######## fetch_unit ########
Fig. 1: fetch_unit, met1 routing
The bar under the picture is 50 um long. Supply wires on this layer in grey.
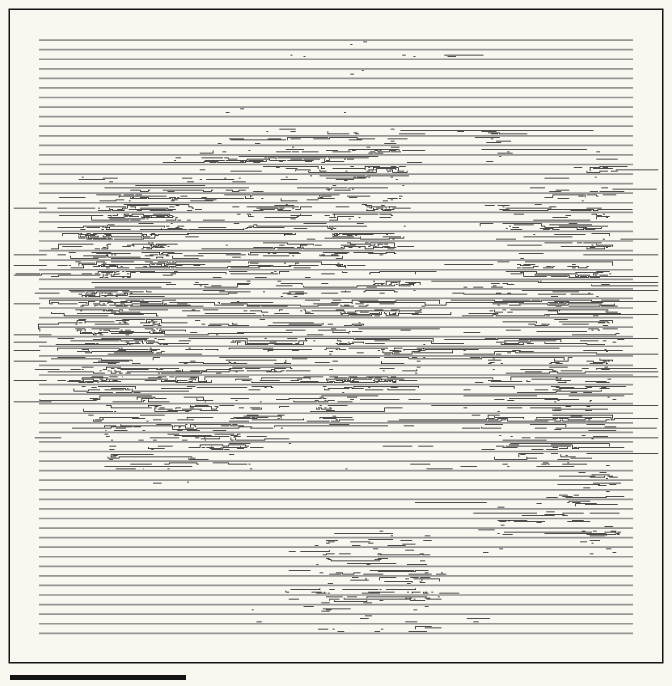
Fig. 2: fetch_unit, met2 routing
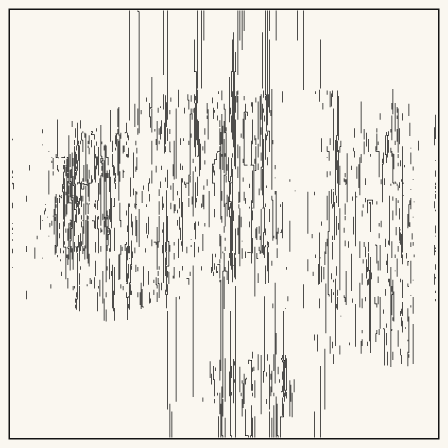
Fig. 3: fetch_unit, the metal 3 layer
The bar under the picture is 50 um long. Cells faint in the background.
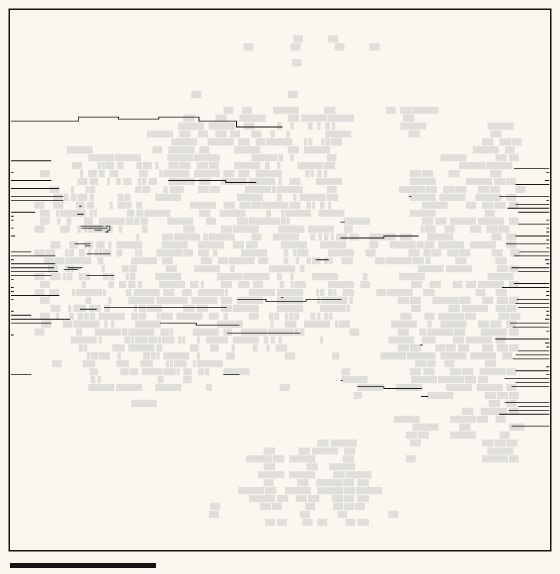
--- src/rtl/binvention_pkg.sv ---
// Shared Binvention front-end constants: instruction width and the decoder
// field positions used by both fetch_unit and decoder.
package binvention_pkg;

   localparam int INSTR_W = 32;
   localparam int OP_MSB  = 15;
   localparam int OP_LSB  = 14;

   // Width of a counter that must hold every value from 0 to depth inclusive.
   function automatic int cnt_width(input int depth);
      return $clog2(depth + 1);
   endfunction

endpackage

--- src/rtl/fetch_fifo.sv ---
// Small synchronous FIFO with a single-cycle flush; the head entry is read
// combinationally so the consumer sees it in the same cycle it becomes valid.
module fetch_fifo #(
   parameter  int WIDTH = 8,
   parameter  int DEPTH = 2,
   localparam int CNT_W = $clog2(DEPTH + 1)
) (
   input  logic             clk,
   input  logic             rst_n,
   input  logic             i_flush,
   input  logic             i_push,
   input  logic [WIDTH-1:0] i_data,
   input  logic             i_pop,
   output logic [WIDTH-1:0] o_data,
   output logic [CNT_W-1:0] o_count
);

   localparam int PTR_W = (DEPTH > 1) ? $clog2(DEPTH) : 1;

   logic [WIDTH-1:0] r_mem [DEPTH];
   logic [PTR_W-1:0] r_rd_ptr;
   logic [PTR_W-1:0] r_wr_ptr;
   logic [CNT_W-1:0] r_count;
   logic             w_push;
   logic             w_pop;

   // Pointers wrap explicitly so DEPTH need not be a power of two.
   function automatic logic [PTR_W-1:0] ptr_inc(input logic [PTR_W-1:0] p);
      return (p == PTR_W'(DEPTH - 1)) ? '0 : p + 1'b1;
   endfunction

   assign w_push  = i_push && (r_count != CNT_W'(DEPTH));
   assign w_pop   = i_pop && (r_count != '0);
   assign o_data  = r_mem[r_rd_ptr];
   assign o_count = r_count;

   always_ff @(posedge clk or negedge rst_n) begin
      if (!rst_n) begin
         r_rd_ptr <= '0;
         r_wr_ptr <= '0;
         r_count  <= '0;
         for (int i = 0; i < DEPTH; i++) begin
            r_mem[i] <= '0;
         end
      end else if (i_flush) begin
         r_rd_ptr <= '0;
         r_wr_ptr <= '0;
         r_count  <= '0;
      end else begin
         if (w_push) begin
            r_mem[r_wr_ptr] <= i_data;
            r_wr_ptr        <= ptr_inc(r_wr_ptr);
         end
         if (w_pop) begin
            r_rd_ptr <= ptr_inc(r_rd_ptr);
         end
         r_count <= r_count + CNT_W'(w_push) - CNT_W'(w_pop);
      end
   end

endmodule

--- src/rtl/fetch_unit.sv ---
// Binvention instruction fetch: PC, credit-limited memory requests, in-order
// response buffering and redirect handling with drop-marking of stale reads.
module fetch_unit
   import binvention_pkg::*;
#(
   parameter int ADDR_W   = 16,
   parameter int RESET_PC = 0,
   parameter int DEPTH    = 2
) (
   input  logic               clk,
   input  logic               rst_n,
   output logic               imem_req_valid,
   input  logic               imem_req_ready,
   output logic [ADDR_W-1:0]  imem_req_addr,
   input  logic               imem_rsp_valid,
   input  logic [INSTR_W-1:0] imem_rsp_data,
   output logic               inst_valid,
   input  logic               inst_ready,
   output logic [INSTR_W-1:0] instruction,
   output logic [ADDR_W-1:0]  inst_pc,
   input  logic               redirect_valid,
   input  logic [ADDR_W-1:0]  redirect_pc
);

   localparam int CNT_W = cnt_width(DEPTH);
   localparam int BUF_W = ADDR_W + INSTR_W;

   logic [ADDR_W-1:0] r_pc;
   logic [CNT_W-1:0]  r_outstanding;
   logic [CNT_W-1:0]  r_drop;
   logic              r_run;

   logic [CNT_W-1:0]  w_buf_count;
   logic [CNT_W-1:0]  w_tag_count;
   logic [ADDR_W-1:0] w_tag_head;
   logic [BUF_W-1:0]  w_buf_head;
   logic [CNT_W:0]    w_credit_used;
   logic [CNT_W:0]    w_credit_limit;
   logic              w_consume;
   logic              w_req_fire;
   logic              w_rsp_drop;
   logic              w_rsp_keep;
   logic [CNT_W-1:0]  w_outstanding_next;

   assign inst_valid = (w_buf_count != '0);
   assign w_consume  = inst_valid && inst_ready;

   // A slot being consumed this cycle is lent to the next request; without
   // this, DEPTH=2 cannot sustain one instruction per cycle at latency 1.
   assign w_credit_used  = {1'b0, r_outstanding} + {1'b0, w_buf_count};
   assign w_credit_limit = (CNT_W + 1)'(DEPTH) + (CNT_W + 1)'(w_consume);
   assign imem_req_valid = r_run && (w_credit_used < w_credit_limit);
   assign imem_req_addr  = r_pc;

   assign w_req_fire = imem_req_valid && imem_req_ready;
   assign w_rsp_drop = imem_rsp_valid && (r_drop != '0);
   assign w_rsp_keep = imem_rsp_valid && (r_drop == '0);

   assign w_outstanding_next = r_outstanding + CNT_W'(w_req_fire) - CNT_W'(imem_rsp_valid);

   always_ff @(posedge clk or negedge rst_n) begin
      if (!rst_n) begin
         r_pc          <= ADDR_W'(RESET_PC);
         r_outstanding <= '0;
         r_drop        <= '0;
         r_run         <= 1'b0;
      end else begin
         r_run         <= 1'b1;
         r_outstanding <= w_outstanding_next;
         if (redirect_valid) begin
            // Everything still in flight after this edge belongs to the old path.
            r_pc   <= redirect_pc;
            r_drop <= w_outstanding_next;
         end else begin
            if (w_req_fire) begin
               r_pc <= r_pc + 1'b1;
            end
            r_drop <= r_drop - CNT_W'(w_rsp_drop);
         end
      end
   end

   fetch_fifo #(
      .WIDTH (ADDR_W),
      .DEPTH (DEPTH)
   ) u_tag_q (
      .clk     (clk),
      .rst_n   (rst_n),
      .i_flush (redirect_valid),
      .i_push  (w_req_fire),
      .i_data  (r_pc),
      .i_pop   (w_rsp_keep && (w_tag_count != '0)),
      .o_data  (w_tag_head),
      .o_count (w_tag_count)
   );

   fetch_fifo #(
      .WIDTH (BUF_W),
      .DEPTH (DEPTH)
   ) u_inst_buf (
      .clk     (clk),
      .rst_n   (rst_n),
      .i_flush (redirect_valid),
      .i_push  (w_rsp_keep),
      .i_data  ({w_tag_head, imem_rsp_data}),
      .i_pop   (w_consume),
      .o_data  (w_buf_head),
      .o_count (w_buf_count)
   );

   assign instruction = w_buf_head[INSTR_W-1:0];
   assign inst_pc     = w_buf_head[BUF_W-1:INSTR_W];

endmodule
--- config.mk ---
export PLATFORM = sky130hd
export DESIGN_NAME = fetch_unit
export DESIGN_NICKNAME = d
export VERILOG_FILES = /design/src/rtl/binvention_pkg.sv /design/src/rtl/fetch_fifo.sv /design/src/rtl/fetch_unit.sv
export SDC_FILE = /design/constraint.sdc
export NUM_CORES = 1
export LEC_CHECK = 0
export CAP_MARGIN = 20
export CORE_MARGIN = 8
export CORE_UTILIZATION = 25
export DETAILED_ROUTE_END_ITERATION = 6
export GPL_TIMING_DRIVEN = 0
export HOLD_SLACK_MARGIN = 0.08
export SETUP_SLACK_MARGIN = 0.1
export SLEW_MARGIN = 20
export SYNTH_ARGS = -nofsm -noshare
export SYNTH_HDL_FRONTEND = slang
export SYNTH_SLANG_ARGS = --single-unit
--- constraint.sdc ---
create_clock -name clk -period 8.7 [get_ports clk]
set_clock_uncertainty 0.15 [all_clocks]
set_input_delay 1.74 -clock clk [delete_from_list [all_inputs] [get_ports clk]]
set_output_delay 1.74 -clock clk [all_outputs]
set_load 0.02 [all_outputs]
==> results.yml <==
# yosys + openroad results
outcome:
  status: "completed"
cts:
  post_cts_resized: 0
  postCtsSetupBuffers: 0
power:
  power.leakage_uw: 0.00400
  power_clock_uw: 745
  power_report.internal_total_uw: 2150
final_timing:
  post_route_minimum_period_ns: 5.93
  final_worst_path_cycle_share_pct: 68.1
  hold_viol: 0
setup_path:
  reg2reg_setup_slack_ns: 5.47
  total_buffers_and_inverters_traversed_by_the_critical_path: 3
  critPathMaxStageDelay_ns: 0.60
  cp_data_arrival_time_ns: 4.04
  critical_path.top_delay_family: "buffers and inverters"
  required_ns: 6.81
  critPathLaunchType: "primary input"
logic_synthesis:
  synth_xor_xnor_area_share_pct: 1.22
  yosys.stat.seqShare_pct: 54.8
  mux_area_share_pct: 24.8
  synth.avg_cell_area_sq_um: 12.6
  yosysCellCount: 571
  yosys_most_used_dff: "sky130_fd_sc_hd__dfrtp_1"
  area_fraction_in_compound_gates_after_synthesis_pct: 5.86
  logic_family: "multiplexers"
  synth_simple_gate_area_share_pct: 8.85
floorplanning:
  taps: 384
final_layout:
  postLayoutCoreUtil_pct: 33.3
  finish.cell_count_without_fillers: 1107
  share_of_layout_cells_above_drive_strength_1_pct: 27.8
  stdcell_area_sq_um: 9470
  sh_comb_area_pct: 32.3
global_routing:
  antenna_found_initial: 0
  grt_pass1_vias: 5124
  grt_pass1_wl_mm: 29.0
route:
  drc_errors: 0
  detail_route.iter0.violations: 268
  m1WireLength_mm: 9.05
  remaining_antenna_violation_count_after_routing: 0
About Fig. 1:
nets with wire on the layer: 703
main direction: horizontal
DRT Wirelength: 18.1 mm
total via count after detailed routing: 4860

About Fig. 2:
nets with wire on the layer: 663
longest straight run: 65.5 um
wire length on this layer: 7790 um
share of all routed wire: 43%
routing usage on met2: 16.2%

About Fig. 3:
nets with wire on the layer: 96
main direction: horizontal
longest straight run: 41.9 um
wire length on this layer: 1060 um

## worst reg2reg max path: cells and delay by family (launching register included)
kind                       cells  cell delay, ns
AOI/OAI and AO/OA              1            0.09
xor gates and xnor gates       2            0.34
adders and majority gates      4            1.07
buffers and inverters          1            0.04
DFF                            1            0.43
and+or+nand+nor                4            1.03
## registers in the layout, indices dropped and copies added, names as in the netlist, 2 cells and up
signal              count
imem_req_addr          16
u_tag_q.o_count         2
u_tag_q.r_mem          32
r_outstanding           2
r_drop                  2
u_inst_buf.o_count      2
u_inst_buf.r_mem       96

######## io_port_unit_flat ########
Fig. 4: io_port_unit_flat, met1 routing
The bar under the picture is 50 um long. Supply wires on this layer in grey.
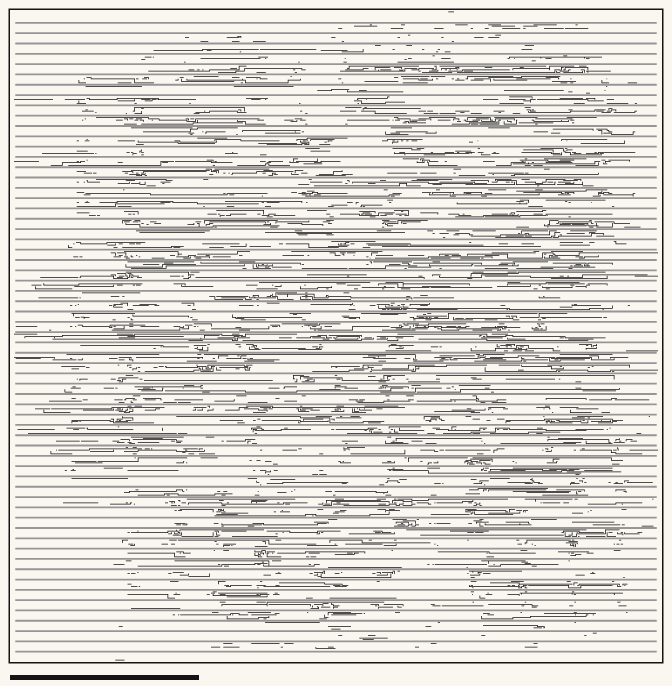
Fig. 5: io_port_unit_flat, met2 routing
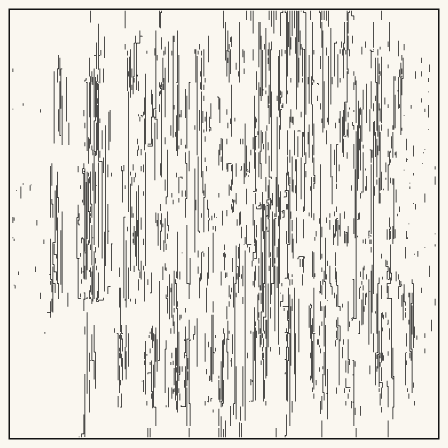
<file path="src/rtl/io_pkg.sv">
// io_pkg: shared constants for the memory-mapped I/O unit.
//   NUM_IO_PORTS     number of input channels and of output ports
//   IO_ADDR_W        width of the cpu I/O address
//   IO_ADDR_PORT0..3 addresses of the four data ports
//   IO_ADDR_STATUS   address of the {full, nonempty} status word
//   is_port_addr()   true when an address selects one of the data ports
package io_pkg;

    localparam int NUM_IO_PORTS = 4;
    localparam int IO_ADDR_W    = 3;

    localparam logic [IO_ADDR_W-1:0] IO_ADDR_PORT0  = 3'd0;
    localparam logic [IO_ADDR_W-1:0] IO_ADDR_PORT1  = 3'd1;
    localparam logic [IO_ADDR_W-1:0] IO_ADDR_PORT2  = 3'd2;
    localparam logic [IO_ADDR_W-1:0] IO_ADDR_PORT3  = 3'd3;
    localparam logic [IO_ADDR_W-1:0] IO_ADDR_STATUS = 3'd4;

    function automatic logic is_port_addr(input logic [IO_ADDR_W-1:0] addr);
        return addr <= IO_ADDR_PORT3;
    endfunction

endpackage

</file>
<file path="src/rtl/io_if.sv">
// io_if: cpu-side I/O bus of the I/O unit.
//   we     cpu I/O write enable
//   re     cpu I/O read enable
//   addr   0-3 data port, 4 status, 5-7 unmapped
//   wdata  write data
//   rdata  read data, combinational from the unit
// Modports: master = cpu side, slave = I/O unit side.
interface io_if
    import io_pkg::*;
#(
    parameter int DATA_W = 8
);

    logic                 we;
    logic                 re;
    logic [IO_ADDR_W-1:0] addr;
    logic [DATA_W-1:0]    wdata;
    logic [DATA_W-1:0]    rdata;

    modport master (
        output we, re, addr, wdata,
        input  rdata
    );

    modport slave (
        input  we, re, addr, wdata,
        output rdata
    );

endinterface

</file>
<file path="src/rtl/io_fifo.sv">
// io_fifo: single-clock FIFO buffering one input channel.
//   clk, reset  clock and synchronous active-high reset
//   push, wdata write request and data; ignored while full
//   pop         read request; ignored while empty
//   head        word at the read pointer (valid only when !empty)
//   full, empty occupancy flags derived from the registered count
// A full FIFO refuses a push even if it is popped on the same edge, so the
// producer-side ready is pure registered state.
module io_fifo #(
    parameter int DATA_W     = 8,
    parameter int FIFO_DEPTH = 4
) (
    input  logic              clk,
    input  logic              reset,
    input  logic              push,
    input  logic [DATA_W-1:0] wdata,
    input  logic              pop,
    output logic [DATA_W-1:0] head,
    output logic              full,
    output logic              empty
);

    localparam int PTR_W = $clog2(FIFO_DEPTH);

    logic [DATA_W-1:0] mem [FIFO_DEPTH];
    logic [PTR_W-1:0]  rd_ptr;
    logic [PTR_W-1:0]  wr_ptr;
    logic [PTR_W:0]    count;
    logic              do_push;
    logic              do_pop;

    assign full    = (count == (PTR_W + 1)'(FIFO_DEPTH));
    assign empty   = (count == '0);
    assign do_push = push && !full;
    assign do_pop  = pop && !empty;
    assign head    = mem[rd_ptr];

    // NOTE: sequential state uses <= so every register samples pre-edge values.
    always_ff @(posedge clk) begin
        if (reset) begin
            rd_ptr <= '0;
            wr_ptr <= '0;
            count  <= '0;
        end else begin
            // Pointers wrap naturally because the depth is a power of two.
            if (do_push) wr_ptr <= wr_ptr + 1'b1;
            if (do_pop)  rd_ptr <= rd_ptr + 1'b1;
            case ({do_push, do_pop})
                2'b10:   count <= count + 1'b1;
                2'b01:   count <= count - 1'b1;
                default: count <= count;
            endcase
        end
    end

    // NOTE: storage is not reset; count==0 already makes stale words unreachable.
    always_ff @(posedge clk) begin
        if (do_push) mem[wr_ptr] <= wdata;
    end

endmodule

</file>
<file path="src/rtl/io_port_unit.sv">
// io_port_unit: memory-mapped I/O unit behind the single-cycle cpu.
//   clk, reset  clock and synchronous active-high reset
//   cpu         io_if slave: we/re/addr/wdata in, combinational rdata out
//   in_data     channel n input word at [n*DATA_W +: DATA_W]
//   in_valid    channel n offers a word
//   in_ready    channel n FIFO not full
//   out_data    latched output port n at [n*DATA_W +: DATA_W]
//   out_strobe  one-cycle pulse after port n is written
// Reads of ports 0-3 return the FIFO head in the same cycle and pop it at
// the edge; address 4 returns {full, nonempty}; writes to 0-3 latch data.
module io_port_unit
    import io_pkg::*;
#(
    parameter int DATA_W     = 8,
    parameter int FIFO_DEPTH = 4
) (
    input  logic                         clk,
    input  logic                         reset,
    io_if.slave                          cpu,
    input  logic [NUM_IO_PORTS*DATA_W-1:0] in_data,
    input  logic [NUM_IO_PORTS-1:0]        in_valid,
    output logic [NUM_IO_PORTS-1:0]        in_ready,
    output logic [NUM_IO_PORTS*DATA_W-1:0] out_data,
    output logic [NUM_IO_PORTS-1:0]        out_strobe
);

    logic [DATA_W-1:0]       head [NUM_IO_PORTS];
    logic [NUM_IO_PORTS-1:0] full;
    logic [NUM_IO_PORTS-1:0] empty;
    logic [NUM_IO_PORTS-1:0] pop;
    logic [1:0]              sel;
    logic                    addr_is_port;

    assign sel          = cpu.addr[1:0];
    assign addr_is_port = is_port_addr(cpu.addr);
    assign in_ready     = ~full;

    // A read of an empty channel raises pop, but the FIFO ignores it.
    always_comb begin
        pop = '0;
        if (cpu.re && addr_is_port) pop[sel] = 1'b1;
    end

    for (genvar g = 0; g < NUM_IO_PORTS; g++) begin : g_fifo
        io_fifo #(
            .DATA_W    (DATA_W),
            .FIFO_DEPTH(FIFO_DEPTH)
        ) u_fifo (
            .clk  (clk),
            .reset(reset),
            .push (in_valid[g]),
            .wdata(in_data[g*DATA_W +: DATA_W]),
            .pop  (pop[g]),
            .head (head[g]),
            .full (full[g]),
            .empty(empty[g])
        );
    end

    // NOTE: rdata gets a default first so every path assigns it and no latch forms.
    always_comb begin
        cpu.rdata = '0;
        if (cpu.re) begin
            if (addr_is_port) begin
                if (!empty[sel]) cpu.rdata = head[sel];
            end else if (cpu.addr == IO_ADDR_STATUS) begin
                cpu.rdata = DATA_W'({full, ~empty});
            end
        end
    end

    always_ff @(posedge clk) begin
        if (reset) begin
            out_data   <= '0;
            out_strobe <= '0;
        end else begin
            out_strobe <= '0;
            if (cpu.we && addr_is_port) begin
                out_data[sel*DATA_W +: DATA_W] <= cpu.wdata;
                out_strobe[sel]                <= 1'b1;
            end
        end
    end

endmodule

</file>
<file path="src/flat_wrapper.sv">
// flat-port wrapper written by rule: the top's interface ports become plain ports
module io_port_unit_flat import io_pkg::*;
#(
    parameter int DATA_W     = 8,
    parameter int FIFO_DEPTH = 4
)
  (clk, reset, in_data, in_valid, in_ready, out_data, out_strobe, cpu_we, cpu_re, cpu_addr, cpu_wdata, cpu_rdata);
  io_if #(.DATA_W(DATA_W)) cpu_i ();
  input  logic clk;
  input  logic reset;
  input  logic [NUM_IO_PORTS*DATA_W-1:0] in_data;
  input  logic [NUM_IO_PORTS-1:0] in_valid;
  output logic [NUM_IO_PORTS-1:0] in_ready;
  output logic [NUM_IO_PORTS*DATA_W-1:0] out_data;
  output logic [NUM_IO_PORTS-1:0] out_strobe;
  input wire logic [$bits(cpu_i.we)-1:0] cpu_we;
  input wire logic [$bits(cpu_i.re)-1:0] cpu_re;
  input wire logic [$bits(cpu_i.addr)-1:0] cpu_addr;
  input wire logic [$bits(cpu_i.wdata)-1:0] cpu_wdata;
  output wire logic [$bits(cpu_i.rdata)-1:0] cpu_rdata;
  assign cpu_i.we = cpu_we;
  assign cpu_i.re = cpu_re;
  assign cpu_i.addr = cpu_addr;
  assign cpu_i.wdata = cpu_wdata;
  assign cpu_rdata = cpu_i.rdata;
  io_port_unit #(.DATA_W(DATA_W), .FIFO_DEPTH(FIFO_DEPTH)) u_core (.clk(clk), .reset(reset), .cpu(cpu_i), .in_data(in_data), .in_valid(in_valid), .in_ready(in_ready), .out_data(out_data), .out_strobe(out_strobe));
endmodule
</file>
<file path="config.mk">
export PLATFORM = sky130hd
export DESIGN_NAME = io_port_unit_flat
export DESIGN_NICKNAME = d
export VERILOG_FILES = /design/src/rtl/io_pkg.sv /design/src/rtl/io_if.sv /design/src/rtl/io_fifo.sv /design/src/rtl/io_port_unit.sv /design/src/flat_wrapper.sv
export SDC_FILE = /design/constraint.sdc
export NUM_CORES = 1
export LEC_CHECK = 0
export ABC_AREA = 1
export CORE_UTILIZATION = 30
export DETAILED_ROUTE_END_ITERATION = 7
export GPL_TIMING_DRIVEN = 0
export PLACE_DENSITY_LB_ADDON = 0.05
export SLEW_MARGIN = 20
export SYNTH_ARGS = -nofsm -noshare
export SYNTH_HDL_FRONTEND = slang
export SYNTH_SLANG_ARGS = --single-unit
</file>
<file path="constraint.sdc">
create_clock -name clk -period 9.5 [get_ports clk]
set_input_delay 2.375 -clock clk [delete_from_list [all_inputs] [get_ports clk]]
set_output_delay 2.375 -clock clk [all_outputs]
set_load 0.005 [all_outputs]
</file>
==> results.yml <==
# yosys + openroad results
outcome:
  status: "completed"
cts:
  cts_inserted_buffers: 17
  cts_htree_levels: 4
final_timing:
  timing.clock.skew_ns: 0.0126
  maxSlewHeadroom_pct: 39.7
  maxClockFrequency_mhz: 132
place:
  routabilityCongestion: 0.753
  number_of_i_o_port_buffers: 97
  post-place-cells: 1368
setup_path:
  critical_path.reg2reg.startpoint: "u_core.g_fifo[2].u_fifo.count[0]$_SDFFE_PP0P_"
  critPathLaunch: "cpu_addr[0]"
  reg2reg_depth: 10
  reg2reg_setup_slack_ns: 7.23
  criticalPathCategory: "primary input to primary output"
  cp_data_arrival_time_ns: 5.19
  worst_r2r_endpoint: "u_core.g_fifo[2].u_fifo.count[2]$_SDFFE_PP0P_"
power:
  p_sw_uw: 479
  power-top-group: "sequential cells"
  irDropWorstVdd_v: 0.000114
  power_combinational_uw: 172
  share_seq_of_total_power_pct: 51.0
final_layout:
  largest_register: "u_core.g_fifo.u_fifo.mem"
  largestRegisters: "u_core.g_fifo.u_fifo.mem x128, u_core.out_data x32, u_core.g_fifo.u_fifo.count x12"
  largest_register_ffs: 128
  clkbuf_count: 17
  sh_comb_area_pct: 25.9
  sequential_share_of_cell_area_pct: 49.2
  layout.buffer.nonclock.area_share_pct: 10.5
min_path:
  timing.hold.worst.class: "flop to flop"
  hold_path_depth: 2
route:
  drt_wl_total_mm: 21.8
  detailedRoute.firstPassIterationCount: 5
logic_synthesis:
  enable_flop_cells: 128
  count_of_state_elements_after_synthesis: 200
  synthCells: 893
  syn_nets: 972
  mappedNetlistArea_sq_um: 8670
  ys_top_cells_by_count: "205 x sky130_fd_sc_hd__nand2_1, 153 x sky130_fd_sc_hd__nand3_1, 128 x sky130_fd_sc_hd__edfxtp_1"
Notes on Fig. 4 above:
wire length on this layer: 10700 um
nets with wire on the layer: 994
longest straight run: 60.3 um
main direction: horizontal
share of all routed wire: 49%

Notes on Fig. 5 above:
longest straight run: 75.3 um
nets with wire on the layer: 774

## routing by layer
| layer | vias up | GRT usage (%) |
|---|---|---|
| met1 | 2831 | 21.3 |
| met4 | 0 | 4.31 |
| met2 | 115 | 24.2 |
| li1 | 3216 | - |
| met5 | - | 0 |
| met3 | 18 | 3.39 |
## cell families (layout without fill, tap and decap cells)
family / Yosys count / in the layout / synth area share [%]
and+or+nand+nor: 401 / 401 / 20.3
DFF: 200 / 200 / 60.9
buffers and inverters: 151 / 280 / 7.00
AOI/OAI and AO/OA: 112 / 112 / 7.27
adders and majority gates: 28 / 28 / 4.38
xor gates and xnor gates: 1 / 1 / 0.101

######## mem_port_arbiter ########
<file path="config.mk">
export PLATFORM = sky130hd
export DESIGN_NAME = mem_port_arbiter
export DESIGN_NICKNAME = d
export VERILOG_FILES = /design/src/rtl/mem_arb_pkg.sv /design/src/rtl/mem_arb_starve_ctr.sv /design/src/rtl/mem_port_arbiter.sv
export SDC_FILE = /design/constraint.sdc
export NUM_CORES = 1
export LEC_CHECK = 0
export CAP_MARGIN = 20
export CORE_ASPECT_RATIO = 0.8
export CORE_MARGIN = 10
export CORE_UTILIZATION = 24
export CTS_BUF_LIST = sky130_fd_sc_hd__clkbuf_8
export CTS_CLUSTER_DIAMETER = 200
export DETAILED_ROUTE_END_ITERATION = 10
export MAX_ROUTING_LAYER = met4
export PLACE_DENSITY = 0.89
export SLEW_MARGIN = 20
export SYNTH_ARGS = -nofsm -noshare
export SYNTH_HDL_FRONTEND = slang
export SYNTH_HIERARCHICAL = 1
export SYNTH_SLANG_ARGS = --single-unit
</file>
<file path="constraint.sdc">
create_clock -name clk_sys -period 6.4 [get_ports clk_sys]
set_input_delay 0.64 -clock clk_sys [delete_from_list [all_inputs] [get_ports clk_sys]]
set_output_delay 0.64 -clock clk_sys [all_outputs]
set_load 0.01 [all_outputs]
</file>
<file path="src/rtl/mem_arb_pkg.sv">
// mem_arb_pkg
// Shared types and constants for the instruction/data memory port arbiter.
//   owner_e   : which requester a response belongs to
//   rsp_t     : response-stage register contents (valid, owner, err)
//   ERR_RDATA : read data returned with error and store responses
//   addr_in_range : RAM window check used on the granted address
package mem_arb_pkg;

  typedef enum logic {
    OWN_INSTR = 1'b0,
    OWN_DATA  = 1'b1
  } owner_e;

  typedef struct packed {
    logic   valid;
    owner_e owner;
    logic   err;
  } rsp_t;

  localparam logic [31:0] ERR_RDATA = 32'h0;

  // An address hits the RAM when clearing the in-window offset bits leaves
  // exactly the base address. Requires size to be a power of two and base
  // aligned to it.
  function automatic logic addr_in_range(input logic [31:0] addr,
                                         input logic [31:0] base,
                                         input logic [31:0] size);
    return (addr & ~(size - 32'd1)) == base;
  endfunction

endpackage

</file>
<file path="src/rtl/mem_arb_starve_ctr.sv">
// mem_arb_starve_ctr
// Counts consecutive cycles in which the data port requests but is refused,
// and raises force_data once that count reaches MAX_WAIT so data overrides
// the fixed instruction priority for one grant.
// Ports:
//   clk_sys, rst_sys : clock, asynchronous active-high reset
//   data_req         : data port is requesting this cycle
//   data_gnt         : data port is granted this cycle
//   force_data       : data must win arbitration this cycle
module mem_arb_starve_ctr #(
  parameter int unsigned MAX_WAIT = 4
) (
  input  logic clk_sys,
  input  logic rst_sys,
  input  logic data_req,
  input  logic data_gnt,
  output logic force_data
);

  logic [3:0] r_wait_cnt;

  always_ff @(posedge clk_sys or posedge rst_sys) begin
    if (rst_sys) begin
      r_wait_cnt <= 4'd0;
    end else if (!data_req || data_gnt) begin
      r_wait_cnt <= 4'd0;
    end else if (r_wait_cnt != 4'hF) begin
      // force_data guarantees a grant at MAX_WAIT, so the saturation is
      // only a guard against wrap-around.
      r_wait_cnt <= r_wait_cnt + 4'd1;
    end
  end

  assign force_data = data_req && (r_wait_cnt == 4'(MAX_WAIT));

endmodule

</file>
<file path="src/rtl/mem_port_arbiter.sv">
// mem_port_arbiter
// Shares one single-port RAM (1-cycle read latency) between the instruction
// fetch port and the data port. Instruction fetch has fixed priority; the
// data port is forced through after MAX_WAIT consecutive refusals.
// Accesses outside [MEM_START, MEM_START+MEM_SIZE) are granted without a RAM
// strobe and answered with an error response.
//
// Handshake (both requester ports): a requester raises *_req with address and
// data stable and keeps them stable until *_gnt is seen high in the same
// cycle; that cycle is the transfer. Exactly one cycle later the owner sees
// *_rvalid with *_rdata/*_err. Only one access is ever in flight.
//
// Ports:
//   clk_sys, rst_sys              : clock, asynchronous active-high reset
//   instr_req/addr, instr_gnt     : fetch request side
//   instr_rvalid/rdata/err        : fetch response side
//   data_req/we/be/addr/wdata     : load/store request side, data_gnt
//   data_rvalid/rdata/err         : load/store response side
//   mem_req/we/be/addr/wdata      : RAM command, mem_rdata : RAM read data
module mem_port_arbiter
  import mem_arb_pkg::*;
#(
  parameter int unsigned MEM_SIZE  = 65536,
  parameter logic [31:0] MEM_START = 32'h0000_0000,
  parameter int unsigned MAX_WAIT  = 4,
  localparam int unsigned AW       = $clog2(MEM_SIZE) - 2
) (
  input  logic          clk_sys,
  input  logic          rst_sys,
  input  logic          instr_req,
  input  logic [31:0]   instr_addr,
  output logic          instr_gnt,
  output logic          instr_rvalid,
  output logic [31:0]   instr_rdata,
  output logic          instr_err,
  input  logic          data_req,
  input  logic          data_we,
  input  logic [3:0]    data_be,
  input  logic [31:0]   data_addr,
  input  logic [31:0]   data_wdata,
  output logic          data_gnt,
  output logic          data_rvalid,
  output logic [31:0]   data_rdata,
  output logic          data_err,
  output logic          mem_req,
  output logic          mem_we,
  output logic [3:0]    mem_be,
  output logic [AW-1:0] mem_addr,
  output logic [31:0]   mem_wdata,
  input  logic [31:0]   mem_rdata
);

  localparam logic [31:0] SIZE_W = 32'(MEM_SIZE);

  logic        w_force_data;
  logic        w_data_gnt;
  logic        w_instr_gnt;
  logic        w_gnt_any;
  logic [31:0] w_sel_addr;
  logic        w_in_range;
  logic [31:0] w_rsp_rdata;

  rsp_t r_rsp;
  logic r_rsp_store;

  mem_arb_starve_ctr #(
    .MAX_WAIT (MAX_WAIT)
  ) u_starve_ctr (
    .clk_sys    (clk_sys),
    .rst_sys    (rst_sys),
    .data_req   (data_req),
    .data_gnt   (w_data_gnt),
    .force_data (w_force_data)
  );

  // Grants are gated by reset so every output is quiet while reset is held,
  // even though the requests themselves may still be asserted.
  assign w_data_gnt  = !rst_sys && data_req && (!instr_req || w_force_data);
  assign w_instr_gnt = !rst_sys && instr_req && !w_data_gnt;
  assign w_gnt_any   = w_data_gnt || w_instr_gnt;
  assign w_sel_addr  = w_data_gnt ? data_addr : instr_addr;
  assign w_in_range  = addr_in_range(w_sel_addr, MEM_START, SIZE_W);

  assign instr_gnt = w_instr_gnt;
  assign data_gnt  = w_data_gnt;

  // RAM command: driven only for a granted in-range access; fetches never
  // write, so write controls come solely from the data port.
  always_comb begin
    mem_req   = 1'b0;
    mem_we    = 1'b0;
    mem_be    = 4'b0000;
    mem_addr  = '0;
    mem_wdata = 32'h0;
    if (w_gnt_any && w_in_range) begin
      mem_req  = 1'b1;
      mem_addr = w_sel_addr[AW+1:2];
      if (w_data_gnt) begin
        mem_we    = data_we;
        mem_be    = data_be;
        mem_wdata = data_wdata;
      end
    end
  end

  // Response stage. valid tracks grants cycle by cycle, which gives
  // back-to-back responses for back-to-back grants. The store flag exists so
  // stores report zero data regardless of what the RAM drives back.
  always_ff @(posedge clk_sys or posedge rst_sys) begin
    if (rst_sys) begin
      r_rsp       <= '0;
      r_rsp_store <= 1'b0;
    end else begin
      r_rsp.valid <= w_gnt_any;
      if (w_gnt_any) begin
        r_rsp.owner <= w_data_gnt ? OWN_DATA : OWN_INSTR;
        r_rsp.err   <= !w_in_range;
        r_rsp_store <= w_data_gnt && data_we;
      end
    end
  end

  assign w_rsp_rdata = (r_rsp.valid && !r_rsp.err && !r_rsp_store) ? mem_rdata : ERR_RDATA;

  assign instr_rvalid = r_rsp.valid && (r_rsp.owner == OWN_INSTR);
  assign instr_err    = instr_rvalid && r_rsp.err;
  assign instr_rdata  = instr_rvalid ? w_rsp_rdata : 32'h0;

  assign data_rvalid  = r_rsp.valid && (r_rsp.owner == OWN_DATA);
  assign data_err     = data_rvalid && r_rsp.err;
  assign data_rdata   = data_rvalid ? w_rsp_rdata : 32'h0;

endmodule

</file>
Fig. 6: mem_port_arbiter, met1 routing
The bar under the picture is 20 um long. Supply wires on this layer in grey.
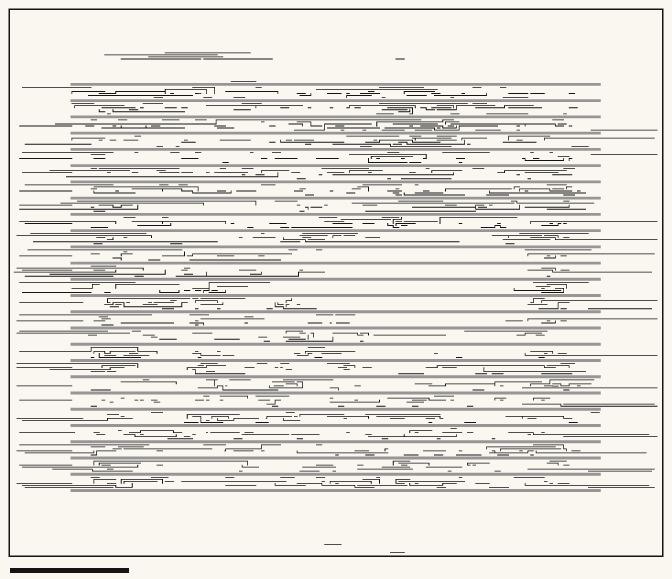
longest straight run: 35.4 um
wire length on this layer: 3840 um
share of all routed wire: 37%
DRT Wirelength: 10.5 mm
met1 Resource Use GR: 20.1%

Fig. 7: mem_port_arbiter, met2 routing
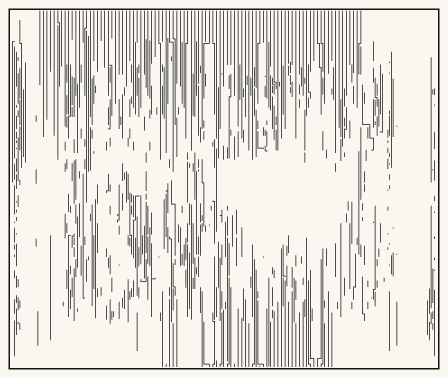
longest straight run: 43.7 um
share of all routed wire: 53%
main direction: vertical
routing usage on met2: 36.8%
total via count after detailed routing: 2356

Fig. 8: mem_port_arbiter, the metal 3 layer
The bar under the picture is 20 um long. Cells faint in the background.
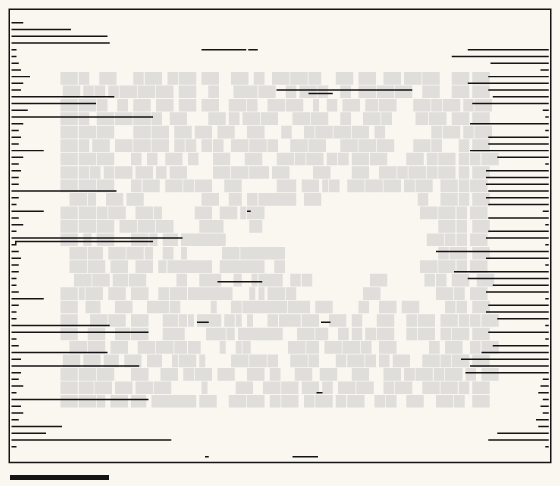
share of all routed wire: 10%
nets with wire on the layer: 131
main direction: horizontal

==> results.yml <==
# yosys + openroad results
outcome:
  status: "completed"
setup_path:
  critical_path.top_delay_family: "buffers and inverters"
  critPathLaunch: "data_req"
final_layout:
  layout.buffer.nonclock.area_share_pct: 61.7
  sh_comb_area_pct: 29.7
  stdcell_area_sq_um: 4180
  combinational_gates: 180
route:
  m1WireLength_mm: 3.84
  met2RoutedLength_mm: 5.54
job:
  tool_warnings: 31
final_timing:
  final_worst_path_cycle_share_pct: 68.6
  worst_slack_ns: 2.01
  maxSlewHeadroom_pct: 41.5
  hold_slack_ns: 0.519
logic_synthesis:
  synth_simple_gate_area_share_pct: 59.1
  synth.avg_cell_area_sq_um: 7.37
  logic_family: "simple AND/OR/NAND/NOR gates"
  area_fraction_in_compound_gates_after_synthesis_pct: 10.0
  mux_area_share_pct: 9.84
place:
  post-place-ws_ns: 1.99
  post-place-cells: 531
global_routing:
  grt_use_met3_pct: 5.58
  gr-total-overflow: 0
cts:
  cts_buffer_depth: 2
  clk_root_buffer_cell: "sky130_fd_sc_hd__clkbuf_8"
  post_cts_resized: 0
power:
  clock_power_share_pct: 26.4
  power_switching_share_pct: 22.4
min_path:
  timing.hold.worst.class: "flop to flop"
path summary, 6_finish.rpt:
path | endpoint | cells past startpoint
min in group asynchronous | u_starve_ctr/r_wait_cnt[1]$_DFFE_PP0P_ | 2
max | mem_addr[2] | 8
max in group asynchronous | r_rsp[0]$_DFFE_PP0P_ | 2
min reg2reg | r_rsp[1]$_DFFE_PP0P_ | 2
min | r_rsp[1]$_DFFE_PP0P_ | 2
max reg2reg | r_rsp[0]$_DFFE_PP0P_ | 8
sequential cells by signal, indices dropped and copies added, names as in the netlist:
register,cells
r_rsp,3
u_starve_ctr/r_wait_cnt,4
r_rsp_store,1

######## tp_buf_pp ########
===== src/rtl/tp_pkg.sv =====
// tp_pkg: shared types, defaults and addressing helper for the ping-pong transpose buffer.
package tp_pkg;

    typedef enum logic {TP_EMPTY, TP_FULL} tp_bank_st_t;

    localparam int TP_N_DEFAULT  = 8;
    localparam int TP_BW_DEFAULT = 8;

    // Flat row-major address of [row][col] in an N x N array with N = 2**lgn.
    function automatic int tp_idx(input int row, input int col, input int lgn);
        return (row << lgn) | col;
    endfunction

endpackage


===== src/rtl/tp_bank.sv =====
// tp_bank: one N x N register array of BW-bit elements with a synchronous write
// port and an asynchronous read port.
module tp_bank
    import tp_pkg::*;
#(
    parameter int BW = TP_BW_DEFAULT,
    parameter int N  = TP_N_DEFAULT
) (
    input  logic                 clk,
    input  logic                 we,
    input  logic [$clog2(N)-1:0] wrow,
    input  logic [$clog2(N)-1:0] wcol,
    input  logic [BW-1:0]        wdata,
    input  logic [$clog2(N)-1:0] rrow,
    input  logic [$clog2(N)-1:0] rcol,
    output logic [BW-1:0]        rdata
);
    localparam int LGN = $clog2(N);
    localparam int AW  = 2 * LGN;

    logic [BW-1:0] mem [N*N];
    logic [AW-1:0] waddr;
    logic [AW-1:0] raddr;

    assign waddr = AW'(tp_idx(int'(wrow), int'(wcol), LGN));
    assign raddr = AW'(tp_idx(int'(rrow), int'(rcol), LGN));

    always_ff @(posedge clk) begin
        if (we) begin
            mem[waddr] <= wdata;
        end
    end

    assign rdata = mem[raddr];

endmodule


===== src/rtl/tp_buf_pp.sv =====
// tp_buf_pp: ping-pong N x N transpose buffer, row-major in, column-major out.
// Build option TP_BUF_PASS_EN adds input tp_mode (0 = drain row-major, 1 = transpose).
module tp_buf_pp
    import tp_pkg::*;
#(
    parameter int BW = TP_BW_DEFAULT,
    parameter int N  = TP_N_DEFAULT
) (
    input  logic          clk,
    input  logic          rst,
    input  logic [BW-1:0] in_data,
    input  logic          in_valid,
    output logic          in_ready,
    output logic [BW-1:0] out_data,
    output logic          out_valid,
    input  logic          out_ready,
    output logic          out_last
`ifdef TP_BUF_PASS_EN
    ,
    input  logic          tp_mode
`endif
);
    localparam int             LGN  = $clog2(N);
    localparam logic [LGN-1:0] LAST = LGN'(N - 1);
    localparam logic [LGN-1:0] ONE  = LGN'(1);

    tp_bank_st_t    bank_st [2];
    logic           wsel;
    logic           rsel;
    logic [LGN-1:0] wrow;
    logic [LGN-1:0] wcol;
    logic [LGN-1:0] rd_fast;
    logic [LGN-1:0] rd_slow;
    logic [LGN-1:0] rrow;
    logic [LGN-1:0] rcol;
    logic           rd_tp;
    logic           wr_fire;
    logic           rd_fire;
    logic           wr_end;
    logic           rd_end;
    logic [BW-1:0]  rdata [2];

    assign in_ready  = !rst && (bank_st[wsel] == TP_EMPTY);
    assign out_valid = (bank_st[rsel] == TP_FULL);
    assign wr_fire   = in_valid && in_ready;
    assign rd_fire   = out_valid && out_ready;
    assign wr_end    = wr_fire && (wrow == LAST) && (wcol == LAST);
    assign rd_end    = rd_fire && (rd_fast == LAST) && (rd_slow == LAST);

    // Read walk is kept as fast/slow counters; the mode decides which one is the row.
    assign rrow     = rd_tp ? rd_fast : rd_slow;
    assign rcol     = rd_tp ? rd_slow : rd_fast;
    assign out_last = out_valid && (rrow == LAST) && (rcol == LAST);
    assign out_data = out_valid ? rdata[rsel] : '0;

`ifdef TP_BUF_PASS_EN
    logic bank_tp [2];

    always_ff @(posedge clk) begin
        if (rst) begin
            bank_tp[0] <= 1'b1;
            bank_tp[1] <= 1'b1;
        end else if (wr_end) begin
            bank_tp[wsel] <= tp_mode;
        end
    end

    assign rd_tp = bank_tp[rsel];
`else
    assign rd_tp = 1'b1;
`endif

    always_ff @(posedge clk) begin
        if (rst) begin
            bank_st[0] <= TP_EMPTY;
            bank_st[1] <= TP_EMPTY;
            wsel       <= 1'b0;
            rsel       <= 1'b0;
            wrow       <= '0;
            wcol       <= '0;
            rd_fast    <= '0;
            rd_slow    <= '0;
        end else begin
            // Counters wrap to zero on their own since N is a power of two.
            if (wr_fire) begin
                wcol <= wcol + ONE;
                if (wcol == LAST) begin
                    wrow <= wrow + ONE;
                end
                if (wr_end) begin
                    bank_st[wsel] <= TP_FULL;
                    wsel          <= !wsel;
                end
            end
            if (rd_fire) begin
                rd_fast <= rd_fast + ONE;
                if (rd_fast == LAST) begin
                    rd_slow <= rd_slow + ONE;
                end
                if (rd_end) begin
                    bank_st[rsel] <= TP_EMPTY;
                    rsel          <= !rsel;
                end
            end
        end
    end

    tp_bank #(.BW(BW), .N(N)) u_bank0 (
        .clk   (clk),
        .we    (wr_fire && !wsel),
        .wrow  (wrow),
        .wcol  (wcol),
        .wdata (in_data),
        .rrow  (rrow),
        .rcol  (rcol),
        .rdata (rdata[0])
    );

    tp_bank #(.BW(BW), .N(N)) u_bank1 (
        .clk   (clk),
        .we    (wr_fire && wsel),
        .wrow  (wrow),
        .wcol  (wcol),
        .wdata (in_data),
        .rrow  (rrow),
        .rcol  (rcol),
        .rdata (rdata[1])
    );

endmodule


===== config.mk =====
export PLATFORM = sky130hd
export DESIGN_NAME = tp_buf_pp
export DESIGN_NICKNAME = d
export VERILOG_FILES = /design/src/rtl/tp_pkg.sv /design/src/rtl/tp_bank.sv /design/src/rtl/tp_buf_pp.sv
export SDC_FILE = /design/constraint.sdc
export NUM_CORES = 1
export LEC_CHECK = 0
export CORE_AREA = 2 2 289 291
export DETAILED_ROUTE_END_ITERATION = 12
export DIE_AREA = 0 0 291 293
export PLACE_DENSITY_LB_ADDON = 0.2
export SYNTH_ARGS = -nofsm -noshare
export SYNTH_HDL_FRONTEND = slang
export SYNTH_SLANG_ARGS = --single-unit

===== constraint.sdc =====
create_clock -name clk -period 4.7 [get_ports clk]
set_input_delay 0.94 -clock clk [delete_from_list [all_inputs] [get_ports clk]]
set_output_delay 0.94 -clock clk [all_outputs]
set_load 0.02 [all_outputs]

==> results.yml <==
# yosys + openroad results
outcome:
  status: "completed"
logic_synthesis:
  logic_family: "multiplexers"
  syn_nets: 2046
  mappedNetlistArea_sq_um: 40700
  yosysCellCount: 2026
final_layout:
  combinational_gates: 866
  share_of_layout_cells_above_drive_strength_1_pct: 23.4
  sequential_share_of_cell_area_pct: 67.1
  lay_top_cells: "1024 x sky130_fd_sc_hd__edfxtp_1, 205 x sky130_fd_sc_hd__mux4_2, 163 x sky130_fd_sc_hd__nor2_1"
  top_area_cell_class: "flip-flops and latches"
final_timing:
  report.final.setup_viol: 0
  worst_max_slew_pin_slew_ns: 1.16
  final_worst_path_cycle_share_pct: 99.1
  post_route_minimum_period_ns: 4.66
setup_path:
  critPathLaunchType: "flop"
  required_ns: 3.76
  cp_data_arrival_time_ns: 3.72
  path_depth: 10
  crit_end: "out_data[7]"
cts:
  clk_pin_slew_ns: 0.06
  clock_sinks: 1042
  cts_buffer_depth: 3
power:
  p_sw_uw: 3550
  clock_power_share_pct: 43.2
  power_combinational_uw: 223
floorplanning:
  coreArea_sq_um: 81800
  die_height_um: 293
global_routing:
  busiest_layer: "met2"
  largest_net_degree_at_the_start_of_global_routing: 103
route:
  remaining_antenna_violation_count_after_routing: 0
  detail_route.iter0.violations: 2345
  met2RoutedLength_mm: 46.9
  m1WireLength_mm: 40.6
job:
  tool_warnings: 32
-- repair_timing --
item | in CTS | in global routing
setup endpoints to repair | 8 | 5
resized | 17 | 8
hold endpoints to repair | 0 | 0
setup buffers | 6 | 0
cloned | 1 | 0
pin swaps | 0 | 0
-- sequential cells by signal (all words and copies together) (netlist names), named ones only --
register and count:
bank_st 2, rsel 1, rd_fast 3, wsel 1
wcol 3, u_bank0.mem 512, wrow 3, u_bank1.mem 512
rcol 3
Fig. 9: tp_buf_pp, met2 routing
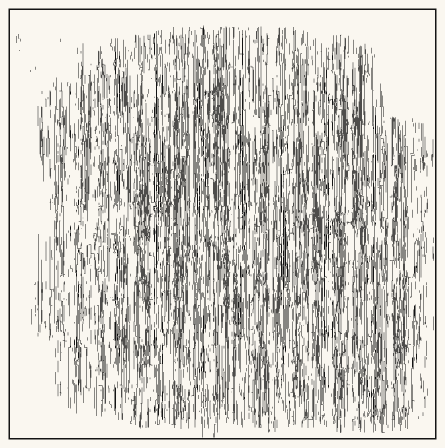
longest straight run: 94.2 um
share of all routed wire: 48%
nets with wire on the layer: 1943
wire length on this layer: 46.9 mm

Fig. 10: tp_buf_pp, clock routing
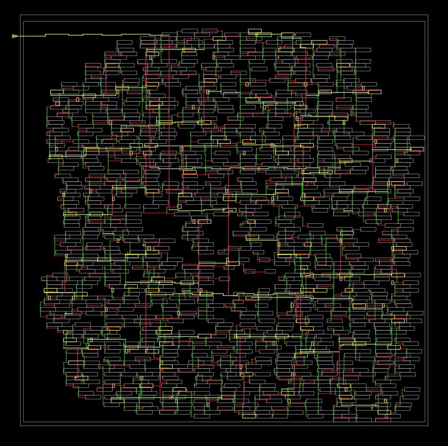
CLK BUF: 141
worst clock skew on the final layout: 0.0233 ns
CTS Buf Count: 102
Clk. pwr: 7950 uW
FFs & Latches: 1042


######## axi_bresp_scheduler ########
Fig. 11: axi_bresp_scheduler, met1 routing
The bar under the picture is 50 um long. Supply wires on this layer in grey.
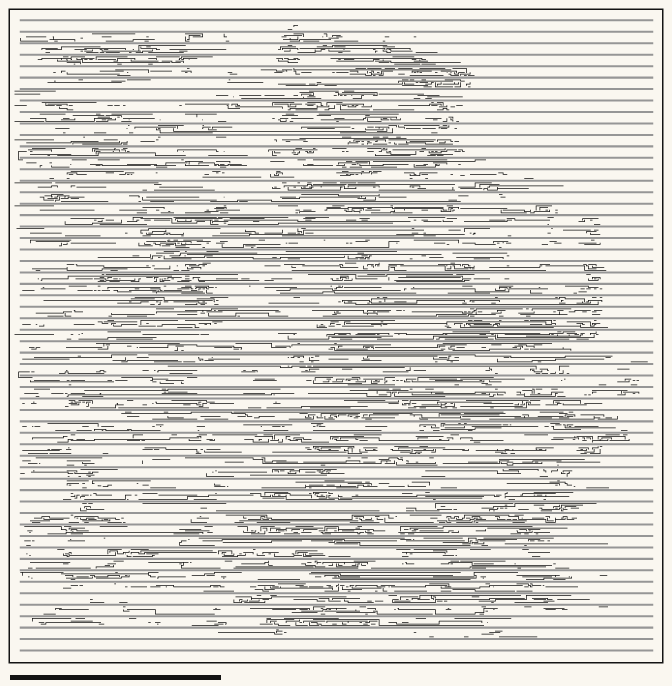
Fig. 12: axi_bresp_scheduler, met2 routing
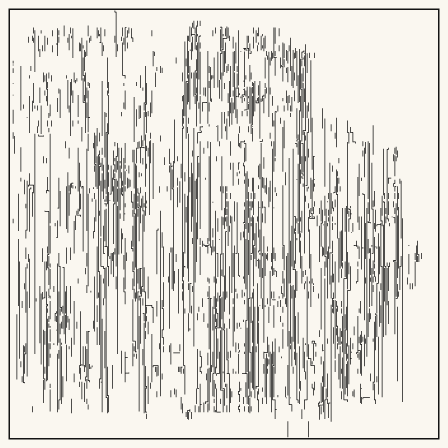
==> src/rtl/axi_bresp_scheduler.sv <==
// AXI B-channel response scheduler: buffers completed write responses and issues them out of order across IDs.
// Latency: a response is issued one cycle after selection; selection waits for occupancy > THRESH or a TIMEOUT idle period.
// Backpressure: in_ready drops at full occupancy; bvalid/bid/bresp hold until bready, then one idle cycle before the next.
//
// Ports:
//   clk, resetn          - rising-edge clock, synchronous active-low reset
//   in_valid/in_ready    - offered write response handshake, with in_id / in_resp payload
//   bvalid/bready        - AXI B channel handshake, with bid / bresp payload
//   count                - number of occupied pending-response slots
module axi_bresp_scheduler #(
  parameter int         DEPTH   = 8,
  parameter int         ID_W    = 2,
  parameter int         THRESH  = 5,
  parameter int         TIMEOUT = 100,
  parameter logic [7:0] SEED    = 8'hA5
) (
  input  logic                       clk,
  input  logic                       resetn,
  input  logic                       in_valid,
  output logic                       in_ready,
  input  logic [ID_W-1:0]            in_id,
  input  logic [1:0]                 in_resp,
  output logic                       bvalid,
  input  logic                       bready,
  output logic [ID_W-1:0]            bid,
  output logic [1:0]                 bresp,
  output logic [$clog2(DEPTH+1)-1:0] count
);

  localparam int IDX_W = $clog2(DEPTH);
  localparam int TAG_W = IDX_W + 1;
  localparam int CNT_W = $clog2(DEPTH + 1);
  localparam int NID   = 1 << ID_W;
  localparam int WC_W  = $clog2(TIMEOUT + 1);

  localparam logic [CNT_W-1:0] DEPTH_C   = CNT_W'(DEPTH);
  localparam logic [CNT_W-1:0] THRESH_C  = CNT_W'(THRESH);
  localparam logic [WC_W-1:0]  TIMEOUT_C = WC_W'(TIMEOUT);

  typedef enum logic {
    S_IDLE = 1'b0,
    S_HOLD = 1'b1
  } state_t;

  state_t state, state_nxt;

  // Slot storage. Tags order same-ID entries; head/tail are per-ID sequence counters
  // one bit wider than the slot index so a full buffer of one ID never aliases.
  logic [DEPTH-1:0] slot_vld;
  logic [ID_W-1:0]  slot_id   [DEPTH];
  logic [1:0]       slot_resp [DEPTH];
  logic [TAG_W-1:0] slot_tag  [DEPTH];
  logic [TAG_W-1:0] head      [NID];
  logic [TAG_W-1:0] tail      [NID];

  logic [7:0]       lfsr;
  logic             lfsr_fb;
  logic [WC_W-1:0]  wait_cnt;

  logic             accept;
  logic             sel;
  logic             free_found;
  logic [IDX_W-1:0] free_idx;
  logic [DEPTH-1:0] elig;
  logic             pick_found;
  logic [IDX_W-1:0] pick_idx;
  logic [IDX_W-1:0] start;
  logic [IDX_W-1:0] cand;
  logic [CNT_W-1:0] count_nxt;

  assign in_ready = (count < DEPTH_C);
  assign accept   = in_valid && in_ready;
  assign bvalid   = (state == S_HOLD);

  // x^8 + x^6 + x^5 + x^4 + 1, shifting toward the MSB.
  assign lfsr_fb  = lfsr[7] ^ lfsr[5] ^ lfsr[4] ^ lfsr[3];

  // Lowest-index free slot. Uses registered valids, so a slot freed by this
  // cycle's selection is not visible to this cycle's accept.
  always_comb begin
    free_found = 1'b0;
    free_idx   = '0;
    for (int i = 0; i < DEPTH; i++) begin
      if (!free_found && !slot_vld[i]) begin
        free_found = 1'b1;
        free_idx   = IDX_W'(i);
      end
    end
  end

  // A slot may leave only when it is the oldest outstanding entry of its ID.
  // Entries written this cycle are not yet valid, so they become eligible next cycle.
  always_comb begin
    elig = '0;
    for (int i = 0; i < DEPTH; i++) begin
      elig[i] = slot_vld[i] && (slot_tag[i] == head[slot_id[i]]);
    end
  end

  // Randomised round-robin: first eligible slot at or after the LFSR start point.
  // DEPTH is a power of two, so the index adder wraps at DEPTH-1 by itself.
  always_comb begin
    pick_found = 1'b0;
    pick_idx   = '0;
    cand       = '0;
    start      = lfsr[IDX_W-1:0];
    for (int k = 0; k < DEPTH; k++) begin
      cand = start + IDX_W'(k);
      if (!pick_found && elig[cand]) begin
        pick_found = 1'b1;
        pick_idx   = cand;
      end
    end
  end

  // Selection only from IDLE, so the cycle that completes a HOLD handshake never
  // selects and consecutive responses are separated by an idle cycle.
  assign sel = (state == S_IDLE) && pick_found &&
               ((count > THRESH_C) || ((count != '0) && (wait_cnt == TIMEOUT_C)));

  always_comb begin
    count_nxt = count;
    case ({accept, sel})
      2'b10:   count_nxt = count + CNT_W'(1);
      2'b01:   count_nxt = count - CNT_W'(1);
      default: count_nxt = count;
    endcase
  end

  always_comb begin
    state_nxt = state;
    case (state)
      S_IDLE: if (sel)    state_nxt = S_HOLD;
      S_HOLD: if (bready) state_nxt = S_IDLE;
      default:            state_nxt = S_IDLE;
    endcase
  end

  always_ff @(posedge clk) begin
    if (!resetn) begin
      state <= S_IDLE;
    end else begin
      state <= state_nxt;
    end
  end

  always_ff @(posedge clk) begin
    if (!resetn) begin
      slot_vld <= '0;
      for (int j = 0; j < NID; j++) begin
        head[j] <= '0;
        tail[j] <= '0;
      end
      wait_cnt <= '0;
      count    <= '0;
      bid      <= '0;
      bresp    <= '0;
      lfsr     <= SEED;
    end else begin
      lfsr  <= {lfsr[6:0], lfsr_fb};
      count <= count_nxt;

      if (accept) begin
        slot_vld[free_idx] <= 1'b1;
        tail[in_id]        <= tail[in_id] + TAG_W'(1);
      end

      // free_idx is never a valid slot and pick_idx always is, so these never collide.
      if (sel) begin
        slot_vld[pick_idx]       <= 1'b0;
        head[slot_id[pick_idx]]  <= head[slot_id[pick_idx]] + TAG_W'(1);
        bid                      <= slot_id[pick_idx];
        bresp                    <= slot_resp[pick_idx];
      end

      if ((count == '0) || sel) begin
        wait_cnt <= '0;
      end else if (wait_cnt != TIMEOUT_C) begin
        wait_cnt <= wait_cnt + WC_W'(1);
      end
    end
  end

  // Payload needs no reset: it is qualified by slot_vld everywhere it is read.
  always_ff @(posedge clk) begin
    if (resetn && accept) begin
      slot_id[free_idx]   <= in_id;
      slot_resp[free_idx] <= in_resp;
      slot_tag[free_idx]  <= tail[in_id];
    end
  end

endmodule

==> config.mk <==
export PLATFORM = sky130hd
export DESIGN_NAME = axi_bresp_scheduler
export DESIGN_NICKNAME = d
export VERILOG_FILES = /design/src/rtl/axi_bresp_scheduler.sv
export SDC_FILE = /design/constraint.sdc
export NUM_CORES = 1
export LEC_CHECK = 0
export ABC_AREA = 1
export CORE_MARGIN = 2
export CORE_UTILIZATION = 35
export CTS_CLUSTER_DIAMETER = 60
export CTS_CLUSTER_SIZE = 24
export DETAILED_ROUTE_END_ITERATION = 16
export HOLD_SLACK_MARGIN = 0.1
export PLACE_DENSITY = 0.46
export REMOVE_ABC_BUFFERS = 1
export SLEW_MARGIN = 10
export SYNTH_ARGS = -nofsm -noshare
export SYNTH_HDL_FRONTEND = slang
export SYNTH_SLANG_ARGS = --single-unit
export TNS_END_PERCENT = 1
==> constraint.sdc <==
create_clock -name clk -period 9.1 [get_ports clk]
set_clock_uncertainty 0.15 [all_clocks]
set_input_delay 1.82 -clock clk [delete_from_list [all_inputs] [get_ports clk]]
set_output_delay 1.82 -clock clk [all_outputs]
set_load 0.05 [all_outputs]
==> results.yml <==
# yosys + openroad results
final_layout:
  clkCellAreaFrac_pct: 6.61
  design.seq.count: 128
  clkbuf_count: 17
  area_growth_syn_to_layout_pct: 12.0
  mi_logic_area_sq_um: 3820
logic_synthesis:
  enable_flop_cells: 96
  area_fraction_in_compound_gates_after_synthesis_pct: 6.02
  synth_top_cell_by_count: "sky130_fd_sc_hd__nand2_1"
  yosys.stat.seqShare_pct: 44.3
global_routing:
  grt_pass1_vias: 6386
route:
  remaining_antenna_violation_count_after_routing: 0
setup_path:
  critical_path.reg2reg.startpoint: "lfsr[0]$_SDFF_PN1_"
  cp_data_arrival_time_ns: 5.33
  critPathMaxStageDelay_ns: 0.70
  worstPathMaxFanout: 22
  critPathLaunch: "lfsr[0]$_SDFF_PN1_"
floorplanning:
  chipWidth_um: 155
place:
  place.detailed.hpwl_mm: 17.0
power:
  power.leakage_uw: 0.00374
  share_seq_of_total_power_pct: 34.1
  p_sw_uw: 860
outcome:
  status: "completed"
Notes on Fig. 11 above:
longest straight run: 77.5 um
wire length on this layer: 11300 um
nets with wire on the layer: 1001
share of all routed wire: 47%
DRT Wirelength: 23.9 mm
total via count after detailed routing: 6860

Notes on Fig. 12 above:
longest straight run: 79.6 um
nets with wire on the layer: 772
routing usage on met2: 33.4%

stage by stage:
step / util [%] / total power, uW
final: 39.6 / 2130
after global routing: 39.6 / 2270
after CTS: 39.6 / 2150
after detailed placement: 37.0 / 1460
after global placement: 37.0 / 1460
after floorplan: - / 1240
layer usage:
layer,share of wire (%),routed length (um),GRT usage [%]
met4,1.3,318,5.69
met5,0,0,0
met2,47,11100,33.4
met3,4.7,1130,3.87
met1,47,11300,28.4

######## mult_seq_nbits ########
Fig. 13: mult_seq_nbits, met1 routing
The bar under the picture is 50 um long. Supply wires on this layer in grey.
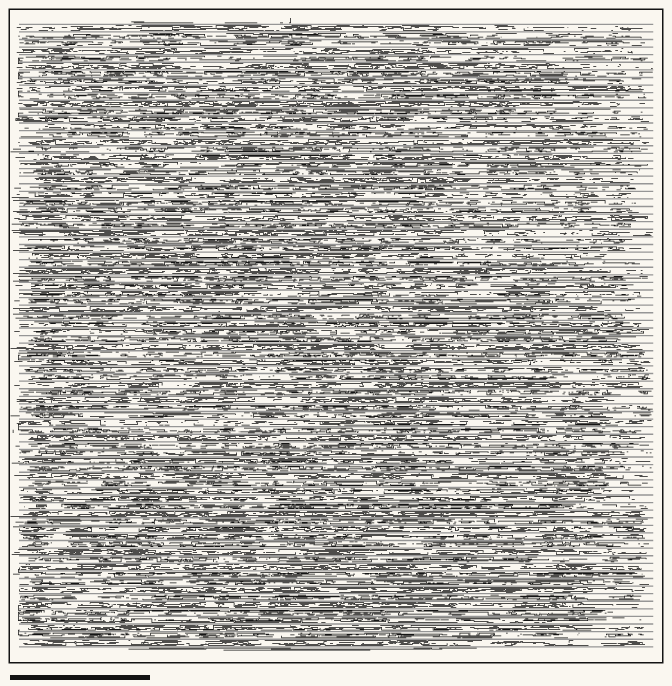
Fig. 14: mult_seq_nbits, met2 routing
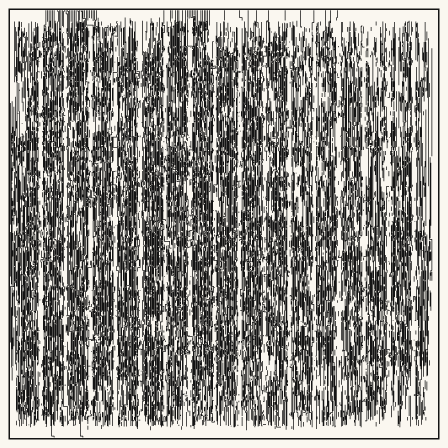
[src/rtl/mult_pkg.sv]
// Shared definitions for the sequential multiplier.
//   state_e         : controller states (IDLE, BUSY, DONE)
//   LEGAL_BPC_MASK  : bit n set means BITS_PER_CYCLE = n is supported
//   iter_count()    : iterations per operation, WIDTH / BITS_PER_CYCLE
//   cnt_width()     : iteration counter width, clog2(ITER + 1)
//   bpc_is_legal()  : checks a BITS_PER_CYCLE value against LEGAL_BPC_MASK
package mult_pkg;

  typedef enum logic [1:0] {
    ST_IDLE = 2'd0,
    ST_BUSY = 2'd1,
    ST_DONE = 2'd2
  } state_e;

  // Supported values are 1, 2 and 4.
  localparam logic [4:0] LEGAL_BPC_MASK = 5'b1_0110;

  function automatic int iter_count(input int width, input int bpc);
    return width / bpc;
  endfunction

  function automatic int cnt_width(input int width, input int bpc);
    return $clog2(iter_count(width, bpc) + 1);
  endfunction

  function automatic bit bpc_is_legal(input int bpc);
    if (bpc < 1 || bpc > 4) return 1'b0;
    return LEGAL_BPC_MASK[bpc];
  endfunction

endpackage

[src/rtl/mult_pp_step.sv]
// One multiply iteration: forms mcand x (BITS_PER_CYCLE multiplier bits),
// aligns it to the current iteration and adds it to the accumulator.
// Purely combinational.
//   i_acc         : accumulator before this iteration (2*WIDTH bits)
//   i_mcand       : multiplicand magnitude (WIDTH bits)
//   i_mplier_bits : low multiplier bits consumed this iteration
//   i_cnt         : iteration index, selects the alignment shift
//   o_acc         : accumulator after this iteration
module mult_pp_step
  import mult_pkg::*;
#(
  parameter int WIDTH          = 32,
  parameter int BITS_PER_CYCLE = 1
) (
  input  logic [2*WIDTH-1:0]                            i_acc,
  input  logic [WIDTH-1:0]                              i_mcand,
  input  logic [BITS_PER_CYCLE-1:0]                     i_mplier_bits,
  input  logic [cnt_width(WIDTH, BITS_PER_CYCLE)-1:0]   i_cnt,
  output logic [2*WIDTH-1:0]                            o_acc
);

  localparam int PW    = 2 * WIDTH;
  localparam int CNT_W = cnt_width(WIDTH, BITS_PER_CYCLE);
  // Three spare bits cover the multiply by BITS_PER_CYCLE <= 4.
  localparam int SH_W  = CNT_W + 3;

  logic [PW-1:0]   w_pp;
  logic [SH_W-1:0] w_shamt;

  assign w_pp    = PW'(i_mcand) * PW'(i_mplier_bits);
  assign w_shamt = SH_W'(i_cnt) * SH_W'(BITS_PER_CYCLE);
  assign o_acc   = i_acc + (w_pp << w_shamt);

endmodule

[src/rtl/mult_seq_nbits.sv]
// Sequential WIDTH x WIDTH multiplier, unsigned or two's-complement per
// operation, retiring BITS_PER_CYCLE multiplier bits per clock.
// Operands enter through a valid/ready handshake; the 2*WIDTH-bit product
// leaves through another. Sign is handled by multiplying magnitudes and
// negating the result when the operand signs differ.
//   clk, rst_n          : clock, synchronous active-low reset
//   in_valid / in_ready : operand handshake (in_ready = IDLE)
//   mplier, mcand       : operands, sampled only on the accept edge
//   is_signed           : 1 = two's-complement operands, 0 = unsigned
//   out_valid/out_ready : result handshake (out_valid = DONE)
//   product             : registered result, held until the next result
module mult_seq_nbits
  import mult_pkg::*;
#(
  parameter int WIDTH          = 32,
  parameter int BITS_PER_CYCLE = 1
) (
  input  logic               clk,
  input  logic               rst_n,
  input  logic               in_valid,
  output logic               in_ready,
  input  logic [WIDTH-1:0]   mplier,
  input  logic [WIDTH-1:0]   mcand,
  input  logic               is_signed,
  output logic               out_valid,
  input  logic               out_ready,
  output logic [2*WIDTH-1:0] product
);

  localparam int PW    = 2 * WIDTH;
  localparam int ITER  = iter_count(WIDTH, BITS_PER_CYCLE);
  localparam int CNT_W = cnt_width(WIDTH, BITS_PER_CYCLE);

  if (WIDTH < 2) begin : g_bad_width
    $error("mult_seq_nbits: WIDTH must be at least 2");
  end
  if (!bpc_is_legal(BITS_PER_CYCLE)) begin : g_bad_bpc
    $error("mult_seq_nbits: BITS_PER_CYCLE must be 1, 2 or 4");
  end
  if ((WIDTH % BITS_PER_CYCLE) != 0) begin : g_bad_div
    $error("mult_seq_nbits: BITS_PER_CYCLE must divide WIDTH");
  end

  state_e           r_state;
  state_e           w_next_state;
  logic [CNT_W-1:0] r_cnt;
  logic [WIDTH-1:0] r_mplier;
  logic [WIDTH-1:0] r_mcand;
  logic             r_neg;
  logic [PW-1:0]    r_acc;
  logic [PW-1:0]    r_product;

  logic             w_accept;
  logic             w_last;
  logic [WIDTH-1:0] w_mplier_mag;
  logic [WIDTH-1:0] w_mcand_mag;
  logic [PW-1:0]    w_acc_next;

  // Negating the most-negative value wraps back to 2^(WIDTH-1), which is
  // exactly the magnitude wanted when read as unsigned.
  assign w_mplier_mag = (is_signed && mplier[WIDTH-1]) ? -mplier : mplier;
  assign w_mcand_mag  = (is_signed && mcand[WIDTH-1])  ? -mcand  : mcand;

  assign w_accept = in_valid && (r_state == ST_IDLE);
  assign w_last   = (r_state == ST_BUSY) && (r_cnt == CNT_W'(ITER - 1));

  mult_pp_step #(
    .WIDTH          (WIDTH),
    .BITS_PER_CYCLE (BITS_PER_CYCLE)
  ) u_step (
    .i_acc         (r_acc),
    .i_mcand       (r_mcand),
    .i_mplier_bits (r_mplier[BITS_PER_CYCLE-1:0]),
    .i_cnt         (r_cnt),
    .o_acc         (w_acc_next)
  );

  // NOTE: reset is synchronous, so rst_n is tested inside the clocked block
  // and does not appear in the sensitivity list.
  always_ff @(posedge clk) begin
    if (!rst_n) begin
      r_state <= ST_IDLE;
    end else begin
      r_state <= w_next_state;
    end
  end

  // Handshake outputs are decoded from state only, so there is no
  // combinational path from in_valid or out_ready.
  always_comb begin
    // NOTE: every output of this block gets a default first so no path
    // leaves a variable unassigned and no latch is inferred.
    w_next_state = r_state;
    in_ready     = 1'b0;
    out_valid    = 1'b0;
    unique case (r_state)
      ST_IDLE: begin
        in_ready = 1'b1;
        if (in_valid) w_next_state = ST_BUSY;
      end
      ST_BUSY: begin
        if (w_last) w_next_state = ST_DONE;
      end
      ST_DONE: begin
        out_valid = 1'b1;
        if (out_ready) w_next_state = ST_IDLE;
      end
      default: w_next_state = ST_IDLE;
    endcase
  end

  always_ff @(posedge clk) begin
    if (!rst_n) begin
      r_cnt     <= '0;
      r_mplier  <= '0;
      r_mcand   <= '0;
      r_neg     <= 1'b0;
      r_acc     <= '0;
      r_product <= '0;
    end else if (w_accept) begin
      // NOTE: non-blocking assignments so every register here sees the
      // pre-edge values of the others, independent of statement order.
      r_mplier <= w_mplier_mag;
      r_mcand  <= w_mcand_mag;
      r_neg    <= is_signed & (mplier[WIDTH-1] ^ mcand[WIDTH-1]);
      r_acc    <= '0;
      r_cnt    <= '0;
    end else if (r_state == ST_BUSY) begin
      r_acc    <= w_acc_next;
      r_mplier <= r_mplier >> BITS_PER_CYCLE;
      r_cnt    <= r_cnt + CNT_W'(1);
      // Product only changes here, so it stays stable through DONE and
      // after the output handshake.
      if (w_last) r_product <= r_neg ? -w_acc_next : w_acc_next;
    end
  end

  assign product = r_product;

endmodule

[config.mk]
export PLATFORM = sky130hd
export DESIGN_NAME = mult_seq_nbits
export DESIGN_NICKNAME = d
export VERILOG_FILES = /design/src/rtl/mult_pkg.sv /design/src/rtl/mult_pp_step.sv /design/src/rtl/mult_seq_nbits.sv
export SDC_FILE = /design/constraint.sdc
export NUM_CORES = 1
export LEC_CHECK = 0
export ABC_AREA = 1
export CELL_PAD_IN_SITES_DETAIL_PLACEMENT = 1
export CELL_PAD_IN_SITES_GLOBAL_PLACEMENT = 1
export CORE_MARGIN = 3
export CORE_UTILIZATION = 37
export CTS_CLUSTER_SIZE = 10
export DETAILED_ROUTE_END_ITERATION = 8
export PLACE_DENSITY = 0.74
export SYNTH_ARGS = -nofsm -noshare
export SYNTH_HDL_FRONTEND = slang
export SYNTH_SLANG_ARGS = --single-unit
[constraint.sdc]
create_clock -name clk -period 3.97 [get_ports clk]
set_clock_uncertainty 0.15 [all_clocks]
set_input_delay 0.397 -clock clk [delete_from_list [all_inputs] [get_ports clk]]
set_output_delay 0.397 -clock clk [all_outputs]
set_load 0.02 [all_outputs]
==> results.yml <==
# yosys + openroad results
final_layout:
  stdcell_area_sq_um: 32500
  inv_count: 590
  postLayoutCoreUtil_pct: 64.0
  finalNetCount: 4397
power:
  power.leakage_uw: 0.0158
floorplanning:
  coreArea_sq_um: 50700
  chipWidth_um: 234
cts:
  clock_sinks: 201
global_routing:
  gr-total-overflow: 0
  grt_pass1_vias: 29000
setup_path:
  reg2reg_setup_slack_ns: -1.63
  cpMaxStageDelayCell: "sky130_fd_sc_hd__dfxtp_4"
  required_ns: 4.31
  cp_data_arrival_time_ns: 5.94
  worst_r2r_endpoint: "product[24]$_SDFFE_PN0P_"
  crit_end: "product[24]$_SDFFE_PN0P_"
logic_synthesis:
  yosysCellCount: 3500
  synth_async_sr_flop_share_pct: 0
  area_fraction_in_compound_gates_after_synthesis_pct: 17.1
place:
  number_of_i_o_port_buffers: 134
route:
  met2RoutedLength_mm: 64.5
outcome:
  status: "complete, but fails checks"
  failing_checks: "setup timing"
final_timing:
  report.final.setup_viol: 113
  fin_setup_tns_ns: -102.93
  worst_slack_ns: -1.63
Notes on Fig. 13 above:
wire length on this layer: 49.1 mm
longest straight run: 88.8 um
nets with wire on the layer: 4268
main direction: horizontal
share of all routed wire: 33%
total via count after detailed routing: 31100
met1 Resource Use GR: 46.9%
DRT Wirelength: 149 mm

Notes on Fig. 14 above:
nets with wire on the layer: 4182
share of all routed wire: 43%
main direction: vertical
wire length on this layer: 64.5 mm
longest straight run: 80.6 um

[where the power goes]
part / switching (uW) / total (uW) / internal [uW]
combinational: 1920 / 3090 / 1170
sequential: 127 / 2240 / 2110
clock: 1210 / 2620 / 1400
total: 3260 / 7940 / 4680
[cell usage after synthesis (all sizes together), types with 12 or more instances]
cell,number
nand3,164
o21ai,282
nand2,1250
a31oi,12
ha,68
clkbuf,97
nand4,32
xor2,50
dfxtp,201
o21a,14
nor2,354
o22ai,17
o211ai,57
o221ai,12
a21oi,140
nor3,38
inv,580
xnor2,19
buf,27

######## uart_tx_arbiter ########
Fig. 15: uart_tx_arbiter, met1 routing
The bar under the picture is 20 um long. Supply wires on this layer in grey.
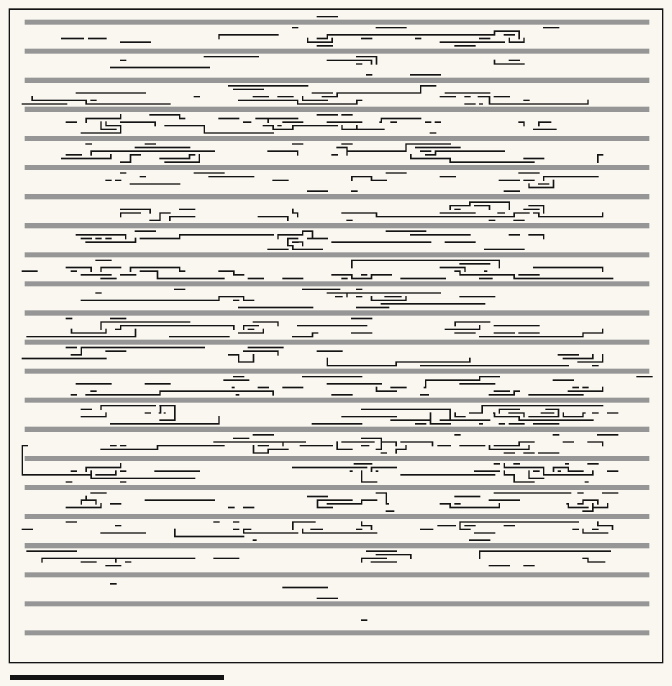
$ cat config.mk
export PLATFORM = sky130hd
export DESIGN_NAME = uart_tx_arbiter
export DESIGN_NICKNAME = d
export VERILOG_FILES = /design/src/rtl/uart_pkg.sv /design/src/rtl/rr_arb2.sv /design/src/rtl/uart_tx_arbiter.sv
export SDC_FILE = /design/constraint.sdc
export NUM_CORES = 1
export LEC_CHECK = 0
export ABC_AREA = 1
export CAP_MARGIN = 20
export CORE_UTILIZATION = 45
export CTS_CLUSTER_DIAMETER = 30
export CTS_CLUSTER_SIZE = 14
export DETAILED_ROUTE_END_ITERATION = 8
export PLACE_DENSITY = 0.78
export SLEW_MARGIN = 20
export SYNTH_ARGS = -nofsm -noshare
export SYNTH_HDL_FRONTEND = slang
export SYNTH_SLANG_ARGS = --single-unit
$ cat constraint.sdc
create_clock -name clk -period 2.08 [get_ports clk]
set_input_delay 0.312 -clock clk [delete_from_list [all_inputs] [get_ports clk]]
set_output_delay 0.312 -clock clk [all_outputs]
set_load 0.05 [all_outputs]
$ cat src/rtl/uart_pkg.sv
// Shared state encoding, defaults and small helpers for the UART transmit arbiter.
package uart_pkg;

  typedef enum logic [1:0] {
    IDLE      = 2'd0,
    LOAD      = 2'd1,
    WAIT_BUSY = 2'd2,
    WAIT_DONE = 2'd3
  } state_t;

  localparam logic [3:0] DROP_TIMEOUT_DEF = 4'd15;
  localparam logic [3:0] BAUD_RST_DEF     = 4'b1011;

  typedef struct packed {
    logic       eight;
    logic       pen;
    logic       ohel;
    logic [3:0] baud;
  } frame_cfg_t;

  function automatic logic [3:0] sat_inc4(input logic [3:0] v);
    return (v == 4'hF) ? v : v + 4'd1;
  endfunction

endpackage

$ cat src/rtl/rr_arb2.sv
// Two-way round-robin picker: one-hot grant from the request pair and the last winner.
module rr_arb2 (
  input  logic [1:0] req,
  input  logic       last_grant,
  output logic [1:0] gnt
);

  // On a tie the requester that did not win last time is chosen.
  always_comb begin
    gnt = 2'b00;
    case (req)
      2'b01:   gnt = 2'b01;
      2'b10:   gnt = 2'b10;
      2'b11:   gnt = last_grant ? 2'b01 : 2'b10;
      default: gnt = 2'b00;
    endcase
  end

endmodule

$ cat src/rtl/uart_tx_arbiter.sv
// Arbitrates two byte requesters onto one UART transmitter and owns the
// active frame configuration, which only changes while the transmitter is idle.
module uart_tx_arbiter
  import uart_pkg::*;
#(
  parameter logic [3:0] DROP_TIMEOUT = DROP_TIMEOUT_DEF,
  parameter logic [3:0] BAUD_RST     = BAUD_RST_DEF
) (
  input  logic       clk,
  input  logic       rst,
  input  logic       req0,
  input  logic       req1,
  input  logic [7:0] data0,
  input  logic [7:0] data1,
  output logic       ack0,
  output logic       ack1,
  input  logic       cfg_wr,
  input  logic       cfg_eight,
  input  logic       cfg_pen,
  input  logic       cfg_ohel,
  input  logic [3:0] cfg_baud,
  input  logic       TxRdy,
  output logic       load,
  output logic [7:0] outPort,
  output logic       eight,
  output logic       pen,
  output logic       ohel,
  output logic [3:0] baud,
  output logic       busy,
  output logic       err
);

  state_t     state;
  state_t     next_state;
  logic [1:0] gnt;
  logic       last_grant;
  logic       cfg_pend;
  frame_cfg_t shadow;
  logic [3:0] cnt;
  logic       do_apply;
  logic       do_grant;
  logic       do_timeout;
  logic       cnt_clr;
  logic       cnt_inc;

  rr_arb2 u_arb (
    .req        ({req1, req0}),
    .last_grant (last_grant),
    .gnt        (gnt)
  );

  // State register.
  always_ff @(posedge clk or posedge rst) begin
    if (rst) begin
      state <= IDLE;
    end else begin
      state <= next_state;
    end
  end

  // Next-state logic.
  always_comb begin
    next_state = state;
    case (state)
      IDLE: begin
        if (do_grant) next_state = LOAD;
        else          next_state = IDLE;
      end
      LOAD:      next_state = WAIT_BUSY;
      WAIT_BUSY: begin
        if (!TxRdy)          next_state = WAIT_DONE;
        else if (do_timeout) next_state = IDLE;
        else                 next_state = WAIT_BUSY;
      end
      WAIT_DONE: begin
        if (TxRdy) next_state = IDLE;
        else       next_state = WAIT_DONE;
      end
      default:   next_state = IDLE;
    endcase
  end

  // FSM decode: a pending config takes the idle cycle ahead of any grant.
  always_comb begin
    do_apply   = 1'b0;
    do_grant   = 1'b0;
    do_timeout = 1'b0;
    cnt_clr    = 1'b0;
    cnt_inc    = 1'b0;
    case (state)
      IDLE: begin
        do_apply = cfg_pend;
        do_grant = !cfg_pend && TxRdy && (req0 || req1);
      end
      LOAD:      cnt_clr = 1'b1;
      WAIT_BUSY: begin
        cnt_inc    = 1'b1;
        do_timeout = TxRdy && (sat_inc4(cnt) >= DROP_TIMEOUT);
      end
      WAIT_DONE: cnt_inc = 1'b0;
      default:   cnt_clr = 1'b1;
    endcase
  end

  // Registered outputs, arbitration history, shadow config and timeout counter.
  always_ff @(posedge clk or posedge rst) begin
    if (rst) begin
      load       <= 1'b0;
      ack0       <= 1'b0;
      ack1       <= 1'b0;
      busy       <= 1'b0;
      err        <= 1'b0;
      outPort    <= 8'h00;
      last_grant <= 1'b1;
      cfg_pend   <= 1'b0;
      shadow     <= '{eight: 1'b0, pen: 1'b0, ohel: 1'b0, baud: BAUD_RST};
      eight      <= 1'b0;
      pen        <= 1'b0;
      ohel       <= 1'b0;
      baud       <= BAUD_RST;
      cnt        <= 4'd0;
    end else begin
      load <= do_grant;
      ack0 <= do_grant & gnt[0];
      ack1 <= do_grant & gnt[1];
      busy <= (next_state != IDLE);
      if (do_grant) begin
        outPort    <= gnt[1] ? data1 : data0;
        last_grant <= gnt[1];
      end
      // A write in the same cycle as an apply stays pending so the newest value wins.
      if (cfg_wr) begin
        shadow   <= '{eight: cfg_eight, pen: cfg_pen, ohel: cfg_ohel, baud: cfg_baud};
        cfg_pend <= 1'b1;
      end else if (do_apply) begin
        cfg_pend <= 1'b0;
      end
      if (do_apply) begin
        eight <= shadow.eight;
        pen   <= shadow.pen;
        ohel  <= shadow.ohel;
        baud  <= shadow.baud;
      end
      if (do_timeout) begin
        err <= 1'b1;
      end
      if (cnt_clr) begin
        cnt <= 4'd0;
      end else if (cnt_inc) begin
        cnt <= sat_inc4(cnt);
      end
    end
  end

endmodule

==> results.yml <==
# yosys + openroad results
logic_synthesis:
  count_of_state_elements_after_synthesis: 35
  synth.distinct_cells: 18
  logic_family: "simple AND/OR/NAND/NOR gates"
place:
  postPlaceCellArea_sq_um: 2100
final_timing:
  maxSlewHeadroom_pct: 66.0
  hold_slack_ns: 0.347
  hold_viol: 0
  grt_setup_unrepaired: "no"
floorplanning:
  die_area_sq_um: 3720
cts:
  clk_pin_slew_ns: 0.10
  clk_root_buffer_cell: "sky130_fd_sc_hd__clkbuf_4"
  clock_sinks: 35
final_layout:
  sequential_share_of_cell_area_pct: 40.1
  share_of_layout_cells_above_drive_strength_1_pct: 9.28
outcome:
  status: "completed"
power:
  irDropWorstVdd_v: 0.000763
  fin_total_pwr_uw: 3200
setup_path:
  worstPathMaxFanout: 2
Notes on Fig. 15 above:
nets with wire on the layer: 233
wire length on this layer: 1310 um
DRT Wirelength: 2.93 mm
met1 Resource Use GR: 21.5%
total via count after detailed routing: 1291

-- state kept, by name, indices dropped and copies added, names as in the netlist --
register and flops:
ack0 1, ack1 1, baud 4, busy 1
cfg_pend 1, cnt 4, eight 1, err 1
last_grant 1, load 1, ohel 1, outPort 8
pen 1, shadow 7, state 2
-- where the power goes --
group | switching (uW) | internal [uW] | leakage (uW) | total [uW]
clock | 221 | 375 | 0.0000525 | 596
sequential | 124 | 938 | 0.000422 | 1060
combinational | 1020 | 523 | 0.000572 | 1540

######## branch_resolve_unit_flat ########
Fig. 16: branch_resolve_unit_flat, met1 routing
The bar under the picture is 50 um long. Supply wires on this layer in grey.
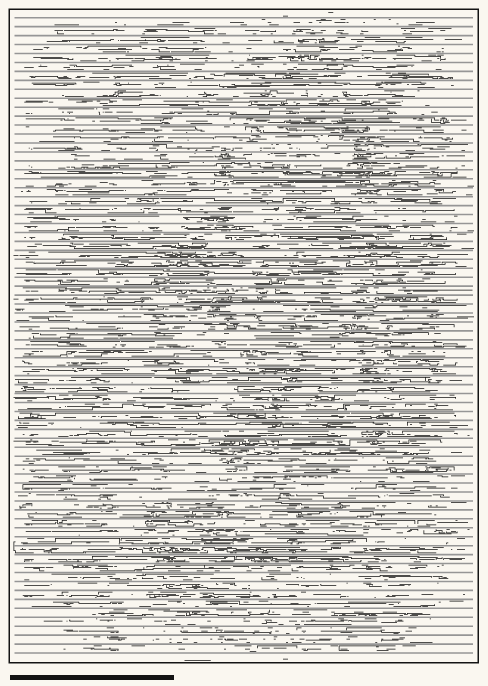
$ cat src/rtl/branch_resolve_unit_if.sv
// Bus bundle between the pipeline (DECODE/EXEC/predictor side) and the
// branch resolve unit. The pipeline is the master; the resolve unit is the slave.
interface branch_resolve_unit_if #(
    parameter int AW = 32
);
    // DECODE push channel
    logic          d_push;
    logic [AW-1:0] d_pc;
    logic          d_pred_taken;
    logic [AW-1:0] d_pred_target;
    logic          d_ready;

    // EXEC resolve channel
    logic          x_resolve;
    logic          x_taken;
    logic [AW-1:0] x_target;

    // Pipeline redirect
    logic          flush;
    logic [AW-1:0] redirect_addr;

    // Predictor training port
    logic          upd_valid;
    logic [AW-1:0] upd_pc;
    logic [AW-1:0] upd_target;
    logic          upd_taken;

    modport master (
        output d_push, d_pc, d_pred_taken, d_pred_target,
        output x_resolve, x_taken, x_target,
        input  d_ready, flush, redirect_addr,
        input  upd_valid, upd_pc, upd_target, upd_taken
    );

    modport slave (
        input  d_push, d_pc, d_pred_taken, d_pred_target,
        input  x_resolve, x_taken, x_target,
        output d_ready, flush, redirect_addr,
        output upd_valid, upd_pc, upd_target, upd_taken
    );
endinterface

$ cat src/rtl/branch_resolve_unit.sv
// Branch resolve unit: holds predicted-branch records in an in-order FIFO
// from DECODE until EXEC resolves them, raises flush/redirect on a
// mispredict and pulses a training update back into the predictor.
module branch_resolve_unit #(
    parameter int DEPTH      = 4,
    parameter int AW         = 32,
    parameter int INSN_BYTES = 4
) (
    input  logic                       clk,
    input  logic                       rst_n,
    branch_resolve_unit_if.slave       bus,
    output logic [$clog2(DEPTH):0]     count,
    output logic                       err_underflow,
    output logic                       err_overflow
);
    localparam int PW = $clog2(DEPTH);
    localparam int CW = PW + 1;

    // Record storage (one entry per in-flight branch)
    logic [AW-1:0] pc_mem  [DEPTH];
    logic          pt_mem  [DEPTH];
    logic [AW-1:0] tgt_mem [DEPTH];

    logic [PW-1:0] wr_ptr;
    logic [PW-1:0] rd_ptr;

    logic          fifo_full;
    logic          fifo_empty;
    logic          do_resolve;
    logic          mispredict;
    logic          push_ok;
    logic          overflow_hit;
    logic          underflow_hit;
    logic [AW-1:0] head_pc;
    logic          head_pt;
    logic [AW-1:0] head_tgt;
    logic [AW-1:0] fallthrough;
    logic [AW-1:0] redirect_nxt;

    assign fifo_full   = (count == CW'(DEPTH));
    assign fifo_empty  = (count == '0);
    assign bus.d_ready = ~fifo_full;

    assign head_pc     = pc_mem[rd_ptr];
    assign head_pt     = pt_mem[rd_ptr];
    assign head_tgt    = tgt_mem[rd_ptr];
    assign fallthrough = head_pc + AW'(INSN_BYTES);

    // Decode the cycle's FIFO actions and the mispredict condition
    always_comb begin
        // NOTE: every signal gets a default first so no path leaves it unassigned (no latch).
        do_resolve    = 1'b0;
        mispredict    = 1'b0;
        push_ok       = 1'b0;
        overflow_hit  = 1'b0;
        underflow_hit = 1'b0;
        redirect_nxt  = fallthrough;

        do_resolve    = bus.x_resolve & ~fifo_empty;
        underflow_hit = bus.x_resolve &  fifo_empty;

        if (do_resolve) begin
            mispredict = (bus.x_taken != head_pt) |
                         (bus.x_taken & (head_tgt != bus.x_target));
        end

        if (bus.x_taken) begin
            redirect_nxt = bus.x_target;
        end

        // A same-cycle pop frees the slot, so a push against a full FIFO is
        // still taken; a push alongside a mispredict is wrong-path and dropped.
        push_ok      = bus.d_push & (~fifo_full | do_resolve) & ~mispredict;
        overflow_hit = bus.d_push & fifo_full & ~do_resolve;
    end

    // Pointer / occupancy bookkeeping; a mispredict empties the FIFO
    always_ff @(posedge clk or negedge rst_n) begin
        if (!rst_n) begin
            // NOTE: sequential state uses non-blocking assignments so all flops update together.
            wr_ptr <= '0;
            rd_ptr <= '0;
            count  <= '0;
        end else if (mispredict) begin
            rd_ptr <= wr_ptr;
            count  <= '0;
        end else begin
            if (push_ok) begin
                wr_ptr <= wr_ptr + PW'(1);
            end
            if (do_resolve) begin
                rd_ptr <= rd_ptr + PW'(1);
            end
            count <= count + CW'(push_ok) - CW'(do_resolve);
        end
    end

    // Record storage write
    // NOTE: the record array has no reset; entries are only read once count says they are valid.
    always_ff @(posedge clk) begin
        if (push_ok) begin
            pc_mem[wr_ptr]  <= bus.d_pc;
            pt_mem[wr_ptr]  <= bus.d_pred_taken;
            tgt_mem[wr_ptr] <= bus.d_pred_target;
        end
    end

    // Registered flush/redirect and predictor-update pulses
    always_ff @(posedge clk or negedge rst_n) begin
        if (!rst_n) begin
            bus.flush         <= 1'b0;
            bus.redirect_addr <= '0;
            bus.upd_valid     <= 1'b0;
            bus.upd_pc        <= '0;
            bus.upd_target    <= '0;
            bus.upd_taken     <= 1'b0;
        end else begin
            bus.flush     <= mispredict;
            bus.upd_valid <= do_resolve;
            if (mispredict) begin
                bus.redirect_addr <= redirect_nxt;
            end
            if (do_resolve) begin
                bus.upd_pc     <= head_pc;
                bus.upd_target <= bus.x_target;
                bus.upd_taken  <= bus.x_taken;
            end
        end
    end

    // Sticky error flags, cleared only by reset
    always_ff @(posedge clk or negedge rst_n) begin
        if (!rst_n) begin
            err_underflow <= 1'b0;
            err_overflow  <= 1'b0;
        end else begin
            if (underflow_hit) begin
                err_underflow <= 1'b1;
            end
            if (overflow_hit) begin
                err_overflow <= 1'b1;
            end
        end
    end
endmodule

$ cat src/flat_wrapper.sv
// flat-port wrapper written by rule: the top's interface ports become plain ports
module branch_resolve_unit_flat 
#(
    parameter int DEPTH      = 4,
    parameter int AW         = 32,
    parameter int INSN_BYTES = 4
)
  (clk, rst_n, count, err_underflow, err_overflow, bus_d_push, bus_d_pc, bus_d_pred_taken, bus_d_pred_target, bus_x_resolve, bus_x_taken, bus_x_target, bus_d_ready, bus_flush, bus_redirect_addr, bus_upd_valid, bus_upd_pc, bus_upd_target, bus_upd_taken);
  branch_resolve_unit_if #(.AW(AW)) bus_i ();
  input  logic clk;
  input  logic rst_n;
  output logic [$clog2(DEPTH):0] count;
  output logic err_underflow;
  output logic err_overflow;
  input wire logic [$bits(bus_i.d_push)-1:0] bus_d_push;
  input wire logic [$bits(bus_i.d_pc)-1:0] bus_d_pc;
  input wire logic [$bits(bus_i.d_pred_taken)-1:0] bus_d_pred_taken;
  input wire logic [$bits(bus_i.d_pred_target)-1:0] bus_d_pred_target;
  input wire logic [$bits(bus_i.x_resolve)-1:0] bus_x_resolve;
  input wire logic [$bits(bus_i.x_taken)-1:0] bus_x_taken;
  input wire logic [$bits(bus_i.x_target)-1:0] bus_x_target;
  output wire logic [$bits(bus_i.d_ready)-1:0] bus_d_ready;
  output wire logic [$bits(bus_i.flush)-1:0] bus_flush;
  output wire logic [$bits(bus_i.redirect_addr)-1:0] bus_redirect_addr;
  output wire logic [$bits(bus_i.upd_valid)-1:0] bus_upd_valid;
  output wire logic [$bits(bus_i.upd_pc)-1:0] bus_upd_pc;
  output wire logic [$bits(bus_i.upd_target)-1:0] bus_upd_target;
  output wire logic [$bits(bus_i.upd_taken)-1:0] bus_upd_taken;
  assign bus_i.d_push = bus_d_push;
  assign bus_i.d_pc = bus_d_pc;
  assign bus_i.d_pred_taken = bus_d_pred_taken;
  assign bus_i.d_pred_target = bus_d_pred_target;
  assign bus_i.x_resolve = bus_x_resolve;
  assign bus_i.x_taken = bus_x_taken;
  assign bus_i.x_target = bus_x_target;
  assign bus_d_ready = bus_i.d_ready;
  assign bus_flush = bus_i.flush;
  assign bus_redirect_addr = bus_i.redirect_addr;
  assign bus_upd_valid = bus_i.upd_valid;
  assign bus_upd_pc = bus_i.upd_pc;
  assign bus_upd_target = bus_i.upd_target;
  assign bus_upd_taken = bus_i.upd_taken;
  branch_resolve_unit #(.DEPTH(DEPTH), .AW(AW), .INSN_BYTES(INSN_BYTES)) u_core (.clk(clk), .rst_n(rst_n), .bus(bus_i), .count(count), .err_underflow(err_underflow), .err_overflow(err_overflow));
endmodule
$ cat config.mk
export PLATFORM = sky130hd
export DESIGN_NAME = branch_resolve_unit_flat
export DESIGN_NICKNAME = d
export VERILOG_FILES = /design/src/rtl/branch_resolve_unit_if.sv /design/src/rtl/branch_resolve_unit.sv /design/src/flat_wrapper.sv
export SDC_FILE = /design/constraint.sdc
export NUM_CORES = 1
export LEC_CHECK = 0
export CAP_MARGIN = 20
export CORE_ASPECT_RATIO = 1.4
export CORE_UTILIZATION = 55
export DETAILED_ROUTE_END_ITERATION = 16
export GPL_TIMING_DRIVEN = 0
export HOLD_SLACK_MARGIN = 0.1
export PLACE_DENSITY_LB_ADDON = 0.05
export SYNTH_ARGS = -nofsm -noshare
export SYNTH_HDL_FRONTEND = slang
export SYNTH_SLANG_ARGS = --single-unit
export TNS_END_PERCENT = 10
$ cat constraint.sdc
create_clock -name clk -period 5.1 [get_ports clk]
set_input_delay 0.765 -clock clk [delete_from_list [all_inputs] [get_ports clk]]
set_output_delay 0.765 -clock clk [all_outputs]
set_load 0.05 [all_outputs]
==> results.yml <==
# yosys + openroad results
final_layout:
  ff_latch_area_sq_um: 10500
  finalNetCount: 1350
  lay_top_cells: "260 x sky130_fd_sc_hd__edfxtp_1, 234 x sky130_fd_sc_hd__nand2_1, 205 x sky130_fd_sc_hd__clkdlybuf4s50_1"
  combinational_gates: 567
  final.signal_buffer_count: 257
  antenna-diode-count: 1
  top_area_cell_class: "flip-flops and latches"
final_timing:
  report.final.setup_viol: 0
  final_worst_path_cycle_share_pct: 78.5
  maxClockFrequency_mhz: 250
  hold_slack_ns: 0.463
setup_path:
  critPathLaunchType: "flop"
  critical_path.top_delay_family: "simple AND/OR/NAND/NOR gates"
  criticalPathCategory: "flop to flop"
floorplanning:
  fp_util_pct: 56.2
  chipWidth_um: 142
  taps: 365
job:
  drv_cap: 0
route:
  met3RoutedLength_mm: 2.28
  dr_total_vias: 9210
cts:
  cts_tree: "done"
  clk_latency_ns: 0.54
  clk_root_buffer_cell: "sky130_fd_sc_hd__clkbuf_16"
  postCtsSetupBuffers: 0
  cts_inserted_buffers: 36
power:
  power.density_cell_area_nw_per_um2: 664
global_routing:
  largest_net_degree_at_the_start_of_global_routing: 86
outcome:
  status: "completed"
logic_synthesis:
  mappedNetlistArea_sq_um: 15100
  synth_top_cell_by_count: "sky130_fd_sc_hd__edfxtp_1"
  count_of_state_elements_after_synthesis: 368
About Fig. 16:
share of all routed wire: 40%
nets with wire on the layer: 1208
wire length on this layer: 15100 um
longest straight run: 43.5 um

-- cells by family after synthesis --
kind of cell | synth area share, %
buf+inv | 1.94
fa+ha+maj | 0.712
mux | 12.6
compound gates | 2.66
flops | 69.5
simple gates | 8.99
xor+xnor | 3.59
-- power by group through the flow --
| stage | clock [uW] | combinational (uW) | sequential [uW] |
|---|---|---|---|
| floorplan | 0 | 2320 | 5840 |
| global placement | 0 | 5510 | 4510 |
| detailed placement | 0 | 5610 | 4480 |
| CTS | 2600 | 5640 | 4430 |
| global route | 2710 | 5900 | 4490 |
| finish | 2570 | 5580 | 4430 |

######## fwd_operand_stage ########
**config.mk**
```make
export PLATFORM = sky130hd
export DESIGN_NAME = fwd_operand_stage
export DESIGN_NICKNAME = d
export VERILOG_FILES = /design/src/rtl/mips_pkg.sv /design/src/rtl/fwd_resolve.sv /design/src/rtl/fwd_operand_stage.sv
export SDC_FILE = /design/constraint.sdc
export NUM_CORES = 1
export LEC_CHECK = 0
export CORE_ASPECT_RATIO = 0.6
export CORE_UTILIZATION = 58
export CTS_CLUSTER_DIAMETER = 150
export DETAILED_ROUTE_END_ITERATION = 7
export DONT_BUFFER_PORTS = 1
export PLACE_DENSITY = 0.76
export SLEW_MARGIN = 20
export SYNTH_ARGS = -nofsm -noshare
export SYNTH_HDL_FRONTEND = slang
export SYNTH_HIERARCHICAL = 1
export SYNTH_SLANG_ARGS = --single-unit
```
**constraint.sdc**
```tcl
create_clock -name i_clk -period 2.85 [get_ports i_clk]
set_clock_uncertainty 0.15 [all_clocks]
set_input_delay 0.4275 -clock i_clk [delete_from_list [all_inputs] [get_ports i_clk]]
set_output_delay 0.4275 -clock i_clk [all_outputs]
set_load 0.02 [all_outputs]
```
**src/rtl/mips_pkg.sv**
```systemverilog
// Shared definitions for the MIPS operand/forwarding logic.
package mips_pkg;

  // Forward-select codes reported per operand
  localparam int unsigned SEL_RF        = 0;
  localparam int unsigned SEL_IMM       = 1;
  localparam int unsigned SEL_EX        = 2;
  localparam int unsigned SEL_HIST_BASE = 3;

  // History storage widths: upper bound for the stage data/register widths
  localparam int unsigned HIST_DATA_W = 64;
  localparam int unsigned HIST_RD_W   = 8;

  // One writeback-history entry
  typedef struct packed {
    logic                   valid;
    logic                   ready;
    logic [HIST_RD_W-1:0]   rd;
    logic [HIST_DATA_W-1:0] data;
  } hist_t;

endpackage

```
**src/rtl/fwd_resolve.sv**
```systemverilog
// Per-operand source resolution: immediate, r0, EX result, or youngest history match.
module fwd_resolve
  import mips_pkg::*;
#(
  parameter int unsigned NBITS   = 32,
  parameter int unsigned RBITS   = 5,
  parameter int unsigned DEPTH   = 2,
  parameter int unsigned SELBITS = 3
) (
  input  logic [RBITS-1:0]   rs,
  input  logic [NBITS-1:0]   rf_data,
  input  logic               use_imm,
  input  logic [NBITS-1:0]   imm,
  input  logic               ex_wr_en,
  input  logic [RBITS-1:0]   ex_rd,
  input  logic [NBITS-1:0]   ex_result,
  input  logic               ex_is_load,
  input  hist_t [DEPTH-1:0]  hist,
  output logic [NBITS-1:0]   data_c,
  output logic [SELBITS-1:0] sel_c,
  output logic               stall_c
);

  // History data/rd are stored wider than this stage may need
  logic unused_hist;
  assign unused_hist = ^hist;

  // Priority search; history scanned oldest-first so the youngest match lands last
  always_comb begin
    data_c  = rf_data;
    sel_c   = SELBITS'(SEL_RF);
    stall_c = 1'b0;
    if (use_imm) begin
      data_c = imm;
      sel_c  = SELBITS'(SEL_IMM);
    end else if (rs != '0) begin
      if (ex_wr_en && (ex_rd == rs)) begin
        data_c  = ex_result;
        sel_c   = SELBITS'(SEL_EX);
        stall_c = ex_is_load;
      end else begin
        for (int k = int'(DEPTH) - 1; k >= 0; k--) begin
          if (hist[k].valid && (hist[k].rd == HIST_RD_W'(rs))) begin
            data_c  = NBITS'(hist[k].data);
            sel_c   = SELBITS'(SEL_HIST_BASE + 32'(k));
            stall_c = !hist[k].ready;
          end
        end
      end
    end
  end

endmodule

```
**src/rtl/fwd_operand_stage.sv**
```systemverilog
// ID/EX operand stage with integrated forwarding, load-use stall and writeback history.
module fwd_operand_stage
  import mips_pkg::*;
#(
  parameter  int unsigned NBITS    = 32,
  parameter  int unsigned RBITS    = 5,
  parameter  int unsigned NSRC     = 2,
  parameter  int unsigned DEPTH    = 2,
  parameter  int unsigned LD_STAGE = 0,
  localparam int unsigned SELBITS  = $clog2(DEPTH + 3)
) (
  input  logic                    i_clk,
  input  logic                    i_reset_n,
  input  logic                    i_id_valid,
  input  logic [NSRC*RBITS-1:0]   i_rs,
  input  logic [NSRC*NBITS-1:0]   i_rf_data,
  input  logic [NSRC-1:0]         i_use_imm,
  input  logic [NBITS-1:0]        i_imm,
  input  logic                    i_ex_wr_en,
  input  logic [RBITS-1:0]        i_ex_rd,
  input  logic [NBITS-1:0]        i_ex_result,
  input  logic                    i_ex_is_load,
  input  logic                    i_ld_valid,
  input  logic [NBITS-1:0]        i_ld_data,
  input  logic                    i_flush,
  output logic                    o_stall,
  output logic                    o_ex_valid,
  output logic [NSRC*NBITS-1:0]   o_ex_operands,
  output logic [NSRC*SELBITS-1:0] o_fwd_sel
);

  hist_t [DEPTH-1:0] hist_q;
  hist_t [DEPTH-1:0] hist_eff;
  hist_t             ex_entry;

  logic [NSRC-1:0]              op_stall;
  logic [NSRC-1:0][NBITS-1:0]   op_data;
  logic [NSRC-1:0][SELBITS-1:0] op_sel;
  logic                         ex_load;

  // History as seen this cycle: a pending load at LD_STAGE is completed by i_ld_data
  always_comb begin
    hist_eff = hist_q;
    if (i_ld_valid && hist_q[LD_STAGE].valid && !hist_q[LD_STAGE].ready) begin
      hist_eff[LD_STAGE].ready = 1'b1;
      hist_eff[LD_STAGE].data  = HIST_DATA_W'(i_ld_data);
    end
  end

  // Entry captured from the instruction leaving EX; writes to r0 are never recorded
  always_comb begin
    ex_entry       = '0;
    ex_entry.valid = i_ex_wr_en && (i_ex_rd != '0);
    ex_entry.ready = !i_ex_is_load;
    ex_entry.rd    = HIST_RD_W'(i_ex_rd);
    ex_entry.data  = HIST_DATA_W'(i_ex_result);
  end

  // History shifts every cycle, stalls included, since EX receives a bubble then
  always_ff @(posedge i_clk or negedge i_reset_n) begin
    if (!i_reset_n) begin
      hist_q <= '0;
    end else begin
      hist_q[0] <= ex_entry;
      for (int k = 1; k < int'(DEPTH); k++) begin
        hist_q[k] <= hist_eff[k-1];
      end
    end
  end

  // One resolver per source operand
  for (genvar j = 0; j < int'(NSRC); j++) begin : g_src
    fwd_resolve #(
      .NBITS   (NBITS),
      .RBITS   (RBITS),
      .DEPTH   (DEPTH),
      .SELBITS (SELBITS)
    ) u_resolve (
      .rs         (i_rs[j*RBITS +: RBITS]),
      .rf_data    (i_rf_data[j*NBITS +: NBITS]),
      .use_imm    (i_use_imm[j]),
      .imm        (i_imm),
      .ex_wr_en   (i_ex_wr_en),
      .ex_rd      (i_ex_rd),
      .ex_result  (i_ex_result),
      .ex_is_load (i_ex_is_load),
      .hist       (hist_eff),
      .data_c     (op_data[j]),
      .sel_c      (op_sel[j]),
      .stall_c    (op_stall[j])
    );
  end

  // Stall request is combinational and suppressed while reset is held
  assign o_stall = i_reset_n & i_id_valid & (|op_stall);
  assign ex_load = i_id_valid & ~o_stall & ~i_flush;

  // EX register: operands/selects only update when a real instruction enters EX
  always_ff @(posedge i_clk or negedge i_reset_n) begin
    if (!i_reset_n) begin
      o_ex_valid    <= 1'b0;
      o_ex_operands <= '0;
      o_fwd_sel     <= '0;
    end else begin
      o_ex_valid <= ex_load;
      if (ex_load) begin
        o_ex_operands <= op_data;
        o_fwd_sel     <= op_sel;
      end
    end
  end

endmodule

```
Fig. 17: fwd_operand_stage, met1 routing
The bar under the picture is 50 um long. Supply wires on this layer in grey.
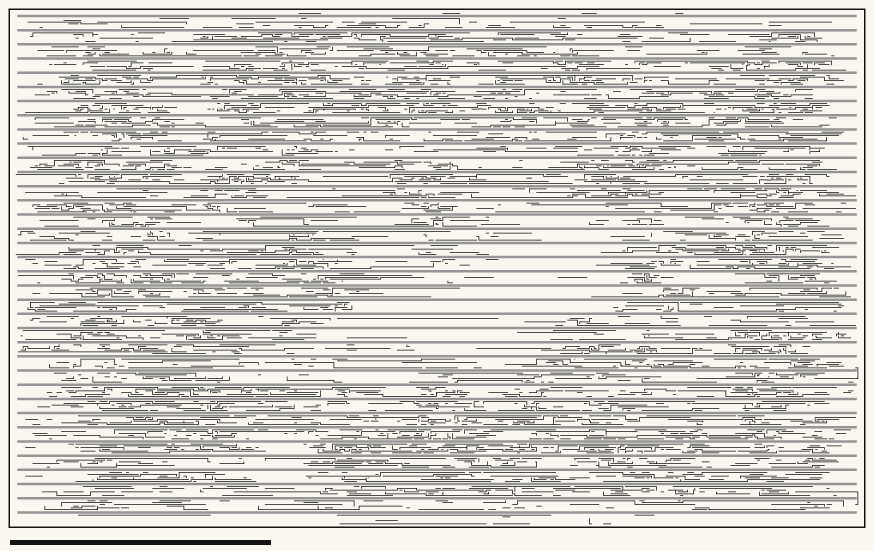
nets with wire on the layer: 1020
main direction: horizontal

==> results.yml <==
# yosys + openroad results
outcome:
  status: "complete, but fails checks"
  failing_checks: "hold timing, setup timing"
final_timing:
  worst_slack_ns: -0.318
  report.final.slew_viol_count: 0
  report.final.setup_viol: 71
  hold_slack_ns: -0.452
  hold_viol: 149
logic_synthesis:
  synth_async_sr_flop_share_pct: 100
  mappedNetlistArea_sq_um: 9110
  topCellsByArea: "sky130_fd_sc_hd__dfrtp_1 41%, sky130_fd_sc_hd__mux2_2 12%, sky130_fd_sc_hd__a221oi_1 6.0%"
  count_of_state_elements_after_synthesis: 149
  area_fraction_in_compound_gates_after_synthesis_pct: 25.8
global_routing:
  grt_util_all_layers_pct: 39.5
  met1_resource_use_gr_pct: 49.6
route:
  via_per_inst: 7.37
  met2RoutedLength_mm: 14.3
cts:
  clk_root_buffer_cell: "sky130_fd_sc_hd__clkbuf_16"
  cts_htree_levels: 4
  cts_tree: "done"
  post_cts_resized: 16
  postCtsSetupBuffers: 6
power:
  share_seq_of_total_power_pct: 46.0
  clock_power_share_pct: 37.6
job:
  drv_cap: 0
floorplanning:
  taps: 203
  coreArea_sq_um: 15300
final_layout:
  mi_logic_area_sq_um: 5310
place:
  number_of_i_o_port_buffers: 0
setup_path:
  critical_path.endpoint_type: "primary output"
Fig. 18: fwd_operand_stage, met2 routing
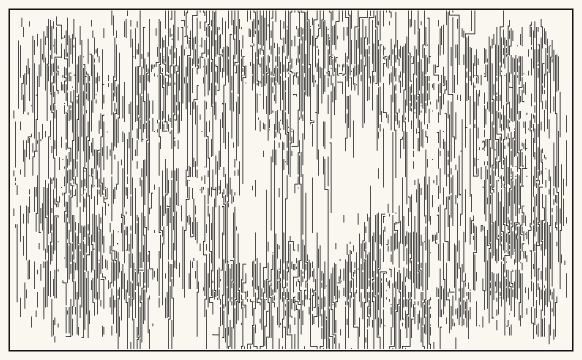
share of all routed wire: 44%
wire length on this layer: 14300 um
DRT Wirelength: 32.9 mm
total via count after detailed routing: 8270
routing usage on met2: 59.4%

## worst max-delay path, stage by stage, from the launching register on
cell	delay, ns
sky130_fd_sc_hd__dfrtp_1	0.40
sky130_fd_sc_hd__or4b_4	0.51
sky130_fd_sc_hd__nor4bb_4	0.29
sky130_fd_sc_hd__buf_4	0.16
sky130_fd_sc_hd__a22oi_2	0.05
sky130_fd_sc_hd__o21a_1	0.15
sky130_fd_sc_hd__a2111oi_4	0.21
sky130_fd_sc_hd__or2_4	0.19
sky130_fd_sc_hd__and3_4	0.21

######## bouncing_box_renderer ########
$ cat src/rtl/bouncing_box_renderer.sv
// bouncing_box_renderer: pixel source drawing a square that bounces once per frame.
// Optional white 2-pixel box border when BOX_BORDER_EN is defined.
module bouncing_box_renderer #(
    parameter int          H_ACTIVE = 640,
    parameter int          V_ACTIVE = 480,
    parameter int          BOX_SIZE = 64,
    parameter int          STEP     = 2,
    parameter logic [23:0] BOX_RGB  = 24'hFF4000,
    parameter logic [23:0] BG_RGB   = 24'h000040
) (
    input  logic       iVGA_CLK,
    input  logic       iRST,
    input  logic       iBLANK_n,
    input  logic       iHS,
    input  logic       iVS,
    input  logic       iFREEZE,
    output logic [7:0] oR,
    output logic [7:0] oG,
    output logic [7:0] oB,
    output logic       oFRAME
);
    localparam logic [0:0] SYNC_WAIT = 1'b0;
    localparam logic [0:0] ACTIVE    = 1'b1;

    logic [0:0]  r_state;
    logic        r_blank_d, r_vs_d, r_dx_neg, r_dy_neg, r_frame;
    logic [9:0]  r_x, r_y, r_bx, r_by;
    logic [23:0] r_rgb;

    logic        w_blank_fall, w_vs_fall, w_x_hi, w_x_lo, w_y_hi, w_y_lo, w_in_box;
    logic [10:0] w_bx_ext, w_by_ext, w_x_ext, w_y_ext;
    logic [9:0]  w_bx_nxt, w_by_nxt;
    logic [23:0] w_box_rgb, w_pix;

    assign w_blank_fall = r_blank_d & ~iBLANK_n;
    assign w_vs_fall    = r_vs_d & ~iVS;
    assign w_bx_ext     = {1'b0, r_bx};
    assign w_by_ext     = {1'b0, r_by};
    assign w_x_ext      = {1'b0, r_x};
    assign w_y_ext      = {1'b0, r_y};

    assign w_x_hi   = !r_dx_neg && (w_bx_ext + 11'(STEP) + 11'(BOX_SIZE) > 11'(H_ACTIVE));
    assign w_x_lo   = r_dx_neg && (w_bx_ext < 11'(STEP));
    assign w_y_hi   = !r_dy_neg && (w_by_ext + 11'(STEP) + 11'(BOX_SIZE) > 11'(V_ACTIVE));
    assign w_y_lo   = r_dy_neg && (w_by_ext < 11'(STEP));
    assign w_bx_nxt = w_x_hi ? 10'(H_ACTIVE - BOX_SIZE) : w_x_lo ? 10'd0 :
                      r_dx_neg ? r_bx - 10'(STEP) : r_bx + 10'(STEP);
    assign w_by_nxt = w_y_hi ? 10'(V_ACTIVE - BOX_SIZE) : w_y_lo ? 10'd0 :
                      r_dy_neg ? r_by - 10'(STEP) : r_by + 10'(STEP);

    assign w_in_box = (w_x_ext >= w_bx_ext) && (w_x_ext < w_bx_ext + 11'(BOX_SIZE)) &&
                      (w_y_ext >= w_by_ext) && (w_y_ext < w_by_ext + 11'(BOX_SIZE));

`ifdef BOX_BORDER_EN
    logic [9:0] w_ox, w_oy;
    assign w_ox      = r_x - r_bx;
    assign w_oy      = r_y - r_by;
    assign w_box_rgb = (w_ox < 10'd2 || w_ox >= 10'(BOX_SIZE - 2) ||
                        w_oy < 10'd2 || w_oy >= 10'(BOX_SIZE - 2)) ? 24'hFFFFFF : BOX_RGB;
`else
    assign w_box_rgb = BOX_RGB;
`endif

    assign w_pix = (iBLANK_n && r_state == ACTIVE) ? (w_in_box ? w_box_rgb : BG_RGB) : 24'd0;

    always_ff @(posedge iVGA_CLK) begin
        if (iRST) begin
            r_state   <= SYNC_WAIT;
            r_blank_d <= 1'b0;
            r_vs_d    <= 1'b0;
            r_x       <= 10'd0;
            r_y       <= 10'd0;
            r_bx      <= 10'((H_ACTIVE - BOX_SIZE) / 2);
            r_by      <= 10'((V_ACTIVE - BOX_SIZE) / 2);
            r_dx_neg  <= 1'b0;
            r_dy_neg  <= 1'b0;
            r_rgb     <= 24'd0;
            r_frame   <= 1'b0;
        end else begin
            r_blank_d <= iBLANK_n;
            r_vs_d    <= iVS;
            r_rgb     <= w_pix;
            r_frame   <= 1'b0;
            if (r_state == SYNC_WAIT) begin
                r_x <= 10'd0;
                r_y <= 10'd0;
                if (w_vs_fall)
                    r_state <= ACTIVE;
            end else if (w_vs_fall) begin
                r_x     <= 10'd0;
                r_y     <= 10'd0;
                r_frame <= 1'b1;
                if (!iFREEZE) begin
                    r_bx     <= w_bx_nxt;
                    r_by     <= w_by_nxt;
                    r_dx_neg <= w_x_hi | (r_dx_neg & ~w_x_lo);
                    r_dy_neg <= w_y_hi | (r_dy_neg & ~w_y_lo);
                end
            end else if (w_blank_fall) begin
                r_x <= 10'd0;
                r_y <= (r_y == 10'h3FF) ? r_y : r_y + 10'd1;
            end else if (iBLANK_n) begin
                r_x <= (r_x == 10'h3FF) ? r_x : r_x + 10'd1;
            end
        end
    end

    // HS may only go active while the line is blanked
    a_hs_align: assert property (@(posedge iVGA_CLK) disable iff (iRST) !iHS |-> !iBLANK_n);

    assign {oR, oG, oB} = r_rgb;
    assign oFRAME       = r_frame;
endmodule

$ cat config.mk
export PLATFORM = sky130hd
export DESIGN_NAME = bouncing_box_renderer
export DESIGN_NICKNAME = d
export VERILOG_FILES = /design/src/rtl/bouncing_box_renderer.sv
export SDC_FILE = /design/constraint.sdc
export NUM_CORES = 1
export LEC_CHECK = 0
export CAP_MARGIN = 5
export CORE_MARGIN = 5
export CORE_UTILIZATION = 63
export DETAILED_ROUTE_END_ITERATION = 16
export GPL_TIMING_DRIVEN = 0
export MAX_ROUTING_LAYER = met4
export PLACE_DENSITY = 0.86
export SKIP_CTS_REPAIR_TIMING = 1
export SLEW_MARGIN = 10
export SYNTH_ARGS = -nofsm -noshare
export SYNTH_HDL_FRONTEND = slang
export SYNTH_SLANG_ARGS = --single-unit
$ cat constraint.sdc
create_clock -name iVGA_CLK -period 6.22 [get_ports iVGA_CLK]
set_input_delay 1.244 -clock iVGA_CLK [delete_from_list [all_inputs] [get_ports iVGA_CLK]]
set_output_delay 1.244 -clock iVGA_CLK [all_outputs]
set_load 0.03 [all_outputs]
Fig. 19: bouncing_box_renderer, met1 routing
The bar under the picture is 20 um long. Supply wires on this layer in grey.
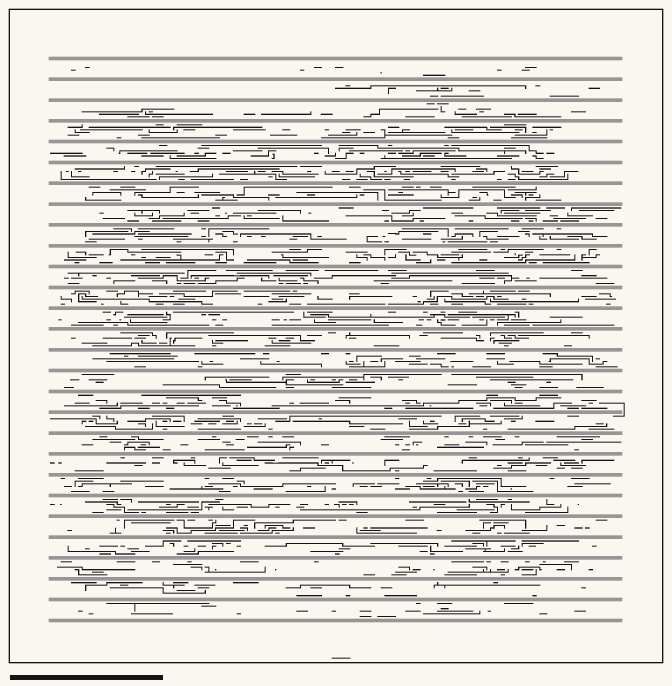
nets with wire on the layer: 487
longest straight run: 20.2 um
share of all routed wire: 43%
wire length on this layer: 3630 um

Fig. 20: bouncing_box_renderer, met2 routing
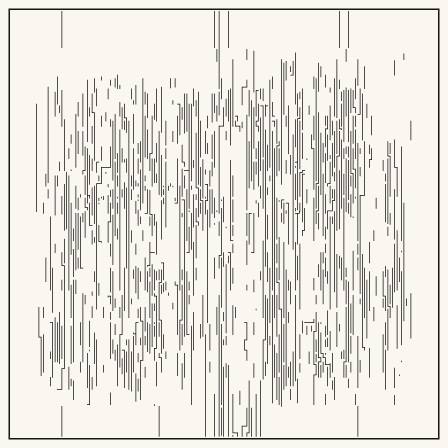
wire length on this layer: 4140 um
main direction: vertical
total via count after detailed routing: 3282
routing usage on met2: 42.0%
DRT Wirelength: 8.45 mm

==> results.yml <==
# yosys + openroad results
outcome:
  status: "completed"
final_layout:
  stdcell_area_sq_um: 3950
  finish.cell_count_without_fillers: 552
  antenna-diode-count: 0
power:
  power_clock_uw: 231
  power-top-group: "sequential cells"
  power_switching_share_pct: 24.3
final_timing:
  fin_setup_tns_ns: 0
  final_worst_path_cycle_share_pct: 48.8
  worst_slack_ns: 3.19
floorplanning:
  die_height_um: 85.2
  num_io_pins: 31
  fp_util_pct: 64.7
route:
  via_per_inst: 5.95
  met2RoutedLength_mm: 4.14
  top_layer: "met4"
  m1WireLength_mm: 3.63
logic_synthesis:
  synth_async_sr_flop_share_pct: 0
  synth.avg_cell_area_sq_um: 8.01
  mappedNetlistArea_sq_um: 3560
  synth-adder-area-share_pct: 13.3
setup_path:
  reg2reg_setup_slack_ns: 3.30
  crit_path_cell_trace: "clkdlybuf4s50_1 -> nand2b_1 -> nor3b_1 -> clkbuf_1 -> nor2_1 -> a311oi_1"
  critical_path.top_delay_family: "buffers and inverters"
  critical_path.endpoint_type: "flop"
cts:
  cts_htree_levels: 2
  cts_buffer_depth: 2
  clk_pin_slew_ns: 0.09
global_routing:
  met1_resource_use_gr_pct: 29.5
==> layout make-up <==
class | instances | area [sq um] | area share, %
multi-input cells | 347 | 2350 | 59.4
clock buffers | 6 | 72.6 | 1.84
inverters | 25 | 93.8 | 2.37
well taps | 72 | 90.1 | 2.28
repair buffers | 14 | 140 | 3.55
flip-flops and latches | 46 | 921 | 23.3
plain buffers | 40 | 248 | 6.27
clock inverters | 2 | 37.5 | 0.950

######## hazard_scoreboard ########
$ cat src/rtl/hazard_pkg.sv
// Shared encodings and types for the hazard unit and its FP scoreboard.
package hazard_pkg;

    localparam logic [1:0] FWD_RF      = 2'b00;
    localparam logic [1:0] FWD_W       = 2'b01;
    localparam logic [1:0] FWD_M       = 2'b10;
    localparam logic [1:0] RESSRC_LOAD = 2'b01;

    localparam int NREG_DEF = 32;
    localparam int AW_DEF   = $clog2(NREG_DEF);

    typedef logic [AW_DEF-1:0] reg_idx_t;

endpackage

$ cat src/rtl/hazard_scoreboard_fp_scoreboard.sv
// Occupancy counter and in-flight destination tracking for the non-pipelined FP unit.
module fp_scoreboard #(
    parameter int NREG   = 32,
    parameter int AW     = $clog2(NREG),
    parameter int FP_LAT = 4
) (
    input  logic            clk,
    input  logic            reset,
    input  logic            issue,
    input  logic [AW-1:0]   issue_rd,
    output logic            busy,
    output logic            done,
    output logic [AW-1:0]   done_rd,
    output logic [NREG-1:0] pending
);

    localparam int CW = $clog2(FP_LAT + 1);

    logic [CW-1:0] cnt;

    assign busy = (cnt != '0);
    assign done = (cnt == CW'(1));

    always_ff @(posedge clk) begin
        if (reset) begin
            cnt     <= '0;
            pending <= '0;
            done_rd <= '0;
        end else begin
            if (issue) begin
                cnt     <= CW'(FP_LAT);
                done_rd <= issue_rd;
            end else if (busy) begin
                cnt <= cnt - CW'(1);
            end
            if (done)
                pending[done_rd] <= 1'b0;
            // x0 never becomes pending, so reads of x0 never stall
            if (issue && issue_rd != '0)
                pending[issue_rd] <= 1'b1;
        end
    end

endmodule

$ cat src/rtl/hazard_scoreboard.sv
// Hazard unit: EX forwarding, load-use / FP RAW-WAW-structural stalls and branch flush.
module hazard_scoreboard
    import hazard_pkg::*;
#(
    parameter int NREG   = 32,
    parameter int AW     = $clog2(NREG),
    parameter int FP_LAT = 4
) (
    input  logic            clk,
    input  logic            reset,
    input  logic [AW-1:0]   Rs1D,
    input  logic [AW-1:0]   Rs2D,
    input  logic [AW-1:0]   RdD,
    input  logic            RegWriteD,
    input  logic            FpOpD,
    input  logic [AW-1:0]   Rs1E,
    input  logic [AW-1:0]   Rs2E,
    input  logic [AW-1:0]   RdE,
    input  logic [1:0]      ResultSrcE,
    input  logic            FpOpE,
    input  logic            PCSrcE,
    input  logic [AW-1:0]   RdM,
    input  logic            RegWriteM,
    input  logic [AW-1:0]   RdW,
    input  logic            RegWriteW,
    output logic [1:0]      ForwardAE,
    output logic [1:0]      ForwardBE,
    output logic            StallF,
    output logic            StallD,
    output logic            FlushD,
    output logic            FlushE,
    output logic            FpBusy,
    output logic            FpDoneW,
    output logic [AW-1:0]   FpRdW,
    output logic [NREG-1:0] Pending
);

    function automatic logic [1:0] fwd_sel(input logic [AW-1:0] rs,
                                           input logic [AW-1:0] rdm, input logic wm,
                                           input logic [AW-1:0] rdw, input logic ww);
        if (wm && rdm == rs && rs != '0)      return FWD_M;
        else if (ww && rdw == rs && rs != '0) return FWD_W;
        else                                  return FWD_RF;
    endfunction

    logic rd_e_hit, lw_stall, fp_issue_stall, raw_stall, waw_stall, struct_stall, stall;

    fp_scoreboard #(.NREG(NREG), .AW(AW), .FP_LAT(FP_LAT)) u_fp (
        .clk      (clk),
        .reset    (reset),
        .issue    (FpOpE),
        .issue_rd (RdE),
        .busy     (FpBusy),
        .done     (FpDoneW),
        .done_rd  (FpRdW),
        .pending  (Pending)
    );

    always_comb begin
        ForwardAE = fwd_sel(Rs1E, RdM, RegWriteM, RdW, RegWriteW);
        ForwardBE = fwd_sel(Rs2E, RdM, RegWriteM, RdW, RegWriteW);
    end

    // Covers the issue cycle itself, before the pending bit exists
    assign rd_e_hit = (Rs1D != '0 && RdE == Rs1D) || (Rs2D != '0 && RdE == Rs2D);

    assign lw_stall       = (ResultSrcE == RESSRC_LOAD) && rd_e_hit;
    assign fp_issue_stall = FpOpE && rd_e_hit;
    assign raw_stall      = Pending[Rs1D] || Pending[Rs2D];
    assign waw_stall      = (RegWriteD || FpOpD) && Pending[RdD];
    assign struct_stall   = FpOpD && (FpBusy || FpOpE);
    assign stall = lw_stall || fp_issue_stall || raw_stall || waw_stall || struct_stall;

    // A taken redirect flushes Decode anyway, so it must not also freeze it
    assign StallF = stall && !PCSrcE;
    assign StallD = stall && !PCSrcE;
    assign FlushD = PCSrcE;
    assign FlushE = PCSrcE || stall;

endmodule

$ cat config.mk
export PLATFORM = sky130hd
export DESIGN_NAME = hazard_scoreboard
export DESIGN_NICKNAME = d
export VERILOG_FILES = /design/src/rtl/hazard_pkg.sv /design/src/rtl/hazard_scoreboard_fp_scoreboard.sv /design/src/rtl/hazard_scoreboard.sv
export SDC_FILE = /design/constraint.sdc
export NUM_CORES = 1
export LEC_CHECK = 0
export ABC_AREA = 1
export CORE_UTILIZATION = 30
export DETAILED_ROUTE_END_ITERATION = 8
export GPL_ROUTABILITY_DRIVEN = 0
export PLACE_DENSITY = 0.58
export SLEW_MARGIN = 20
export SYNTH_ARGS = -nofsm -noshare
export SYNTH_HDL_FRONTEND = slang
export SYNTH_HIERARCHICAL = 1
export SYNTH_SLANG_ARGS = --single-unit
$ cat constraint.sdc
create_clock -name clk -period 1.6 [get_ports clk]
set_input_delay 0.16 -clock clk [delete_from_list [all_inputs] [get_ports clk]]
set_output_delay 0.16 -clock clk [all_outputs]
set_load 0.02 [all_outputs]
Fig. 21: hazard_scoreboard, met1 routing
The bar under the picture is 20 um long. Supply wires on this layer in grey.
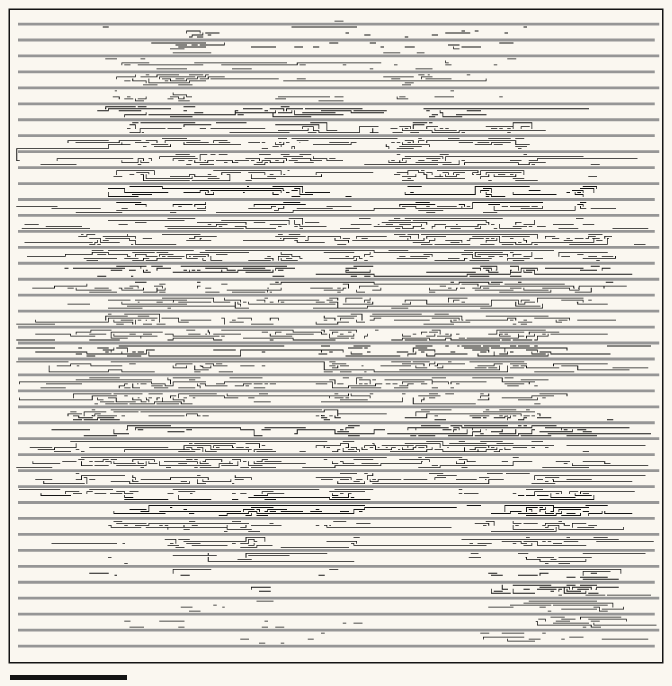
share of all routed wire: 44%
main direction: horizontal
wire length on this layer: 6300 um
met1 Resource Use GR: 30.5%
DRT Wirelength: 14.4 mm
total via count after detailed routing: 4822

Fig. 22: hazard_scoreboard, met2 routing
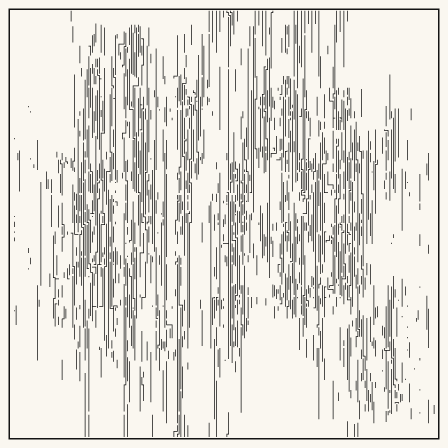
share of all routed wire: 47%
wire length on this layer: 6770 um
longest straight run: 48.3 um
main direction: vertical
nets with wire on the layer: 703

==> results.yml <==
# yosys + openroad results
route:
  m1WireLength_mm: 6.30
  top_layer: "met4"
  detail_route.iter0.violations: 388
  drc_errors: 22
cts:
  clk_pin_slew_ns: 0.06
  cts-hold-fix-buffers: 0
logic_synthesis:
  synth.avg_cell_area_sq_um: 5.49
  synth.distinct_cells: 30
outcome:
  status: "complete, but fails checks"
  failing_checks: "DRC, setup timing"
setup_path:
  total_buffers_and_inverters_traversed_by_the_critical_path: 3
  critical_path.reg2reg.startpoint: "u_fp/cnt[1]$_SDFFE_PP0P_"
  cp_data_arrival_time_ns: 1.72
  worst_r2r_endpoint: "u_fp/pending[6]$_SDFF_PP0_"
min_path:
  hold_start: "RdE[2]"
final_timing:
  final_worst_path_cycle_share_pct: 118
  worst_slack_ns: -0.285
  report.final.setup_viol: 3
global_routing:
  grt_pass1_wl_mm: 23.6
final_layout:
  antenna-diode-count: 0
  ff_latch_area_sq_um: 847
job:
  drv_cap: 0
-- final cells by class --
class / instances / share of cell area, %
clock inverters: 3 / 0.740
flip-flops and latches: 40 / 14.7
repair buffers: 203 / 31.0
clock buffers: 5 / 2.18
multi-input cells: 492 / 41.8
inverters: 96 / 6.40
well taps: 143 / 3.11
-- sequential cells by signal, summed over array words and instances (netlist names) --
signal	cells
u_fp/cnt	3
u_fp/pending	32
u_fp/done_rd	5
-- where the power goes --
group	total (uW)	internal, uW	switching, uW
Clock	1140	733	406
Combinational	1000	444	558
Sequential	1050	1020	30.4
Total	3190	2190	994


==> layout pictures side by side <==
The metal 3 layer.
Plate I
The bar under the picture is 50 um long. Cells faint in the background.
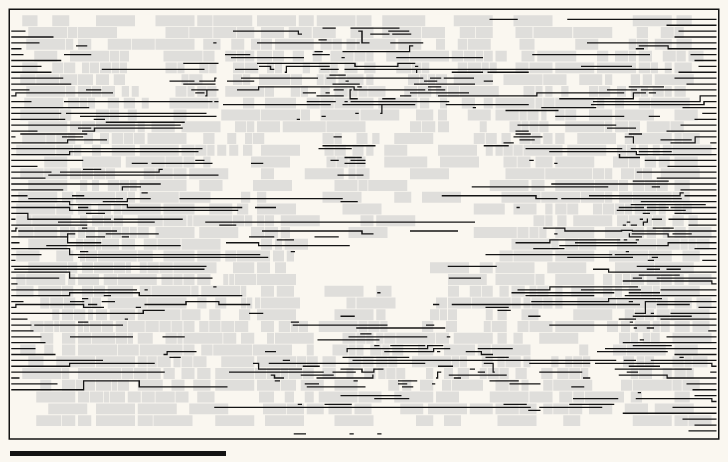
Plate II
The bar under the picture is 20 um long. Cells faint in the background.
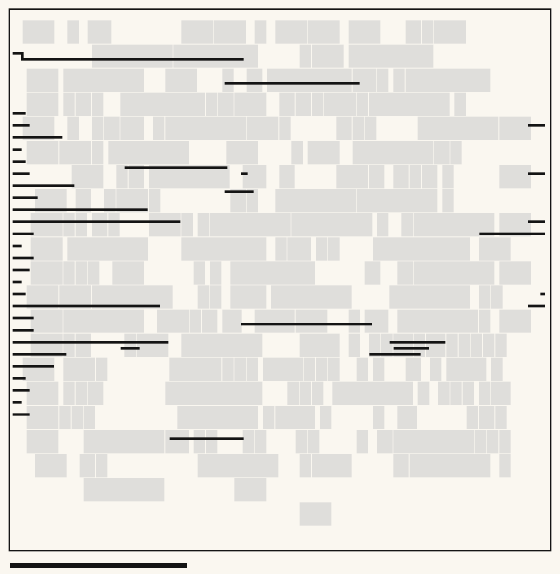
Plate III
The bar under the picture is 20 um long. Cells faint in the background.
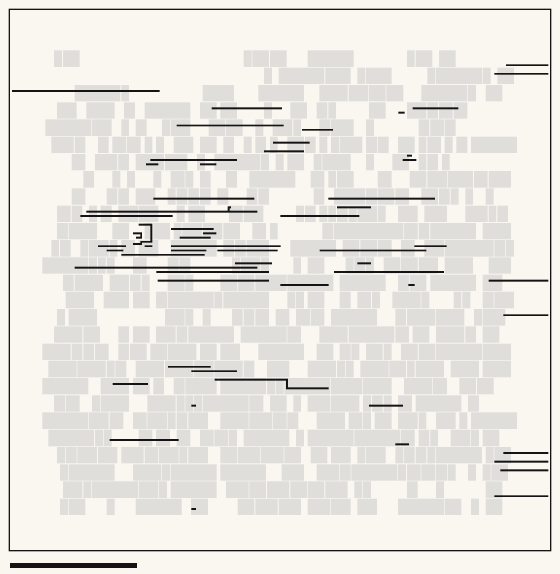
Plate IV
The bar under the picture is 50 um long. Cells faint in the background.
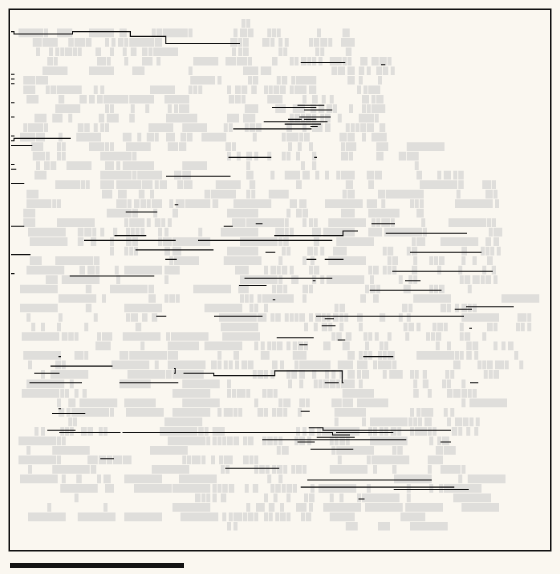
Plate V
The bar under the picture is 50 um long. Cells faint in the background.
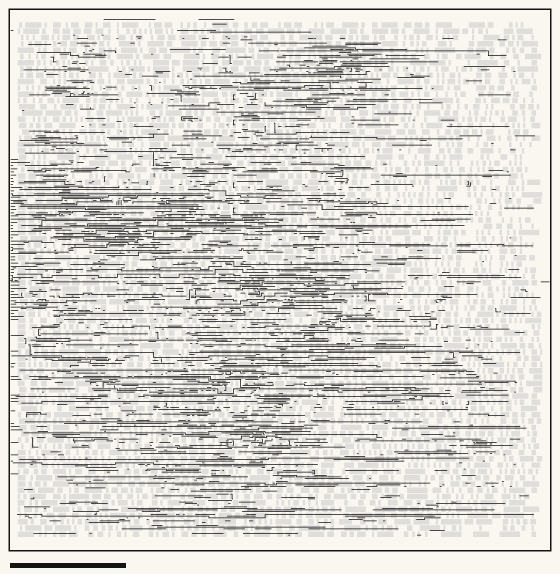
Plate VI
The bar under the picture is 20 um long. Cells faint in the background.
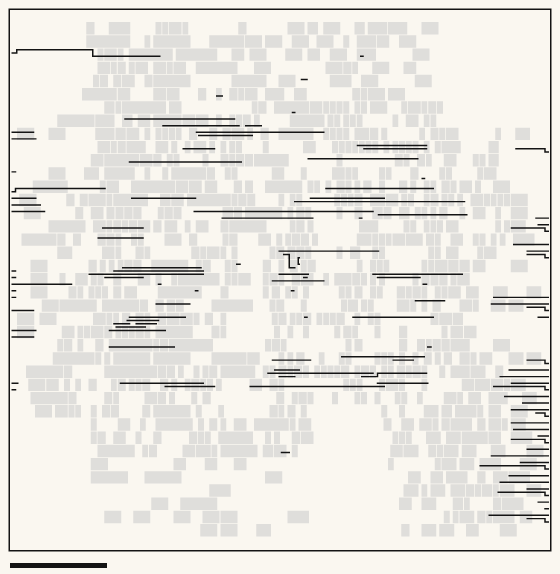
The one with the largest die is Plate V.
The one with the smallest die is Plate II.
bouncing_box_renderer -> Plate III
hazard_scoreboard -> Plate VI
fwd_operand_stage -> Plate I
axi_bresp_scheduler -> Plate IV
mult_seq_nbits -> Plate V
uart_tx_arbiter -> Plate II


==> notes/layouts.md <==
Pictures saved along the way, in no particular order.

The metal 3 layer.
image #1
The bar under the picture is 100 um long. Cells faint in the background.
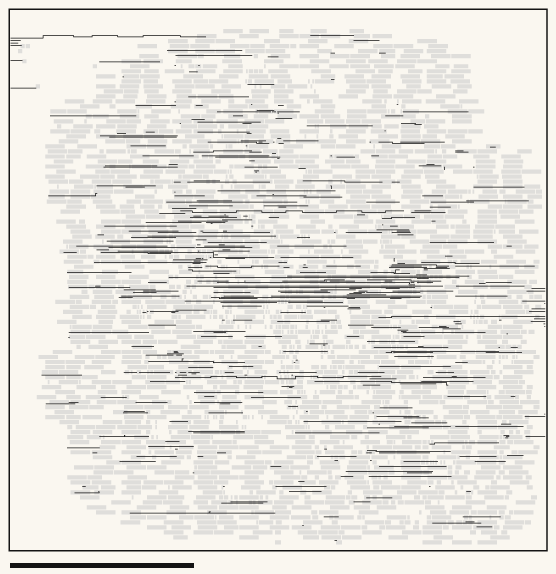
image #2
The bar under the picture is 50 um long. Cells faint in the background.
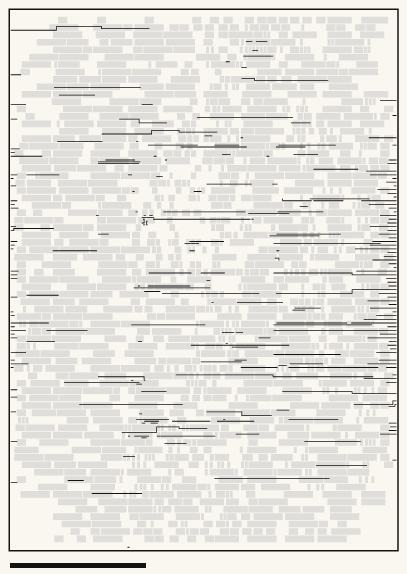
image #3
The bar under the picture is 50 um long. Cells faint in the background.
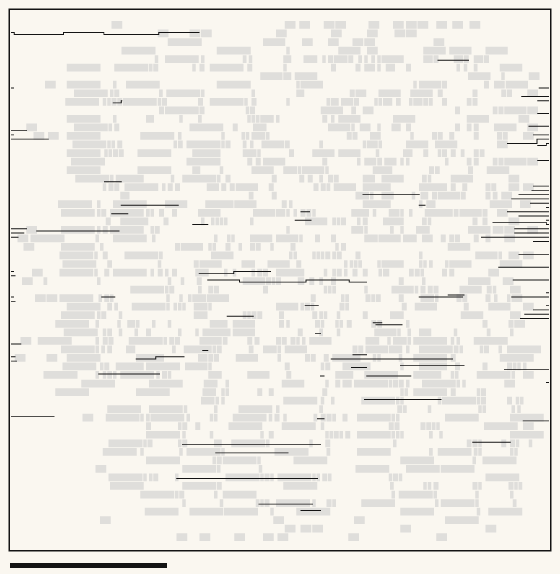
- io_port_unit_flat = image #3
- tp_buf_pp = image #1
- branch_resolve_unit_flat = image #2
The one with the largest die is image #1.

Key to image #3:
share of all routed wire: 4.1%
wire length on this layer: 905 um
nets with wire on the layer: 74

Power is estimated from default activity; no workload was simulated.
